# ---- block 1 ----
===== src/rtl/input_conditioner_pkg.sv =====
// Shared constants and helpers for the input conditioner: counter sizing and default
// debounce/long-press cycle counts derived from the board clock.
package input_conditioner_pkg;

    localparam int unsigned CLOCK_FREQUENCY = 50_000_000;

    // 10 ms debounce window and 1 s long-press hold at CLOCK_FREQUENCY.
    localparam int unsigned DEFAULT_DEBOUNCE_CYCLES   = CLOCK_FREQUENCY / 100;
    localparam int unsigned DEFAULT_LONG_PRESS_CYCLES = CLOCK_FREQUENCY;

    typedef struct packed {
        logic level;
        logic rise;
        logic fall;
        logic long_hit;
    } channel_status_t;

    // Bits needed to hold values 0..max_count; never narrower than one bit.
    function automatic int unsigned counter_width(input int unsigned max_count);
        if (max_count < 1) begin
            return 1;
        end
        return $clog2(max_count + 1);
    endfunction

endpackage


===== src/rtl/input_conditioner_channel.sv =====
// One conditioner lane: synchroniser, counter debounce, registered edge pulses and, when
// INPUT_CONDITIONER_LONG_PRESS_EN is defined, a hold counter producing a long-press pulse.
module input_conditioner_channel
    import input_conditioner_pkg::*;
#(
    parameter int unsigned SYNC_STAGES       = 2,
    parameter int unsigned DEBOUNCE_CYCLES   = DEFAULT_DEBOUNCE_CYCLES,
    parameter logic        INIT_LEVEL        = 1'b0,
    parameter int unsigned LONG_PRESS_CYCLES = DEFAULT_LONG_PRESS_CYCLES
) (
    input  logic            clock,
    input  logic            reset,
    input  logic            raw_in,
    output channel_status_t status
);

    if (SYNC_STAGES < 2) begin : g_bad_sync
        $error("SYNC_STAGES must be at least 2");
    end
    if (DEBOUNCE_CYCLES < 1) begin : g_bad_debounce
        $error("DEBOUNCE_CYCLES must be at least 1");
    end
    if (LONG_PRESS_CYCLES <= DEBOUNCE_CYCLES) begin : g_bad_long_press
        $error("LONG_PRESS_CYCLES must exceed DEBOUNCE_CYCLES");
    end

    localparam int unsigned CW = counter_width(DEBOUNCE_CYCLES);
    localparam logic [CW-1:0] COUNT_ONE      = CW'(1);
    localparam logic [CW-1:0] COUNT_TERMINAL = CW'(DEBOUNCE_CYCLES - 1);

    logic [SYNC_STAGES-1:0] sync_q;
    logic                   sync;
    logic [CW-1:0]          count_q, count_d;
    logic                   level_q, level_d;
    logic                   rise_q, rise_d;
    logic                   fall_q, fall_d;
    logic                   flip;
    logic                   long_hit;

    assign sync = sync_q[SYNC_STAGES-1];

    always_ff @(posedge clock or negedge reset) begin
        if (!reset) begin
            sync_q <= {SYNC_STAGES{INIT_LEVEL}};
        end else begin
            sync_q <= {sync_q[SYNC_STAGES-2:0], raw_in};
        end
    end

    // Any cycle where sync agrees with the stable level discards the partial count.
    always_comb begin
        count_d = '0;
        level_d = level_q;
        flip    = 1'b0;
        if (sync != level_q) begin
            if (count_q == COUNT_TERMINAL) begin
                flip    = 1'b1;
                level_d = sync;
            end else begin
                count_d = count_q + COUNT_ONE;
            end
        end
        rise_d = flip & sync;
        fall_d = flip & ~sync;
    end

    always_ff @(posedge clock or negedge reset) begin
        if (!reset) begin
            count_q <= '0;
            level_q <= INIT_LEVEL;
            rise_q  <= 1'b0;
            fall_q  <= 1'b0;
        end else begin
            count_q <= count_d;
            level_q <= level_d;
            rise_q  <= rise_d;
            fall_q  <= fall_d;
        end
    end

`ifdef INPUT_CONDITIONER_LONG_PRESS_EN
    localparam int unsigned HW = counter_width(LONG_PRESS_CYCLES);
    localparam logic [HW-1:0] HOLD_ONE  = HW'(1);
    localparam logic [HW-1:0] HOLD_MAX  = HW'(LONG_PRESS_CYCLES);
    localparam logic [HW-1:0] HOLD_LAST = HW'(LONG_PRESS_CYCLES - 1);

    logic [HW-1:0] hold_q, hold_d;
    logic          long_q, long_d;

    // Cleared on the edge that raises the level, so the count restarts with each press;
    // parking at HOLD_MAX makes the pulse fire once until a fall re-arms it.
    always_comb begin
        hold_d = hold_q;
        long_d = 1'b0;
        if (!level_q || flip) begin
            hold_d = '0;
        end else if (hold_q != HOLD_MAX) begin
            hold_d = hold_q + HOLD_ONE;
            long_d = (hold_q == HOLD_LAST);
        end
    end

    always_ff @(posedge clock or negedge reset) begin
        if (!reset) begin
            hold_q <= '0;
            long_q <= 1'b0;
        end else begin
            hold_q <= hold_d;
            long_q <= long_d;
        end
    end

    assign long_hit = long_q;
`else
    assign long_hit = 1'b0;
`endif

    assign status.level    = level_q;
    assign status.rise     = rise_q;
    assign status.fall     = fall_q;
    assign status.long_hit = long_hit;

endmodule


===== src/rtl/input_conditioner.sv =====
// Multi-channel conditioner for board buttons/switches: one independent debounce lane per
// input. Long-press pulses exist only when INPUT_CONDITIONER_LONG_PRESS_EN is defined.
module input_conditioner
    import input_conditioner_pkg::*;
#(
    parameter int unsigned          CHANNELS          = 2,
    parameter int unsigned          SYNC_STAGES       = 2,
    parameter int unsigned          DEBOUNCE_CYCLES   = DEFAULT_DEBOUNCE_CYCLES,
    parameter logic [CHANNELS-1:0]  INIT_LEVEL        = '0,
    parameter int unsigned          LONG_PRESS_CYCLES = DEFAULT_LONG_PRESS_CYCLES
) (
    input  logic                clock,
    input  logic                reset,
    input  logic [CHANNELS-1:0] raw_in,
    output logic [CHANNELS-1:0] level_out,
    output logic [CHANNELS-1:0] rise_pulse,
    output logic [CHANNELS-1:0] fall_pulse,
    output logic [CHANNELS-1:0] long_press
);

    if (CHANNELS < 1) begin : g_bad_channels
        $error("CHANNELS must be at least 1");
    end

    for (genvar i = 0; i < CHANNELS; i++) begin : g_channel
        channel_status_t status;

        input_conditioner_channel #(
            .SYNC_STAGES      (SYNC_STAGES),
            .DEBOUNCE_CYCLES  (DEBOUNCE_CYCLES),
            .INIT_LEVEL       (INIT_LEVEL[i]),
            .LONG_PRESS_CYCLES(LONG_PRESS_CYCLES)
        ) u_channel (
            .clock (clock),
            .reset (reset),
            .raw_in(raw_in[i]),
            .status(status)
        );

        assign level_out[i]  = status.level;
        assign rise_pulse[i] = status.rise;
        assign fall_pulse[i] = status.fall;
        assign long_press[i] = status.long_hit;
    end

endmodule


===== config.mk =====
export PLATFORM = sky130hd
export DESIGN_NAME = input_conditioner
export DESIGN_NICKNAME = d
export VERILOG_FILES = /design/src/rtl/input_conditioner_pkg.sv /design/src/rtl/input_conditioner_channel.sv /design/src/rtl/input_conditioner.sv
export SDC_FILE = /design/constraint.sdc
export NUM_CORES = 1
export LEC_CHECK = 0
export ABC_CLOCK_PERIOD_IN_PS = 1800
export CORE_ASPECT_RATIO = 1.1
export CORE_MARGIN = 2
export CORE_UTILIZATION = 53
export CTS_CLUSTER_DIAMETER = 120
export DETAILED_ROUTE_END_ITERATION = 10
export GPL_TIMING_DRIVEN = 0
export PLACE_DENSITY_LB_ADDON = 0.3
export SLEW_MARGIN = 40
export SYNTH_ARGS = -nofsm -noshare
export SYNTH_HDL_FRONTEND = slang
export SYNTH_SLANG_ARGS = --single-unit
export TNS_END_PERCENT = 10

===== constraint.sdc =====
create_clock -name clock -period 1.8 [get_ports clock]
set_input_delay 0.36 -clock clock [delete_from_list [all_inputs] [get_ports clock]]
set_output_delay 0.36 -clock clock [all_outputs]
set_load 0.02 [all_outputs]

# ---- block 2 ----
==> src/rtl/lsu_arb.sv <==
// -----------------------------------------------------------------------------
// lsu_arb
//
// Purpose:
//   Shares one memory/IO port between a fetch requester (if_*, loads only)
//   and a data requester (dm_*, loads and stores). At most one transaction
//   is in flight: a grant is issued combinationally from IDLE, and the
//   response is returned on the following cycle from RSP_IF or RSP_DM.
//   A 1-bit last-winner register gives round-robin fairness when both
//   requesters are pending. A saturating counter records how many IDLE
//   cycles saw both requests pending.
//
// Handshake:
//   A requester raises x_req_i with stable address/data/we and keeps them
//   stable until x_gnt_o is seen high in the same cycle. The grant cycle is
//   the transfer cycle; nothing is latched before it. Exactly one cycle
//   after a grant, x_rvalid_o is high for one cycle with the load data
//   (or 0 for a store acknowledge). A request dropped before its grant is
//   simply ignored.
//
// Ports:
//   clk_i        clock, all state on rising edge
//   rst_ni       asynchronous active-low reset
//   if_req_i     fetch read request
//   if_addr_i    fetch read address
//   if_gnt_o     fetch request accepted this cycle
//   if_rvalid_o  fetch read data valid
//   if_rdata_o   fetch read data (0 when if_rvalid_o is low)
//   dm_req_i     data request
//   dm_we_i      data request is a store (1) or load (0)
//   dm_addr_i    data address
//   dm_wdata_i   data store value
//   dm_gnt_o     data request accepted this cycle
//   dm_rvalid_o  data response valid (load data or store ack)
//   dm_rdata_o   data load value (0 for stores / when idle)
//   mem_addr_o   shared port address (0 when no grant)
//   mem_wdata_o  shared port store data (0 when no grant)
//   mem_st_en_o  shared port store enable (dm store grant cycle only)
//   mem_rdata_i  shared port load data, valid one cycle after the address
//   conf_cnt_o   saturating count of IDLE cycles with both requests pending
//   state_o      debug view of the FSM: 0 = IDLE, 1 = RSP_IF, 2 = RSP_DM
// -----------------------------------------------------------------------------
module lsu_arb #(
   parameter int unsigned AW = 32,
   parameter int unsigned DW = 32,
   parameter int unsigned CW = 16
) (
   input  logic          clk_i,
   input  logic          rst_ni,

   input  logic          if_req_i,
   input  logic [AW-1:0] if_addr_i,
   output logic          if_gnt_o,
   output logic          if_rvalid_o,
   output logic [DW-1:0] if_rdata_o,

   input  logic          dm_req_i,
   input  logic          dm_we_i,
   input  logic [AW-1:0] dm_addr_i,
   input  logic [DW-1:0] dm_wdata_i,
   output logic          dm_gnt_o,
   output logic          dm_rvalid_o,
   output logic [DW-1:0] dm_rdata_o,

   output logic [AW-1:0] mem_addr_o,
   output logic [DW-1:0] mem_wdata_o,
   output logic          mem_st_en_o,
   input  logic [DW-1:0] mem_rdata_i,

   output logic [CW-1:0] conf_cnt_o,
   output logic [1:0]    state_o
);

   typedef enum logic [1:0] {
      IDLE   = 2'b00,
      RSP_IF = 2'b01,
      RSP_DM = 2'b10
   } state_e;

   localparam logic [CW-1:0] CNT_MAX = '1;
   localparam logic [CW-1:0] CNT_ONE = CW'(1);

   state_e        state_q, state_d;
   logic          last_dm_q;   // 1: dm won the most recent grant, 0: if did
   logic          dm_st_q;     // the dm transaction in flight is a store
   logic [CW-1:0] conf_cnt_q;

   logic          pick_if;
   logic          pick_dm;
   logic          conflict;

   // ---------------------------------------------------------------------------
   // Arbitration. Only IDLE can grant. The decision is also gated by rst_ni so
   // that no grant (and no memory-port activity) appears while reset is held,
   // even though the requests reach this logic combinationally.
   // ---------------------------------------------------------------------------
   always_comb begin
      pick_if  = 1'b0;
      pick_dm  = 1'b0;
      conflict = 1'b0;
      if (rst_ni && (state_q == IDLE)) begin
         conflict = if_req_i & dm_req_i;
         if (conflict) begin
            // Whoever did not win last time wins now.
            pick_dm = ~last_dm_q;
            pick_if = last_dm_q;
         end else begin
            // A lone requester wins regardless of history.
            pick_dm = dm_req_i;
            pick_if = if_req_i;
         end
      end
   end

   // ---------------------------------------------------------------------------
   // Next state and outputs
   // ---------------------------------------------------------------------------
   always_comb begin
      state_d     = state_q;
      if_gnt_o    = 1'b0;
      dm_gnt_o    = 1'b0;
      if_rvalid_o = 1'b0;
      dm_rvalid_o = 1'b0;
      if_rdata_o  = '0;
      dm_rdata_o  = '0;
      mem_addr_o  = '0;
      mem_wdata_o = '0;
      mem_st_en_o = 1'b0;

      unique case (state_q)
         IDLE: begin
            if (pick_dm) begin
               dm_gnt_o    = 1'b1;
               mem_addr_o  = dm_addr_i;
               mem_wdata_o = dm_wdata_i;
               mem_st_en_o = dm_we_i;
               state_d     = RSP_DM;
            end else if (pick_if) begin
               if_gnt_o    = 1'b1;
               mem_addr_o  = if_addr_i;
               state_d     = RSP_IF;
            end
         end

         RSP_IF: begin
            if_rvalid_o = 1'b1;
            if_rdata_o  = mem_rdata_i;
            state_d     = IDLE;
         end

         RSP_DM: begin
            dm_rvalid_o = 1'b1;
            // A store is acknowledged with zero data, not with whatever the
            // memory happens to present this cycle.
            dm_rdata_o  = dm_st_q ? '0 : mem_rdata_i;
            state_d     = IDLE;
         end

         default: begin
            state_d = IDLE;
         end
      endcase
   end

   // ---------------------------------------------------------------------------
   // State registers
   // ---------------------------------------------------------------------------
   always_ff @(posedge clk_i or negedge rst_ni) begin
      if (!rst_ni) begin
         state_q    <= IDLE;
         last_dm_q  <= 1'b0;   // "if" won last, so dm takes the first conflict
         dm_st_q    <= 1'b0;
         conf_cnt_q <= '0;
      end else begin
         state_q <= state_d;

         if (pick_if || pick_dm) begin
            last_dm_q <= pick_dm;
         end

         if (pick_dm) begin
            dm_st_q <= dm_we_i;
         end

         if (conflict && (conf_cnt_q != CNT_MAX)) begin
            conf_cnt_q <= conf_cnt_q + CNT_ONE;
         end
      end
   end

   assign conf_cnt_o = conf_cnt_q;
   assign state_o    = state_q;

endmodule

==> config.mk <==
export PLATFORM = sky130hd
export DESIGN_NAME = lsu_arb
export DESIGN_NICKNAME = d
export VERILOG_FILES = /design/src/rtl/lsu_arb.sv
export SDC_FILE = /design/constraint.sdc
export NUM_CORES = 1
export LEC_CHECK = 0
export CORE_AREA = 2 2 109 111
export DETAILED_ROUTE_END_ITERATION = 10
export DIE_AREA = 0 0 111 113
export GPL_ROUTABILITY_DRIVEN = 0
export HOLD_SLACK_MARGIN = 0.06
export SYNTH_ARGS = -nofsm -noshare
export SYNTH_HDL_FRONTEND = slang
export SYNTH_SLANG_ARGS = --single-unit
==> constraint.sdc <==
create_clock -name clk_i -period 2 [get_ports clk_i]
set_input_delay 0.3 -clock clk_i [delete_from_list [all_inputs] [get_ports clk_i]]
set_output_delay 0.3 -clock clk_i [all_outputs]
set_load 0.005 [all_outputs]
# ---- block 3 ----
`src/rtl/ifmap_row_feeder.sv`:
```
// ifmap_row_feeder: reads ifmap words linearly from a synchronous-read
// scratch memory. It tags each word with start-of-row and end-of-row flags.
// It then pushes the tagged words into the PE IFMap FIFO through a 2-entry
// skid buffer that is protected by a read-credit limit.
// Optional build macro: IFMAP_PAD_EN. When it is defined, PAD zero words
// surround every row.
//
// FIFO handshake: a word moves into the FIFO in every cycle where
// wen_buf_IFMap is 1. wen_buf_IFMap is raised only while ready_IFMap is 1
// and the skid buffer holds a word. IFMap then carries that word (the skid
// head). Memory side: mem_dout is the read data for the mem_ren/mem_addr
// issued in the previous cycle.
module ifmap_row_feeder #(
  parameter int DATA_WIDTH     = 20,
  parameter int MEM_ADDR_WIDTH = 8,
  parameter int ROW_LEN_WIDTH  = 5,
  parameter int ROWS_WIDTH     = 4,
  parameter int PAD            = 1
) (
  input  logic                      clk,
  input  logic                      rst,
  input  logic                      Start,
  input  logic [MEM_ADDR_WIDTH-1:0] base_addr_in,
  input  logic [ROW_LEN_WIDTH-1:0]  row_len_in,
  input  logic [ROWS_WIDTH-1:0]     num_rows_in,
  output logic                      mem_ren,
  output logic [MEM_ADDR_WIDTH-1:0] mem_addr,
  input  logic [DATA_WIDTH-1:0]     mem_dout,
  input  logic                      ready_IFMap,
  output logic                      wen_buf_IFMap,
  output logic [DATA_WIDTH+1:0]     IFMap,
  output logic                      busy,
  output logic                      done
);

`ifdef IFMAP_PAD_EN
  localparam bit PAD_ON = 1'b1;
`else
  localparam bit PAD_ON = 1'b0;
`endif
  // Pad words per row side actually emitted. This is zero when padding is
  // compiled out, so the slot logic below then degenerates to plain reads.
  localparam int PADS  = PAD_ON ? PAD : 0;
  localparam int W     = DATA_WIDTH + 2;
  // The effective row length (row_len + 2*PADS) needs two extra bits.
  // This holds for PAD up to 2^ROW_LEN_WIDTH.
  localparam int EL_W  = ROW_LEN_WIDTH + 2;
  localparam int TOT_W = EL_W + ROWS_WIDTH;

  typedef enum logic [1:0] {S_IDLE, S_RUN, S_DRAIN, S_FIN} state_t;

  state_t                    state, state_nxt;
  logic [ROW_LEN_WIDTH-1:0]  row_len_q;
  logic [EL_W-1:0]           eff_len_q, eff_len_in;
  logic [EL_W-1:0]           iss_col, cap_col;
  logic [TOT_W-1:0]          req_left;
  logic [MEM_ADDR_WIDTH-1:0] rd_addr;
  logic                      in_flight, in_flight_pad;
  logic [1:0]                occ;
  logic [W-1:0]              skid0, skid1, cap_word;
  logic                      start_ok, job_empty, issue, is_pad;
  logic                      pop, push, credit_ok, drained;

  assign eff_len_in = EL_W'(row_len_in) + EL_W'(2 * PADS);
  assign start_ok   = (state == S_IDLE) && Start;
  assign job_empty  = (row_len_in == '0) || (num_rows_in == '0);

  // The head pops whenever the FIFO can take it. A returning read always
  // lands in the skid buffer.
  assign pop  = (occ != 2'd0) && ready_IFMap;
  assign push = in_flight;

  // Issue slots outside the memory part of a row are pad slots.
  assign is_pad = (iss_col < EL_W'(PADS)) ||
                  (iss_col >= EL_W'(PADS) + EL_W'(row_len_q));

  // Credit check: the words held plus the words in flight, less the word
  // leaving this cycle, must leave room for one more word.
  always_comb begin
    credit_ok = ({1'b0, occ} + {2'b00, in_flight}) < (3'd2 + {2'b00, pop});
    issue     = (state == S_RUN) && (req_left != '0) && credit_ok;
    mem_ren   = issue && !is_pad;
    drained   = !in_flight && ((occ == 2'd0) || ((occ == 2'd1) && pop));
    cap_word  = {(cap_col == '0),
                 (cap_col == eff_len_q - EL_W'(1)),
                 (in_flight_pad ? {DATA_WIDTH{1'b0}} : mem_dout)};
  end

  // State register.
  always_ff @(posedge clk) begin
    if (!rst) state <= S_IDLE;
    else      state <= state_nxt;
  end

  // Next-state logic. A job is complete once every slot has been issued
  // and the last word leaves the skid buffer.
  always_comb begin
    state_nxt = state;
    unique case (state)
      S_IDLE:  if (Start) state_nxt = job_empty ? S_FIN : S_RUN;
      S_RUN:   if (issue && (req_left == TOT_W'(1))) state_nxt = S_DRAIN;
      S_DRAIN: if (drained) state_nxt = S_FIN;
      S_FIN:   state_nxt = S_IDLE;
      default: state_nxt = S_IDLE;
    endcase
  end

  // Job configuration, the remaining-slot count, the read address and the
  // position of the issue slot within its row.
  always_ff @(posedge clk) begin
    if (!rst) begin
      row_len_q <= '0;
      eff_len_q <= '0;
      req_left  <= '0;
      rd_addr   <= '0;
      iss_col   <= '0;
    end else if (start_ok) begin
      row_len_q <= row_len_in;
      eff_len_q <= eff_len_in;
      req_left  <= TOT_W'(eff_len_in) * TOT_W'(num_rows_in);
      rd_addr   <= base_addr_in;
      iss_col   <= '0;
    end else if (issue) begin
      req_left <= req_left - TOT_W'(1);
      if (mem_ren) rd_addr <= rd_addr + MEM_ADDR_WIDTH'(1);
      iss_col  <= (iss_col == eff_len_q - EL_W'(1)) ? '0 : iss_col + EL_W'(1);
    end
  end

  // In-flight tracking, plus the column counter used to tag captured words.
  always_ff @(posedge clk) begin
    if (!rst) begin
      in_flight     <= 1'b0;
      in_flight_pad <= 1'b0;
      cap_col       <= '0;
    end else begin
      in_flight     <= issue;
      in_flight_pad <= issue && is_pad;
      if (start_ok)  cap_col <= '0;
      else if (push) cap_col <= (cap_col == eff_len_q - EL_W'(1)) ? '0
                                                                  : cap_col + EL_W'(1);
    end
  end

  // 2-entry skid buffer. skid0 is always the head, so IFMap comes straight
  // from a register.
  always_ff @(posedge clk) begin
    if (!rst) begin
      occ   <= 2'd0;
      skid0 <= '0;
      skid1 <= '0;
    end else begin
      unique case ({push, pop})
        2'b10: begin
          if (occ == 2'd0) skid0 <= cap_word;
          else             skid1 <= cap_word;
          occ <= occ + 2'd1;
        end
        2'b01: begin
          skid0 <= skid1;
          occ   <= occ - 2'd1;
        end
        2'b11: begin
          if (occ == 2'd1) begin
            skid0 <= cap_word;
          end else begin
            skid0 <= skid1;
            skid1 <= cap_word;
          end
        end
        default: ;
      endcase
    end
  end

  assign mem_addr      = rd_addr;
  assign wen_buf_IFMap = pop;
  assign IFMap         = skid0;
  assign busy          = (state != S_IDLE);
  assign done          = (state == S_FIN);

endmodule

```
`config.mk`:
```
export PLATFORM = sky130hd
export DESIGN_NAME = ifmap_row_feeder
export DESIGN_NICKNAME = d
export VERILOG_FILES = /design/src/rtl/ifmap_row_feeder.sv
export SDC_FILE = /design/constraint.sdc
export NUM_CORES = 1
export LEC_CHECK = 0
export ABC_AREA = 1
export CORE_MARGIN = 4
export CORE_UTILIZATION = 49
export DETAILED_ROUTE_END_ITERATION = 7
export GPL_TIMING_DRIVEN = 0
export PLACE_DENSITY = 0.81
export SLEW_MARGIN = 20
export SYNTH_ARGS = -nofsm -noshare
export SYNTH_HDL_FRONTEND = slang
export SYNTH_SLANG_ARGS = --single-unit
```
`constraint.sdc`:
```
create_clock -name clk -period 7.8 [get_ports clk]
set_clock_uncertainty 0.05 [all_clocks]
set_input_delay 1.17 -clock clk [delete_from_list [all_inputs] [get_ports clk]]
set_output_delay 1.17 -clock clk [all_outputs]
set_load 0.02 [all_outputs]
```
# ---- block 4 ----
File: src/rtl/avl_mem_arbiter.sv
// avl_mem_arbiter
// Round-robin arbiter that funnels N level-held CPU read/write requests onto a
// single Avalon-MM port of the LPDDR2 controller. Only one transaction is in
// flight at a time. Reads that never return data are recovered by a timeout.
//
// Ports:
//   external_clk       single clock (controller half-rate domain)
//   rst                synchronous reset, active-high
//   init_done          controller calibration done; no new grant while low
//   p_rreq / p_wreq    per-port read / write request, held until p_ack
//   p_addr / p_wdata   per-port byte address and write data, packed by port
//   p_rdata            read data, valid in the ack cycle of a read
//   p_ack              one-hot, one-cycle completion pulse
//   avl_*              Avalon-MM master towards the controller
//   timeout_err        sticky read-timeout flag, cleared only by rst
//   state              FSM state for debug display
module avl_mem_arbiter #(
    parameter int N_PORTS    = 2,
    parameter int CPU_ADDR_W = 32,
    parameter int AVL_ADDR_W = 27,
    parameter int DATA_W     = 32,
    parameter int TIMEOUT    = 1023
) (
    input  logic                         external_clk,
    input  logic                         rst,
    input  logic                         init_done,
    input  logic [N_PORTS-1:0]           p_rreq,
    input  logic [N_PORTS-1:0]           p_wreq,
    input  logic [N_PORTS*CPU_ADDR_W-1:0] p_addr,
    input  logic [N_PORTS*DATA_W-1:0]    p_wdata,
    output logic [DATA_W-1:0]            p_rdata,
    output logic [N_PORTS-1:0]           p_ack,
    input  logic                         avl_waitrequest_n,
    output logic [AVL_ADDR_W-1:0]        avl_address,
    output logic [DATA_W-1:0]            avl_writedata,
    output logic                         avl_read,
    output logic                         avl_write,
    output logic                         avl_burstbegin,
    input  logic                         avl_readdatavalid,
    input  logic [DATA_W-1:0]            avl_readdata,
    output logic                         timeout_err,
    output logic [1:0]                   state
);

    typedef enum logic [1:0] {
        S_IDLE    = 2'd0,
        S_ISSUE   = 2'd1,
        S_WAIT_RD = 2'd2,
        S_DONE    = 2'd3
    } state_e;

    localparam int PTR_W = (N_PORTS > 1) ? $clog2(N_PORTS) : 1;
    localparam int CNT_W = $clog2(TIMEOUT + 1);
    localparam logic [DATA_W-1:0] TIMEOUT_DATA = DATA_W'(32'hDEAD_BEEF);

    state_e                  state_q, state_d;
    logic [PTR_W-1:0]        ptr_q, ptr_d;
    logic [PTR_W-1:0]        grant_q, grant_d;
    logic [AVL_ADDR_W-1:0]   addr_q, addr_d;
    logic [DATA_W-1:0]       wdata_q, wdata_d;
    logic                    is_wr_q, is_wr_d;
    logic                    cmd_q, cmd_d;
    logic                    burst_q, burst_d;
    logic [DATA_W-1:0]       rdata_q, rdata_d;
    logic [CNT_W-1:0]        cnt_q, cnt_d;
    logic                    terr_q, terr_d;

    logic                    arb_found;
    logic [PTR_W-1:0]        arb_pick;
    logic [PTR_W:0]          arb_idx;

    // Round-robin search: first requesting port at or after the pointer,
    // wrapping from the last port back to port 0.
    always_comb begin
        arb_found = 1'b0;
        arb_pick  = '0;
        arb_idx   = '0;
        for (int k = 0; k < N_PORTS; k++) begin
            arb_idx = {1'b0, ptr_q} + (PTR_W+1)'(k);
            if (arb_idx >= (PTR_W+1)'(N_PORTS)) begin
                arb_idx = arb_idx - (PTR_W+1)'(N_PORTS);
            end
            if (!arb_found && (p_rreq[arb_idx[PTR_W-1:0]] || p_wreq[arb_idx[PTR_W-1:0]])) begin
                arb_found = 1'b1;
                arb_pick  = arb_idx[PTR_W-1:0];
            end
        end
    end

    // Next-state and datapath updates. The Avalon command outputs are
    // registered, so the first ISSUE cycle only loads them; the controller
    // sees the command (with burstbegin) from the second ISSUE cycle on and
    // waitrequest_n is only honoured while the command is actually visible.
    always_comb begin
        state_d = state_q;
        ptr_d   = ptr_q;
        grant_d = grant_q;
        addr_d  = addr_q;
        wdata_d = wdata_q;
        is_wr_d = is_wr_q;
        cmd_d   = cmd_q;
        burst_d = 1'b0;
        rdata_d = rdata_q;
        cnt_d   = cnt_q;
        terr_d  = terr_q;

        case (state_q)
            S_IDLE: begin
                if (init_done && arb_found) begin
                    grant_d = arb_pick;
                    addr_d  = p_addr[int'(arb_pick)*CPU_ADDR_W + 2 +: AVL_ADDR_W];
                    wdata_d = p_wdata[int'(arb_pick)*DATA_W +: DATA_W];
                    // A write wins when both requests are up on the granted port.
                    is_wr_d = p_wreq[arb_pick];
                    state_d = S_ISSUE;
                end
            end
            S_ISSUE: begin
                if (!cmd_q) begin
                    cmd_d   = 1'b1;
                    burst_d = 1'b1;
                end else if (avl_waitrequest_n) begin
                    cmd_d   = 1'b0;
                    cnt_d   = '0;
                    state_d = is_wr_q ? S_DONE : S_WAIT_RD;
                end
            end
            S_WAIT_RD: begin
                // Valid data takes precedence over a timeout in the same cycle.
                if (avl_readdatavalid) begin
                    rdata_d = avl_readdata;
                    state_d = S_DONE;
                end else if (cnt_q == CNT_W'(TIMEOUT - 1)) begin
                    rdata_d = TIMEOUT_DATA;
                    terr_d  = 1'b1;
                    state_d = S_DONE;
                end else begin
                    cnt_d = cnt_q + 1'b1;
                end
            end
            S_DONE: begin
                if (grant_q == PTR_W'(N_PORTS - 1)) begin
                    ptr_d = '0;
                end else begin
                    ptr_d = grant_q + 1'b1;
                end
                state_d = S_IDLE;
            end
            default: begin
                state_d = S_IDLE;
            end
        endcase
    end

    // State register; reset abandons any transaction without acknowledging it.
    always_ff @(posedge external_clk) begin
        if (rst) begin
            state_q <= S_IDLE;
            ptr_q   <= '0;
            grant_q <= '0;
            addr_q  <= '0;
            wdata_q <= '0;
            is_wr_q <= 1'b0;
            cmd_q   <= 1'b0;
            burst_q <= 1'b0;
            rdata_q <= '0;
            cnt_q   <= '0;
            terr_q  <= 1'b0;
        end else begin
            state_q <= state_d;
            ptr_q   <= ptr_d;
            grant_q <= grant_d;
            addr_q  <= addr_d;
            wdata_q <= wdata_d;
            is_wr_q <= is_wr_d;
            cmd_q   <= cmd_d;
            burst_q <= burst_d;
            rdata_q <= rdata_d;
            cnt_q   <= cnt_d;
            terr_q  <= terr_d;
        end
    end

    // Acknowledge is a decode of the DONE state, so it lasts exactly one cycle.
    always_comb begin
        p_ack = '0;
        if (state_q == S_DONE) begin
            p_ack[grant_q] = 1'b1;
        end
    end

    assign p_rdata        = rdata_q;
    assign avl_address    = addr_q;
    assign avl_writedata  = wdata_q;
    assign avl_read       = cmd_q & ~is_wr_q;
    assign avl_write      = cmd_q & is_wr_q;
    assign avl_burstbegin = burst_q;
    assign timeout_err    = terr_q;
    assign state          = state_q;

endmodule

File: config.mk
export PLATFORM = sky130hd
export DESIGN_NAME = avl_mem_arbiter
export DESIGN_NICKNAME = d
export VERILOG_FILES = /design/src/rtl/avl_mem_arbiter.sv
export SDC_FILE = /design/constraint.sdc
export NUM_CORES = 1
export LEC_CHECK = 0
export ABC_AREA = 1
export CELL_PAD_IN_SITES_DETAIL_PLACEMENT = 1
export CELL_PAD_IN_SITES_GLOBAL_PLACEMENT = 2
export CORE_UTILIZATION = 20
export CTS_CLUSTER_DIAMETER = 50
export DETAILED_ROUTE_END_ITERATION = 7
export PLACE_DENSITY = 0.92
export RECOVER_POWER = 50
export SYNTH_ARGS = -nofsm -noshare
export SYNTH_HDL_FRONTEND = slang
export SYNTH_SLANG_ARGS = --single-unit
File: constraint.sdc
create_clock -name external_clk -period 2.15 [get_ports external_clk]
set_input_delay 0.43 -clock external_clk [delete_from_list [all_inputs] [get_ports external_clk]]
set_output_delay 0.43 -clock external_clk [all_outputs]
set_load 0.02 [all_outputs]
==> block_1/layers.png <==
(4 px per um)
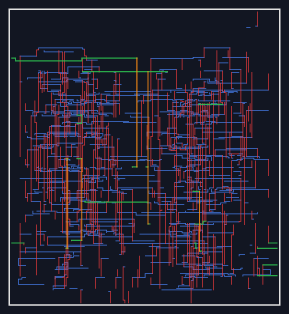
| layer | colour | wire length |
|---|---|---|
| M3 | green | 111 um |
| M2 | red | 2,100 um |
| M1 | blue | 1,830 um |
| M4 | orange | 123 um |

==> block_1/ff_map.png <==
(4 px per um) Other sequential cells in the stronger grey, the rest of the logic in the fainter grey.
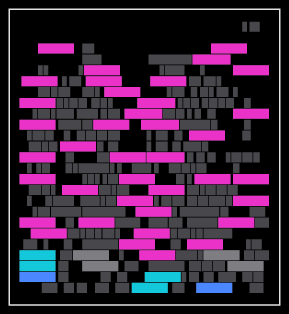
| name in the netlist | colour | flops |
|---|---|---|
| `g_channel.u_channel.sync_q` | cyan | 4 |
| `g_channel.u_channel.count_q` | magenta | 38 |
| `g_channel.u_channel.level_q` | blue | 2 |

==> impl_metrics.ini, block 1 <==
; synthesis and place-and-route metrics
[run_status]
outcome = finished, violations left
violations = negative setup slack

[finish]
stdcell_count = 299
drive_above_1_share_pct = 22.4
clk_share_pct = 4.92
post-route-cell-area_um2 = 2800
ff_count = 48
finalCoreUtilization_pct = 65.8

[timing]
fin_ws_ps = -56.3
setup_violations = 1
maxSlewViolCount = 0

[worst_setup_path]
reg2reg_slack_ps = -60
end_kind = flip-flop
r2r_start = g_channel[0].u_channel.count_q[7]

[synthesis]
ys_chip_area_um2 = 2330
ys_seq_share_pct = 51.5

[placed_design]
numPortBuffers = 9

[floorplanning]
fp.dieW_um = 67.2
coreArea_um2 = 4250
die_h_um = 73.6

[global_routing]
met2_usage_pct = 34.0

[power]
comb_power_share_pct = 4.5
switching_power_uw = 437
powerDensity_nw_per_um2 = 762

[route]
vias = 1668

[clocking]
clk_latency_ps = 300
==> block 1: what timing repair did <==
item / in CTS / in global routing
hold endpoints to repair: 12 / 0
resized: 11 / 12
setup endpoints to repair: 24 / 19
buffers inserted: 1 / 5
hold buffers: 1 / 0
pin swaps: 3 / 2
==> block 1: kinds of logic after synthesis <==
logic type	count (synthesis)	share of synthesized area [%]
and+or+nand+nor	106	25.8
DFF	48	51.5
xor gates and xnor gates	30	11.3
buffers and inverters	16	4.29
AOI/OAI and AO/OA	14	4.78
adders and majority gates	2	1.07
muxes	2	1.13
other	1	0.161
==> block 1: metal layers <==
metal  up-vias  share of wire, %
met3        12               2.7
met5         -                 0
li1        809                 -
met4         0               3.0
met1       822                44
met2        25                50
==> block 1: critical path, cell delays in order, from the launching register on <==
cell     delay [ps]
dfrtp_2         460
nor4_4          290
nand4_2         150
or4_4           540
mux2_4          310
==> block 1: sequential cells by signal, summed over array words and instances (netlist names) <==
signal and flops:
g_channel.u_channel.count_q 38, g_channel.u_channel.fall_q 2, g_channel.u_channel.level_q 2, g_channel.u_channel.rise_q 2, g_channel.u_channel.sync_q 4
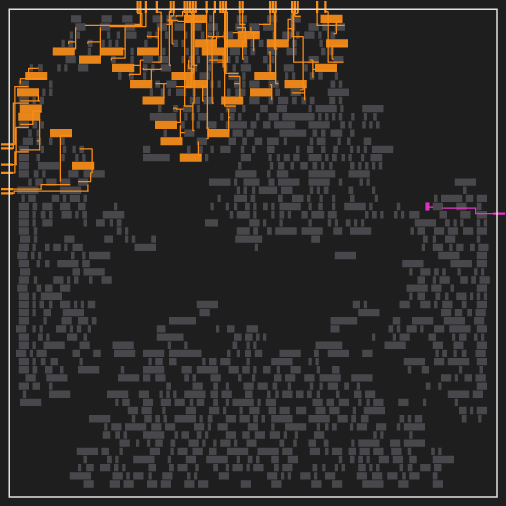
(block_4/port_trees.png)
(3 px per um)
| port | colour | bits | direction | end cells | buffers | wire |
|---|---|---|---|---|---|---|
| `avl_write` | magenta | 1 | output | 1 | 1 | 20.7 um |
| `p_rdata` | orange | 32 | output | 32 | 32 | 1,040 um |

==> block_4/gates.png <==
(2 px per um)
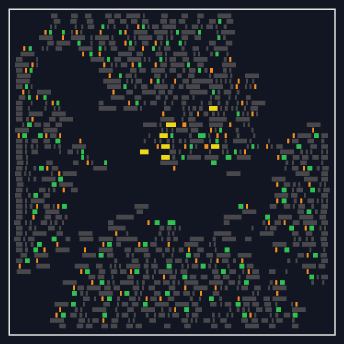
| family | colour | cells | where |
|---|---|---|---|
| aoi and oai cells | green | 107 | all over the die |
| inv cells | orange | 109 | all over the die |
| fa/ha/maj cells | yellow | 7 | centre |

==> impl_metrics.ini, block 4 <==
; synthesis and place-and-route metrics
[synthesis]
ys_sh_xor_pct = 0.342
edf_count = 0
ys_sh_adder_pct = 1.71

[worst_setup_path]
cp_max_fo = 5

[clocking]
post-cts-setup-buffer-count = 0
tritoncts = built
cts.clk_slew.worst_paths_ps = 80
cts.hold.buffers_added = 0

[floorplanning]
initCoreUtil_pct = 20.4

[finish]
stdcell_count = 1302
ff_count = 109

[placed_design]
routabilityCongestion = 0.777

[global_routing]
grt_start_max_net_pins = 69

[timing]
relSlewSlack_pct = 39.6

[route]
dr.pass1.iters = 4

[run_status]
outcome = finished clean
-- block 4: worst max-delay path, stage by stage (launching register included) --
cell,delay (ps)
dfxtp_1,430
inv_1,60
nor2_1,80
clkdlybuf4s50_1,630
-- block 4: path summary, 6_finish.rpt --
kind / startpoint / end
max: cmd_q / avl_read
min: p_rdata[23] / p_rdata[23]
max reg2reg: state[0] / cnt_q[7]
min reg2reg: p_rdata[23] / p_rdata[23]
-- block 4: metal layers --
layer / up-vias / wire length, um
met1: 2592 / 7690
met4: 0 / 451
met5: - / 0
li1: 2776 / -
met2: 129 / 9390
met3: 23 / 926
-- block 4: state kept, by name, indices dropped and copies added, names as in the netlist, 2 cells and up --
name	cells
avl_writedata	32
avl_address	27
p_rdata	32
cnt_q	10
state	2
-- block 4: power breakdown --
part	switching, uW	leakage [uW]	total, uW	internal, uW
Combinational	2060	0.00287	3580	1520
Sequential	232	0.000894	2690	2460
Clock	834	0.000150	1870	1030
Total	3120	0.00392	8140	5010
-- block 4: cells by family after synthesis --
family                   count (synthesis)
AND-OR/OR-AND                          108
flip-flops                             109
AND/OR/NAND/NOR                        345
adder cells (fa/ha/maj)                  7
XOR/XNOR                                 2
buffers and inverters                  152
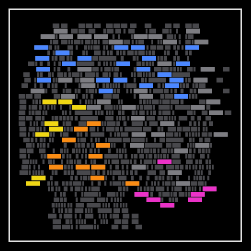
(block_3/ff_map.png)
(2 px per um) Other sequential cells in the stronger grey, the rest of the logic in the fainter grey.
| name in the netlist | colour | flops |
|---|---|---|
| `iss_col` | magenta | 7 |
| `req_left` | orange | 11 |
| `skid1` | blue | 22 |
| `mem_addr` | yellow | 8 |
not coloured: 40

==> impl_metrics.ini, block 3 <==
; synthesis and place-and-route metrics
[run_status]
outcome = finished clean

[power]
powerDensity_nw_per_um2 = 353

[floorplanning]
coreArea_um2 = 11000
fp.dieW_um = 115

[synthesis]
yosys-stat-cells = 793
synthTopLogicFamily = simple AND/OR/NAND/NOR gates
common_cells = nand2_1, inv_1, dfxtp_1
edf_count = 0

[hold_path]
hold_depth = 2

[job]
cap_violations = 0

[worst_setup_path]
max_stage_delay_ps = 660
end_kind = output port
cpMostUsedCell = clkdlybuf4s50_1

[route]
top_layer = met4
drc_errors = 0

[timing]
setup_violations = 0
[block 3: critical path, delay by kind of cell]
family,cells,cell delay (ps)
buffers and inverters,2,1220
AND/OR/NAND/NOR,3,460
AND-OR/OR-AND,1,200
[block 3: cell type report]
type	instances	area, um^2	area share (%)
plain buffers	27	146	2.14
clock buffers	9	225	3.30
clock inverters	7	53.8	0.788
inverters	137	517	7.57
multi-input cells	541	3220	47.1
flip-flops and latches	88	1760	25.8
well taps	140	175	2.57
repair buffers	73	731	10.7
[block 3: power groups by stage]
stage / combinational [uW] / sequential [uW] / clock, uW
floorplan: 827 / 774 / 0
detailed placement: 1290 / 702 / 0
CTS: 1310 / 694 / 413
finish: 1310 / 696 / 409
global route: 1460 / 716 / 433
global placement: 1270 / 700 / 0
[block 3: per-stage QoR]
stage | hold slack (ps) | util [%] | setup slack, ps | instance area, um^2 | std cells
5_1_grt | 435 | 61.9 | 3480 | 6830 | 1022
6_report | 401 | 61.9 | 3530 | 6830 | 1022
2_1_floorplan | 372 | - | 4320 | 5640 | 793
3_5_place_dp | 393 | 59.4 | 3540 | 6550 | 1006
4_1_cts | 403 | 61.9 | 3540 | 6830 | 1022
3_3_place_gp | 387 | 59.4 | 3540 | 6550 | 1006
==> block_2/ff_map.png <==
(2 px per um) Other sequential cells in the stronger grey, the rest of the logic in the fainter grey.
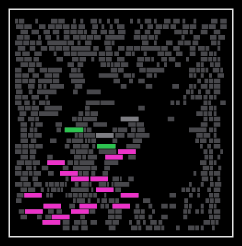
| name in the netlist | colour | flops |
|---|---|---|
| `state_o` | green | 2 |
| `conf_cnt_o` | magenta | 16 |

==> impl_metrics.ini, block 2 <==
; synthesis and place-and-route metrics
[run_status]
violations = negative setup slack
outcome = finished, violations left

[timing]
fin_ws_ps = -138
setup_violations = 55
tightest_slew_ps = 343
fin_setup_tns_ps = -3190
fmax_ghz = 0.468

[route]
wl_met3_um = 906

[worst_setup_path]
reg2reg_slack_ps = 180
critPathRequiredTime_ps = 1700
max_stage_delay_ps = 430
path_delay_family = buffers and inverters
cp_max_fo = 5

[placed_design]
placed_cells = 666
dpl_cell_area_um2 = 5150

[synthesis]
ys.flops = 20
synthCells = 238
ys_types = 32

[clocking]
htreeDepth = 1

[power]
powerComb_uw = 1400
p_seq_share_pct = 22.8

[floorplanning]
dieArea_um2 = 12500
initCoreUtil_pct = 17.7
[block 2: sequential cells by signal, indices dropped and copies added, names as in the netlist]
register    flops
conf_cnt_o     16
last_dm_q       1
dm_st_q         1
state_o         2
[block 2: worst max-delay path by stage]
| stage | start | depth (start not counted) | to | slack, ps |
|---|---|---|---|---|
| detailed placement | rst_ni | 6 | mem_wdata_o[11] | -460 |
| global route | state_o[1] | 9 | mem_addr_o[18] | -200 |
| CTS | state_o[0] | 10 | mem_wdata_o[13] | -150 |
| finish | state_o[1] | 10 | mem_wdata_o[13] | -140 |
| global placement | rst_ni | 6 | mem_wdata_o[11] | -440 |
| floorplan | state_o[1] | 6 | mem_addr_o[10] | 290 |
[block 2: per-stage QoR]
step / worst slack (ps) / utilization, %
after floorplan: 290 / -
after global placement: -442 / 45.7
after detailed placement: -455 / 45.7
after CTS: -145 / 50.3
after global routing: -205 / 50.2
final: -138 / 50.2
[block 2: cell type report]
cell class | count | area [um^2]
fillers | 1064 | 5610
repair buffers | 350 | 3350
multi-input cells | 197 | 1520
flip-flops and latches | 20 | 503
well taps | 143 | 179
clock buffers | 4 | 88.8
inverters | 3 | 11.3
diodes | 1 | 2.50

==> layout pictures side by side <==
Clock nets.
picture 1
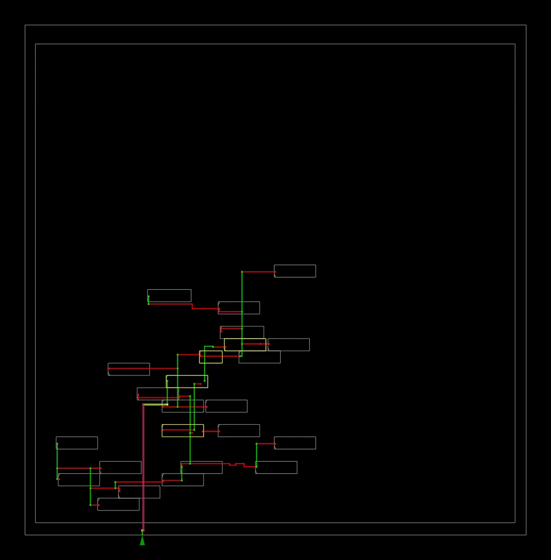
picture 2
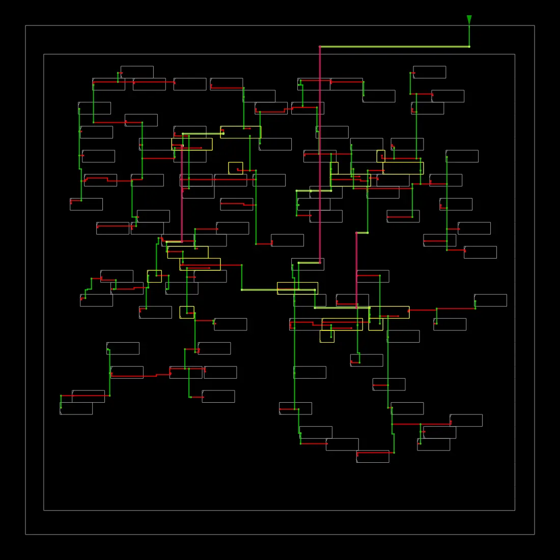
picture 3
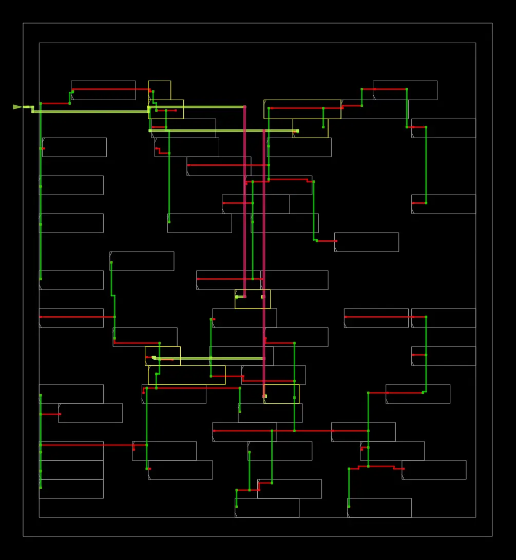
picture 4
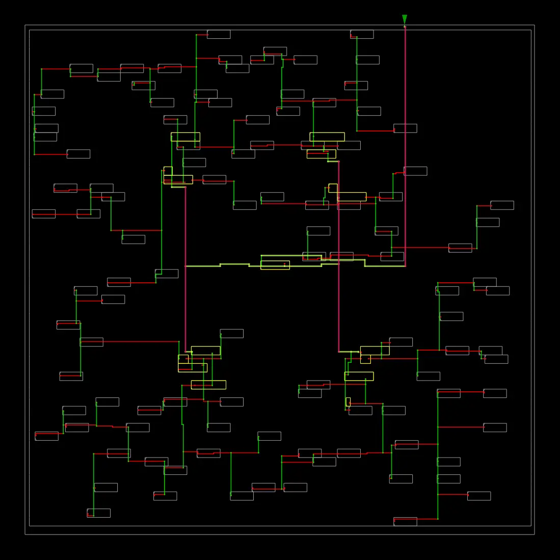
Picture 1 is block 2.
Picture 2 is block 3.
Picture 3 is block 1.
Picture 4 is block 4.


# ---- block 5 ----
==> block_5/gates.png <==
(4 px per um)
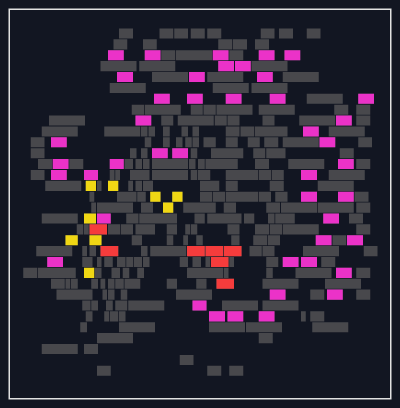

File: src/rtl/mtm_alu_pkg.sv
// Shared definitions for the MTM ALU serial link (serializer and deserializer).
// Holds the FSM state encoding, frame type bit values, CRC-3 polynomial,
// error-flag bit positions and the error payload builder.
package mtm_alu_pkg;

    typedef enum logic [2:0] {
        ST_IDLE    = 3'd0,
        ST_START   = 3'd1,
        ST_TYPE    = 3'd2,
        ST_PAYLOAD = 3'd3,
        ST_STOP    = 3'd4,
        ST_GAP     = 3'd5
    } state_t;

    localparam logic TYPE_DATA = 1'b0;
    localparam logic TYPE_CTRL = 1'b1;

    // x^3 + x + 1, x^3 term implicit
    localparam logic [2:0] CRC3_POLY = 3'b011;

    localparam int ERR_CRC_BIT  = 2;
    localparam int ERR_OP_BIT   = 1;
    localparam int ERR_DATA_BIT = 0;

    // Result packets carry data frames 0..3 and the control frame 4.
    localparam logic [2:0] LAST_RES_FRAME = 3'd4;

    // {1, e2, e2, e1, e1, e0, e0, parity over the upper seven bits}
    function automatic logic [7:0] err_payload(logic [2:0] e);
        logic [6:0] b;
        b = {1'b1, e[ERR_CRC_BIT], e[ERR_CRC_BIT], e[ERR_OP_BIT], e[ERR_OP_BIT],
             e[ERR_DATA_BIT], e[ERR_DATA_BIT]};
        return {b, ^b};
    endfunction

endpackage

File: src/rtl/mtm_alu_serializer_if.sv
// Request/serial-line bundle between the ALU side and the serializer.
//   res_valid, C_in[31:0], flags_in[3:0] : result request
//   err_valid, err_flags[2:0]            : error request
//   in_ready                             : serializer idle, request accepted
//   dout, busy                           : serial line and activity flag
interface mtm_alu_serializer_if;
    logic        res_valid;
    logic [31:0] C_in;
    logic [3:0]  flags_in;
    logic        err_valid;
    logic [2:0]  err_flags;
    logic        in_ready;
    logic        dout;
    logic        busy;

    modport master (
        output res_valid, C_in, flags_in, err_valid, err_flags,
        input  in_ready, dout, busy
    );

    modport slave (
        input  res_valid, C_in, flags_in, err_valid, err_flags,
        output in_ready, dout, busy
    );
endinterface

File: src/rtl/mtm_alu_crc3.sv
// Combinational CRC-3 (x^3+x+1, init 0) over a 37-bit vector, MSB first.
//   data_i[36:0] : input vector
//   crc_o[2:0]   : remainder
module mtm_alu_crc3
    import mtm_alu_pkg::*;
(
    input  logic [36:0] data_i,
    output logic [2:0]  crc_o
);

    logic [2:0] crc;
    logic       fb;

    always_comb begin
        crc = 3'b000;
        fb  = 1'b0;
        for (int i = 36; i >= 0; i--) begin
            fb  = crc[2] ^ data_i[i];
            crc = {crc[1:0], 1'b0} ^ (fb ? CRC3_POLY : 3'b000);
        end
        crc_o = crc;
    end

endmodule

File: src/rtl/mtm_alu_serializer.sv
// Serializes ALU results (4 data frames + 1 control frame with flags/CRC)
// or error reports (1 control frame) onto a single idle-high line.
//   clk, rst : system clock, async active-high reset
//   bus      : slave side of mtm_alu_serializer_if
//
// state   | meaning
// IDLE    | in_ready high, waiting for a request
// START   | driving start bit 0
// TYPE    | driving frame type bit
// PAYLOAD | driving payload bits MSB first, bit_cnt counts 0..7
// STOP    | driving stop bit 1, then next frame or GAP
// GAP     | one idle bit after the packet
module mtm_alu_serializer
    import mtm_alu_pkg::*;
(
    input  logic                 clk,
    input  logic                 rst,
    mtm_alu_serializer_if.slave  bus
);

    state_t      state_q, state_d;
    logic [2:0]  bit_cnt_q, bit_cnt_d;
    logic [2:0]  frame_cnt_q, frame_cnt_d;
    logic        is_err_q, is_err_d;
    logic [31:0] c_q, c_d;
    logic [3:0]  flags_q, flags_d;
    logic [2:0]  err_q, err_d;
    logic        dout_q, dout_d;
    logic        in_ready_q, in_ready_d;
    logic        busy_q, busy_d;

    logic        accept;
    logic        last_frame;
    logic        frame_type;
    logic [7:0]  payload;
    logic [2:0]  bit_nx;
    logic [2:0]  crc;

    mtm_alu_crc3 u_crc3 (
        .data_i ({c_q, 1'b0, flags_q}),
        .crc_o  (crc)
    );

    always_comb begin
        if (is_err_q) begin
            payload = err_payload(err_q);
        end else begin
            case (frame_cnt_q)
                3'd0:    payload = c_q[31:24];
                3'd1:    payload = c_q[23:16];
                3'd2:    payload = c_q[15:8];
                3'd3:    payload = c_q[7:0];
                default: payload = {1'b0, flags_q, crc};
            endcase
        end
        last_frame = is_err_q || (frame_cnt_q == LAST_RES_FRAME);
        frame_type = last_frame ? TYPE_CTRL : TYPE_DATA;
    end

    always_comb begin
        state_d     = state_q;
        bit_cnt_d   = bit_cnt_q;
        frame_cnt_d = frame_cnt_q;
        is_err_d    = is_err_q;
        c_d         = c_q;
        flags_d     = flags_q;
        err_d       = err_q;
        dout_d      = 1'b1;
        in_ready_d  = in_ready_q;
        busy_d      = busy_q;
        accept      = in_ready_q && (bus.res_valid || bus.err_valid);
        bit_nx      = bit_cnt_q + 3'd1;

        // dout_d is the bit for the state being entered, so dout stays registered.
        case (state_q)
            ST_IDLE: begin
                if (accept) begin
                    state_d     = ST_START;
                    is_err_d    = bus.err_valid;
                    c_d         = bus.C_in;
                    flags_d     = bus.flags_in;
                    err_d       = bus.err_flags;
                    frame_cnt_d = 3'd0;
                    bit_cnt_d   = 3'd0;
                    dout_d      = 1'b0;
                    in_ready_d  = 1'b0;
                    busy_d      = 1'b1;
                end
            end
            ST_START: begin
                state_d = ST_TYPE;
                dout_d  = frame_type;
            end
            ST_TYPE: begin
                state_d   = ST_PAYLOAD;
                bit_cnt_d = 3'd0;
                dout_d    = payload[7];
            end
            ST_PAYLOAD: begin
                bit_cnt_d = bit_nx;
                if (bit_cnt_q == 3'd7) begin
                    state_d = ST_STOP;
                    dout_d  = 1'b1;
                end else begin
                    dout_d = payload[3'd7 - bit_nx];
                end
            end
            ST_STOP: begin
                if (last_frame) begin
                    state_d = ST_GAP;
                    dout_d  = 1'b1;
                    busy_d  = 1'b0;
                end else begin
                    state_d     = ST_START;
                    frame_cnt_d = frame_cnt_q + 3'd1;
                    dout_d      = 1'b0;
                end
            end
            ST_GAP: begin
                state_d     = ST_IDLE;
                frame_cnt_d = 3'd0;
                in_ready_d  = 1'b1;
            end
            default: begin
                state_d    = ST_IDLE;
                in_ready_d = 1'b1;
                busy_d     = 1'b0;
            end
        endcase
    end

    always_ff @(posedge clk or posedge rst) begin
        if (rst) begin
            state_q     <= ST_IDLE;
            bit_cnt_q   <= 3'd0;
            frame_cnt_q <= 3'd0;
            is_err_q    <= 1'b0;
            c_q         <= 32'd0;
            flags_q     <= 4'd0;
            err_q       <= 3'd0;
            dout_q      <= 1'b1;
            in_ready_q  <= 1'b1;
            busy_q      <= 1'b0;
        end else begin
            state_q     <= state_d;
            bit_cnt_q   <= bit_cnt_d;
            frame_cnt_q <= frame_cnt_d;
            is_err_q    <= is_err_d;
            c_q         <= c_d;
            flags_q     <= flags_d;
            err_q       <= err_d;
            dout_q      <= dout_d;
            in_ready_q  <= in_ready_d;
            busy_q      <= busy_d;
        end
    end

    assign bus.dout     = dout_q;
    assign bus.in_ready = in_ready_q;
    assign bus.busy     = busy_q;

endmodule

File: src/flat_wrapper.sv
// flat-port wrapper written by rule: the top's interface ports become plain ports
module mtm_alu_serializer_flat import mtm_alu_pkg::*;
  (clk, rst, bus_res_valid, bus_C_in, bus_flags_in, bus_err_valid, bus_err_flags, bus_in_ready, bus_dout, bus_busy);
  mtm_alu_serializer_if bus_i ();
  input  logic clk;
  input  logic rst;
  input wire logic [$bits(bus_i.res_valid)-1:0] bus_res_valid;
  input wire logic [$bits(bus_i.C_in)-1:0] bus_C_in;
  input wire logic [$bits(bus_i.flags_in)-1:0] bus_flags_in;
  input wire logic [$bits(bus_i.err_valid)-1:0] bus_err_valid;
  input wire logic [$bits(bus_i.err_flags)-1:0] bus_err_flags;
  output wire logic [$bits(bus_i.in_ready)-1:0] bus_in_ready;
  output wire logic [$bits(bus_i.dout)-1:0] bus_dout;
  output wire logic [$bits(bus_i.busy)-1:0] bus_busy;
  assign bus_i.res_valid = bus_res_valid;
  assign bus_i.C_in = bus_C_in;
  assign bus_i.flags_in = bus_flags_in;
  assign bus_i.err_valid = bus_err_valid;
  assign bus_i.err_flags = bus_err_flags;
  assign bus_in_ready = bus_i.in_ready;
  assign bus_dout = bus_i.dout;
  assign bus_busy = bus_i.busy;
  mtm_alu_serializer u_core (.clk(clk), .rst(rst), .bus(bus_i));
endmodule
File: config.mk
export PLATFORM = sky130hd
export DESIGN_NAME = mtm_alu_serializer_flat
export DESIGN_NICKNAME = d
export VERILOG_FILES = /design/src/rtl/mtm_alu_pkg.sv /design/src/rtl/mtm_alu_serializer_if.sv /design/src/rtl/mtm_alu_crc3.sv /design/src/rtl/mtm_alu_serializer.sv /design/src/flat_wrapper.sv
export SDC_FILE = /design/constraint.sdc
export NUM_CORES = 1
export LEC_CHECK = 0
export CAP_MARGIN = 20
export CORE_AREA = 3 3 92 94
export CTS_BUF_LIST = sky130_fd_sc_hd__clkbuf_8
export DETAILED_ROUTE_END_ITERATION = 12
export DIE_AREA = 0 0 95 97
export PLACE_DENSITY = 0.65
export RECOVER_POWER = 25
export SLEW_MARGIN = 0
export SYNTH_ARGS = -nofsm -noshare
export SYNTH_HDL_FRONTEND = slang
export SYNTH_SLANG_ARGS = --single-unit
File: constraint.sdc
create_clock -name clk -period 2.88 [get_ports clk]
set_input_delay 0.72 -clock clk [delete_from_list [all_inputs] [get_ports clk]]
set_output_delay 0.72 -clock clk [all_outputs]
set_load 0.02 [all_outputs]
# ---- block 6 ----
File: config.mk
export PLATFORM = sky130hd
export DESIGN_NAME = leaf_out_arbiter_flat
export DESIGN_NICKNAME = d
export VERILOG_FILES = /design/src/rtl/leaf_out_arbiter_if.sv /design/src/rtl/leaf_out_arbiter.sv /design/src/flat_wrapper.sv
export SDC_FILE = /design/constraint.sdc
export NUM_CORES = 1
export LEC_CHECK = 0
export CAP_MARGIN = 10
export CORE_ASPECT_RATIO = 2
export CORE_UTILIZATION = 33
export DETAILED_ROUTE_END_ITERATION = 8
export PLACE_DENSITY = 0.77
export SYNTH_ARGS = -nofsm -noshare
export SYNTH_HDL_FRONTEND = slang
export SYNTH_SLANG_ARGS = --single-unit
File: constraint.sdc
create_clock -name clk_user -period 3.8 [get_ports clk_user]
set_input_delay 1.14 -clock clk_user [delete_from_list [all_inputs] [get_ports clk_user]]
set_output_delay 1.14 -clock clk_user [all_outputs]
set_load 0.01 [all_outputs]
File: src/rtl/leaf_out_arbiter_if.sv
// Requester and output-lane handshake bundle for leaf_out_arbiter.
// master = environment side (requesters + leaf_interface); slave = arbiter side.
interface leaf_out_arbiter_if #(
    parameter int NUM_REQ      = 4,
    parameter int PAYLOAD_BITS = 32
);
    localparam int GID_W = $clog2(NUM_REQ);

    logic [NUM_REQ*PAYLOAD_BITS-1:0] in_data;
    logic [NUM_REQ-1:0]              in_vld;
    logic [NUM_REQ-1:0]              in_ack;
    logic [PAYLOAD_BITS-1:0]         out_data;
    logic                            out_vld;
    logic                            out_ack;
    logic [GID_W-1:0]                grant_id;

    modport master (
        output in_data, in_vld, out_ack,
        input  in_ack, out_data, out_vld, grant_id
    );

    modport slave (
        input  in_data, in_vld, out_ack,
        output in_ack, out_data, out_vld, grant_id
    );
endinterface

File: src/rtl/leaf_out_arbiter.sv
// Burst-locked round-robin arbiter onto one leaf_interface output lane with a one-entry output register.
// Optional statistics counters (stall_cnt, word_cnt) are built when LEAF_ARB_STATS_EN is defined.
module leaf_out_arbiter #(
    parameter int NUM_REQ      = 4,
    parameter int PAYLOAD_BITS = 32,
    parameter int BURST_LEN    = 8
`ifdef LEAF_ARB_STATS_EN
    ,
    parameter int CNT_BITS     = 16
`endif
) (
    input  logic                clk_user,
    input  logic                reset,
    leaf_out_arbiter_if.slave   bus
`ifdef LEAF_ARB_STATS_EN
    ,
    output logic [CNT_BITS-1:0] stall_cnt,
    output logic [CNT_BITS-1:0] word_cnt
`endif
);
    localparam int PTR_W = $clog2(NUM_REQ);
    localparam int CNT_W = $clog2(BURST_LEN + 1);
    localparam int unsigned NREQ_U = NUM_REQ;

    typedef enum logic {IDLE, BURST} state_t;

    state_t                  state, state_n;
    logic [PTR_W-1:0]        rr_ptr, rr_n;
    logic [PTR_W-1:0]        gnt, gnt_n;
    logic [PTR_W-1:0]        winner, load_idx;
    logic [CNT_W-1:0]        burst_cnt, cnt_n;
    logic                    any_vld, load_ok, load;
    logic [NUM_REQ-1:0]      ack;
    logic [PAYLOAD_BITS-1:0] out_data_q;
    logic                    out_vld_q;
    logic [PTR_W-1:0]        grant_id_q;

    function automatic logic [PTR_W-1:0] wrap_inc(input logic [PTR_W-1:0] i);
        if (int'(i) == NUM_REQ - 1) return '0;
        return i + 1'b1;
    endfunction

    // Rotating priority search starting at rr_ptr, wrapping at NUM_REQ.
    always_comb begin
        int unsigned idx;
        idx     = 0;
        winner  = rr_ptr;
        any_vld = 1'b0;
        for (int unsigned k = 0; k < NREQ_U; k++) begin
            idx = int'(rr_ptr) + k;
            if (idx >= NREQ_U) idx = idx - NREQ_U;
            if (!any_vld && bus.in_vld[idx]) begin
                any_vld = 1'b1;
                winner  = idx[PTR_W-1:0];
            end
        end
    end

    always_comb begin
        state_n  = state;
        rr_n     = rr_ptr;
        gnt_n    = gnt;
        cnt_n    = burst_cnt;
        load     = 1'b0;
        load_idx = gnt;
        ack      = '0;
        load_ok  = !out_vld_q || bus.out_ack;
        case (state)
            IDLE: begin
                if (any_vld && load_ok) begin
                    load     = 1'b1;
                    load_idx = winner;
                    gnt_n    = winner;
                    cnt_n    = CNT_W'(1);
                    if (BURST_LEN == 1) rr_n = wrap_inc(winner);
                    else                state_n = BURST;
                end
            end
            BURST: begin
                // A dropped valid ends the lock immediately, costing one bubble.
                if (!bus.in_vld[gnt]) begin
                    state_n = IDLE;
                    rr_n    = wrap_inc(gnt);
                end else if (load_ok) begin
                    load  = 1'b1;
                    cnt_n = burst_cnt + 1'b1;
                    if (cnt_n == CNT_W'(BURST_LEN)) begin
                        state_n = IDLE;
                        rr_n    = wrap_inc(gnt);
                    end
                end
            end
            default: state_n = IDLE;
        endcase
        if (reset) load = 1'b0;
        if (load) ack[load_idx] = 1'b1;
    end

    always_ff @(posedge clk_user) begin
        if (reset) begin
            state      <= IDLE;
            rr_ptr     <= '0;
            gnt        <= '0;
            burst_cnt  <= '0;
            out_vld_q  <= 1'b0;
            out_data_q <= '0;
            grant_id_q <= '0;
        end else begin
            state     <= state_n;
            rr_ptr    <= rr_n;
            gnt       <= gnt_n;
            burst_cnt <= cnt_n;
            if (load) begin
                out_data_q <= bus.in_data[load_idx*PAYLOAD_BITS +: PAYLOAD_BITS];
                grant_id_q <= load_idx;
                out_vld_q  <= 1'b1;
            end else if (bus.out_ack) begin
                out_vld_q <= 1'b0;
            end
        end
    end

    assign bus.in_ack   = ack;
    assign bus.out_data = out_data_q;
    assign bus.out_vld  = out_vld_q;
    assign bus.grant_id = grant_id_q;

`ifdef LEAF_ARB_STATS_EN
    always_ff @(posedge clk_user) begin
        if (reset) begin
            stall_cnt <= '0;
            word_cnt  <= '0;
        end else begin
            if (out_vld_q && !bus.out_ack && stall_cnt != '1) stall_cnt <= stall_cnt + 1'b1;
            if (out_vld_q && bus.out_ack) word_cnt <= word_cnt + 1'b1;
        end
    end
`endif
endmodule

File: src/flat_wrapper.sv
// flat-port wrapper written by rule: the top's interface ports become plain ports
module leaf_out_arbiter_flat 
#(
    parameter int NUM_REQ      = 4,
    parameter int PAYLOAD_BITS = 32,
    parameter int BURST_LEN    = 8

)
  (clk_user, reset, bus_in_data, bus_in_vld, bus_out_ack, bus_in_ack, bus_out_data, bus_out_vld, bus_grant_id);
  leaf_out_arbiter_if #(.NUM_REQ(NUM_REQ), .PAYLOAD_BITS(PAYLOAD_BITS)) bus_i ();
  input  logic clk_user;
  input  logic reset;
  input wire logic [$bits(bus_i.in_data)-1:0] bus_in_data;
  input wire logic [$bits(bus_i.in_vld)-1:0] bus_in_vld;
  input wire logic [$bits(bus_i.out_ack)-1:0] bus_out_ack;
  output wire logic [$bits(bus_i.in_ack)-1:0] bus_in_ack;
  output wire logic [$bits(bus_i.out_data)-1:0] bus_out_data;
  output wire logic [$bits(bus_i.out_vld)-1:0] bus_out_vld;
  output wire logic [$bits(bus_i.grant_id)-1:0] bus_grant_id;
  assign bus_i.in_data = bus_in_data;
  assign bus_i.in_vld = bus_in_vld;
  assign bus_i.out_ack = bus_out_ack;
  assign bus_in_ack = bus_i.in_ack;
  assign bus_out_data = bus_i.out_data;
  assign bus_out_vld = bus_i.out_vld;
  assign bus_grant_id = bus_i.grant_id;
  leaf_out_arbiter #(.NUM_REQ(NUM_REQ), .PAYLOAD_BITS(PAYLOAD_BITS), .BURST_LEN(BURST_LEN)) u_core (.clk_user(clk_user), .reset(reset), .bus(bus_i));
endmodule
==> block_6/clock_nets.png <==
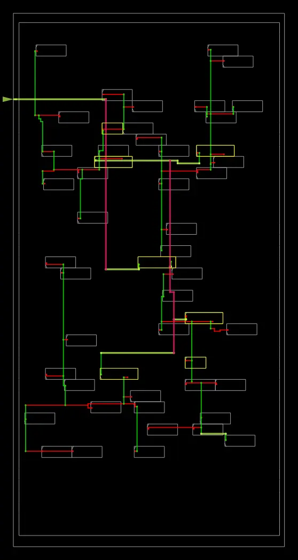
clk latency of the worst-skew pair: 280 ps
CTS Sinks: 44

==> impl_metrics.ini, block 6 <==
; synthesis and place-and-route metrics
[global_routing]
grt_usage_pct = 21.8
antenna_found_initial = 0

[timing]
tightest_slew_ps = 960
relSlewSlack_pct = 36.0

[hold_path]
hold_depth = 2
hold_class = reg2reg

[placed_design]
placed_cells = 536

[floorplanning]
dieArea_um2 = 8590
ios = 174

[synthesis]
ys_types = 38
top_area_share_pct = 32.5
synthCells = 264
ys_seq_share_pct = 32.5

[finish]
buffer_area_share_pct = 39.6
post-route-cell-area_um2 = 4810
logic_area_um2 = 1750

[worst_setup_path]
r2r_start = u_core.rr_ptr[1]
critical_path.endpoint = bus_in_ack[2]
crit_arrival_ps = 2610
critPathKind = in2out
cp_max_fo = 8
path_delay_family = simple AND/OR/NAND/NOR gates
max_stage_delay_ps = 360

[route]
totalWireLength_um = 9290
drt_iter0_drc = 102
vias_per_cell = 5.09

[clocking]
tritoncts = built
htreeDepth = 2

[run_status]
outcome = finished clean
==> block 6: routing by layer <==
layer | share of wire [%] | up-vias | track usage (%)
met1 | 33 | 1319 | 19.8
met2 | 60 | 95 | 45.4
met4 | 2.6 | 0 | 7.76
met3 | 4.2 | 16 | 3.67
met5 | 0 | - | 0
li1 | - | 1362 | -
==> block 6: worst register-to-register path: cells and delay by family, from the launching register on <==
family | cells | cell delay (ps)
AOI/OAI and AO/OA | 3 | 350
buffers and inverters | 2 | 860
DFF | 1 | 380
muxes | 1 | 470
and+or+nand+nor | 2 | 370
==> block 6: where the power goes <==
| part | internal [uW] | total [uW] | leakage [uW] | switching, uW |
|---|---|---|---|---|
| Combinational | 495 | 874 | 0.00143 | 379 |
| Clock | 276 | 445 | 0.0000760 | 170 |
| Sequential | 546 | 599 | 0.000363 | 52.3 |
==> block 6: cell families after synthesis <==
logic type	count (synthesis)	synth area share, %
compound gates	50	22.3
mux	66	24.9
xor+xnor	2	0.647
buf+inv	22	5.04
simple gates	78	13.7
flops	44	32.5
fa+ha+maj	2	0.924
==> block_5/layers.png <==
(4 px per um)
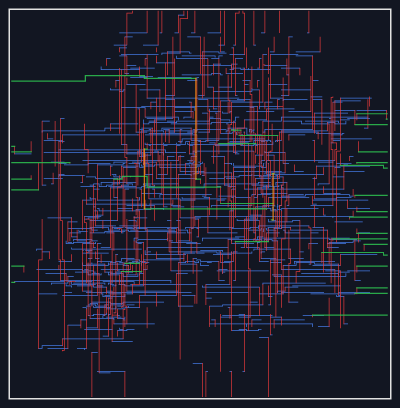
| layer | colour | wire length |
|---|---|---|
| M3 | green | 351 um |
| M1 | blue | 3,090 um |
| M2 | red | 2,960 um |
| M4 | orange | 51.7 um |

## Picture notes: block_5/gates.png
| family | colour | cells |
|---|---|---|
| mux cells | magenta | 44 |
| fa/ha/maj cells | red | 7 |
| non-inverting ao/oa cells | yellow | 9 |

==> impl_metrics.ini, block 5 <==
; synthesis and place-and-route metrics
[synthesis]
edf_count = 0
synthTopCellsByArea = dfrtp_1, mux2_2, xnor2_1
ys_chip_area_um2 = 2890
top_area_share_pct = 43.3

[finish]
drive_above_1_share_pct = 19.9
inv_count = 8
final_common_cell = dfrtp_1

[hold_path]
hold_class = reg2reg

[run_status]
outcome = finished clean

[power]
leakage_uw = 0.00161

[floorplanning]
initCoreUtil_pct = 37.4

[global_routing]
antenna_found_initial = 0
grt_use_met1_pct = 20.8

[worst_setup_path]
cp_slowest_cell = xnor3_1

[route]
vias = 2000

[clocking]
cts.clk_slew.worst_paths_ps = 90

[placed_design]
dpl_cell_area_um2 = 3470
==> block 5: cell families (layout without fill, tap and decap cells) <==
family | after synthesis | after routing | synth area share [%]
and+or+nand+nor | 28 | 28 | 4.80
AOI/OAI and AO/OA | 61 | 61 | 13.9
xor gates and xnor gates | 33 | 33 | 13.4
DFF | 52 | 52 | 45.1
adders and majority gates | 7 | 7 | 3.03
buffers and inverters | 22 | 66 | 2.86
muxes | 44 | 44 | 17.0
==> block 5: flip-flops by register name, summed over array words and instances (netlist names) <==
| name | flops |
|---|---|
| u_core.flags_q | 4 |
| u_core.bit_cnt_q | 3 |
| u_core.bus.in_ready | 1 |
| u_core.is_err_q | 1 |
| u_core.frame_cnt_q | 3 |
| u_core.err_q | 3 |
| u_core.bus.busy | 1 |
| u_core.c_q | 32 |
| u_core.state_q | 3 |
| u_core.bus.dout | 1 |
==> block 5: critical path, delay by kind of cell (launching register included) <==
family | cells | cell delay, ps
AOI/OAI and AO/OA | 3 | 430
DFF | 1 | 410
xor gates and xnor gates | 4 | 1400
==> block 5: report_power, final <==
group | internal [uW] | switching, uW
Clock | 192 | 232
Sequential | 730 | 0
Combinational | 49.8 | 22.5

## Gallery

I/O nets highlighted.
(4 px per um)
shot_01.png
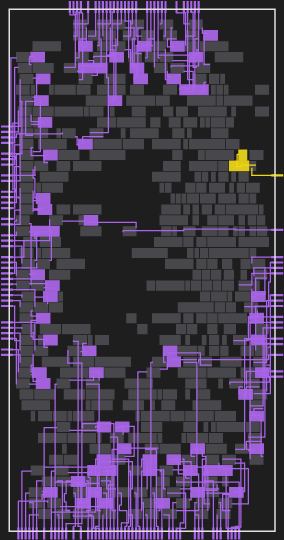
shot_02.png
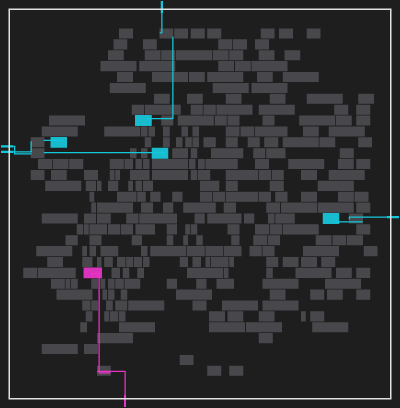
block 6 -> shot_01.png
block 5 -> shot_02.png
- most cells: shot_01.png

Key to shot_02.png:
| port | colour | bits | direction | end cells | buffers | wire |
|---|---|---|---|---|---|---|
| `bus_flags_in` | cyan | 4 | input | 4 | 4 | 98.9 um |
| `bus_res_valid` | magenta | 1 | input | 2 | 1 | 42.6 um |



## Gallery

I/O nets highlighted.
image #1
(6 px per um)
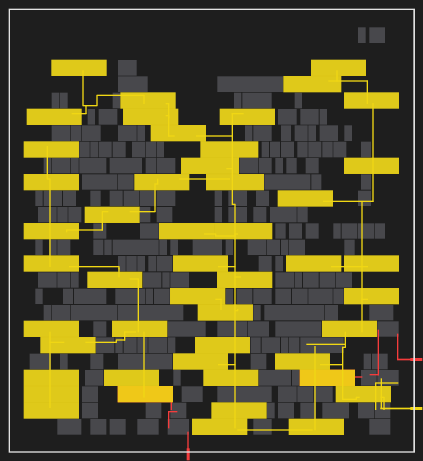
image #2
(4 px per um)
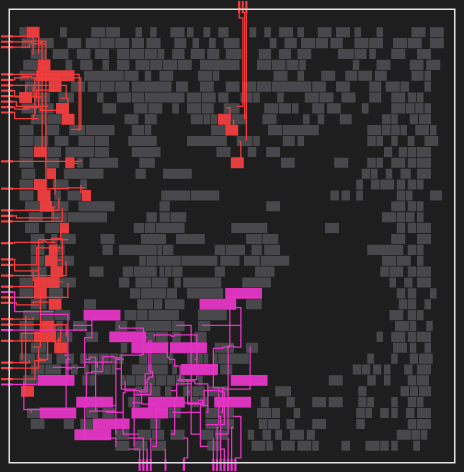
image #3
(4 px per um)
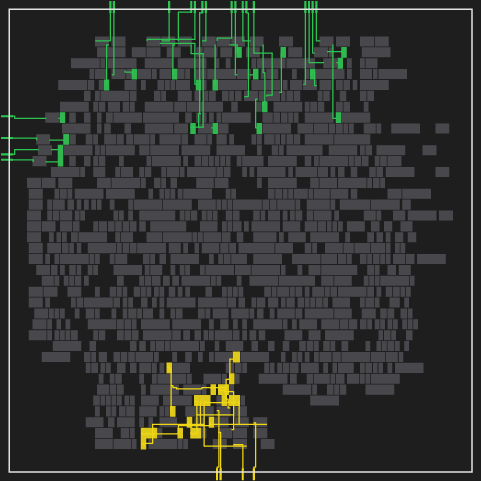
For block 1, see image #1.
For block 2, see image #2.
For block 3, see image #3.
Of these, most cells: image #3


## Gallery

Wiring by layer.
panel A
(3 px per um)
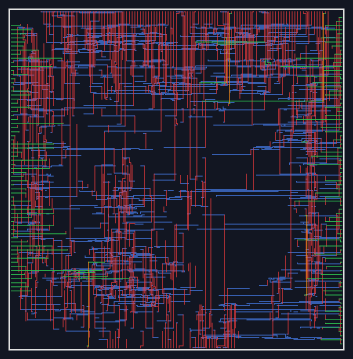
panel B
(2 px per um)
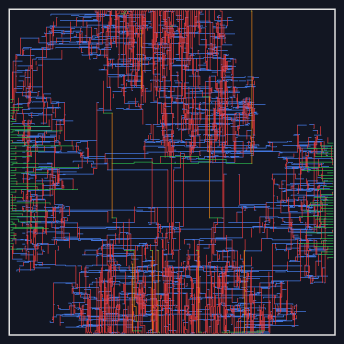
panel C
(4 px per um)
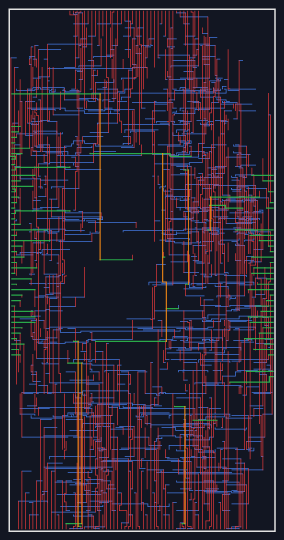
panel D
(3 px per um)
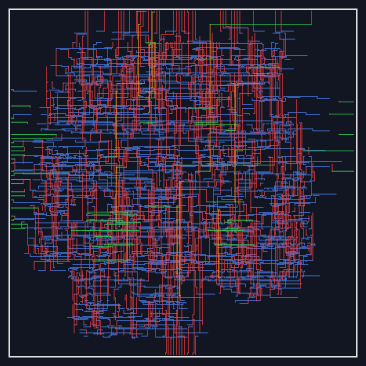
Of these, least wire: panel C
Of these, most wire: panel B
block 2 -> panel A
block 4 -> panel B
block 3 -> panel D
block 6 -> panel C

Power is estimated from default activity; no workload was simulated.
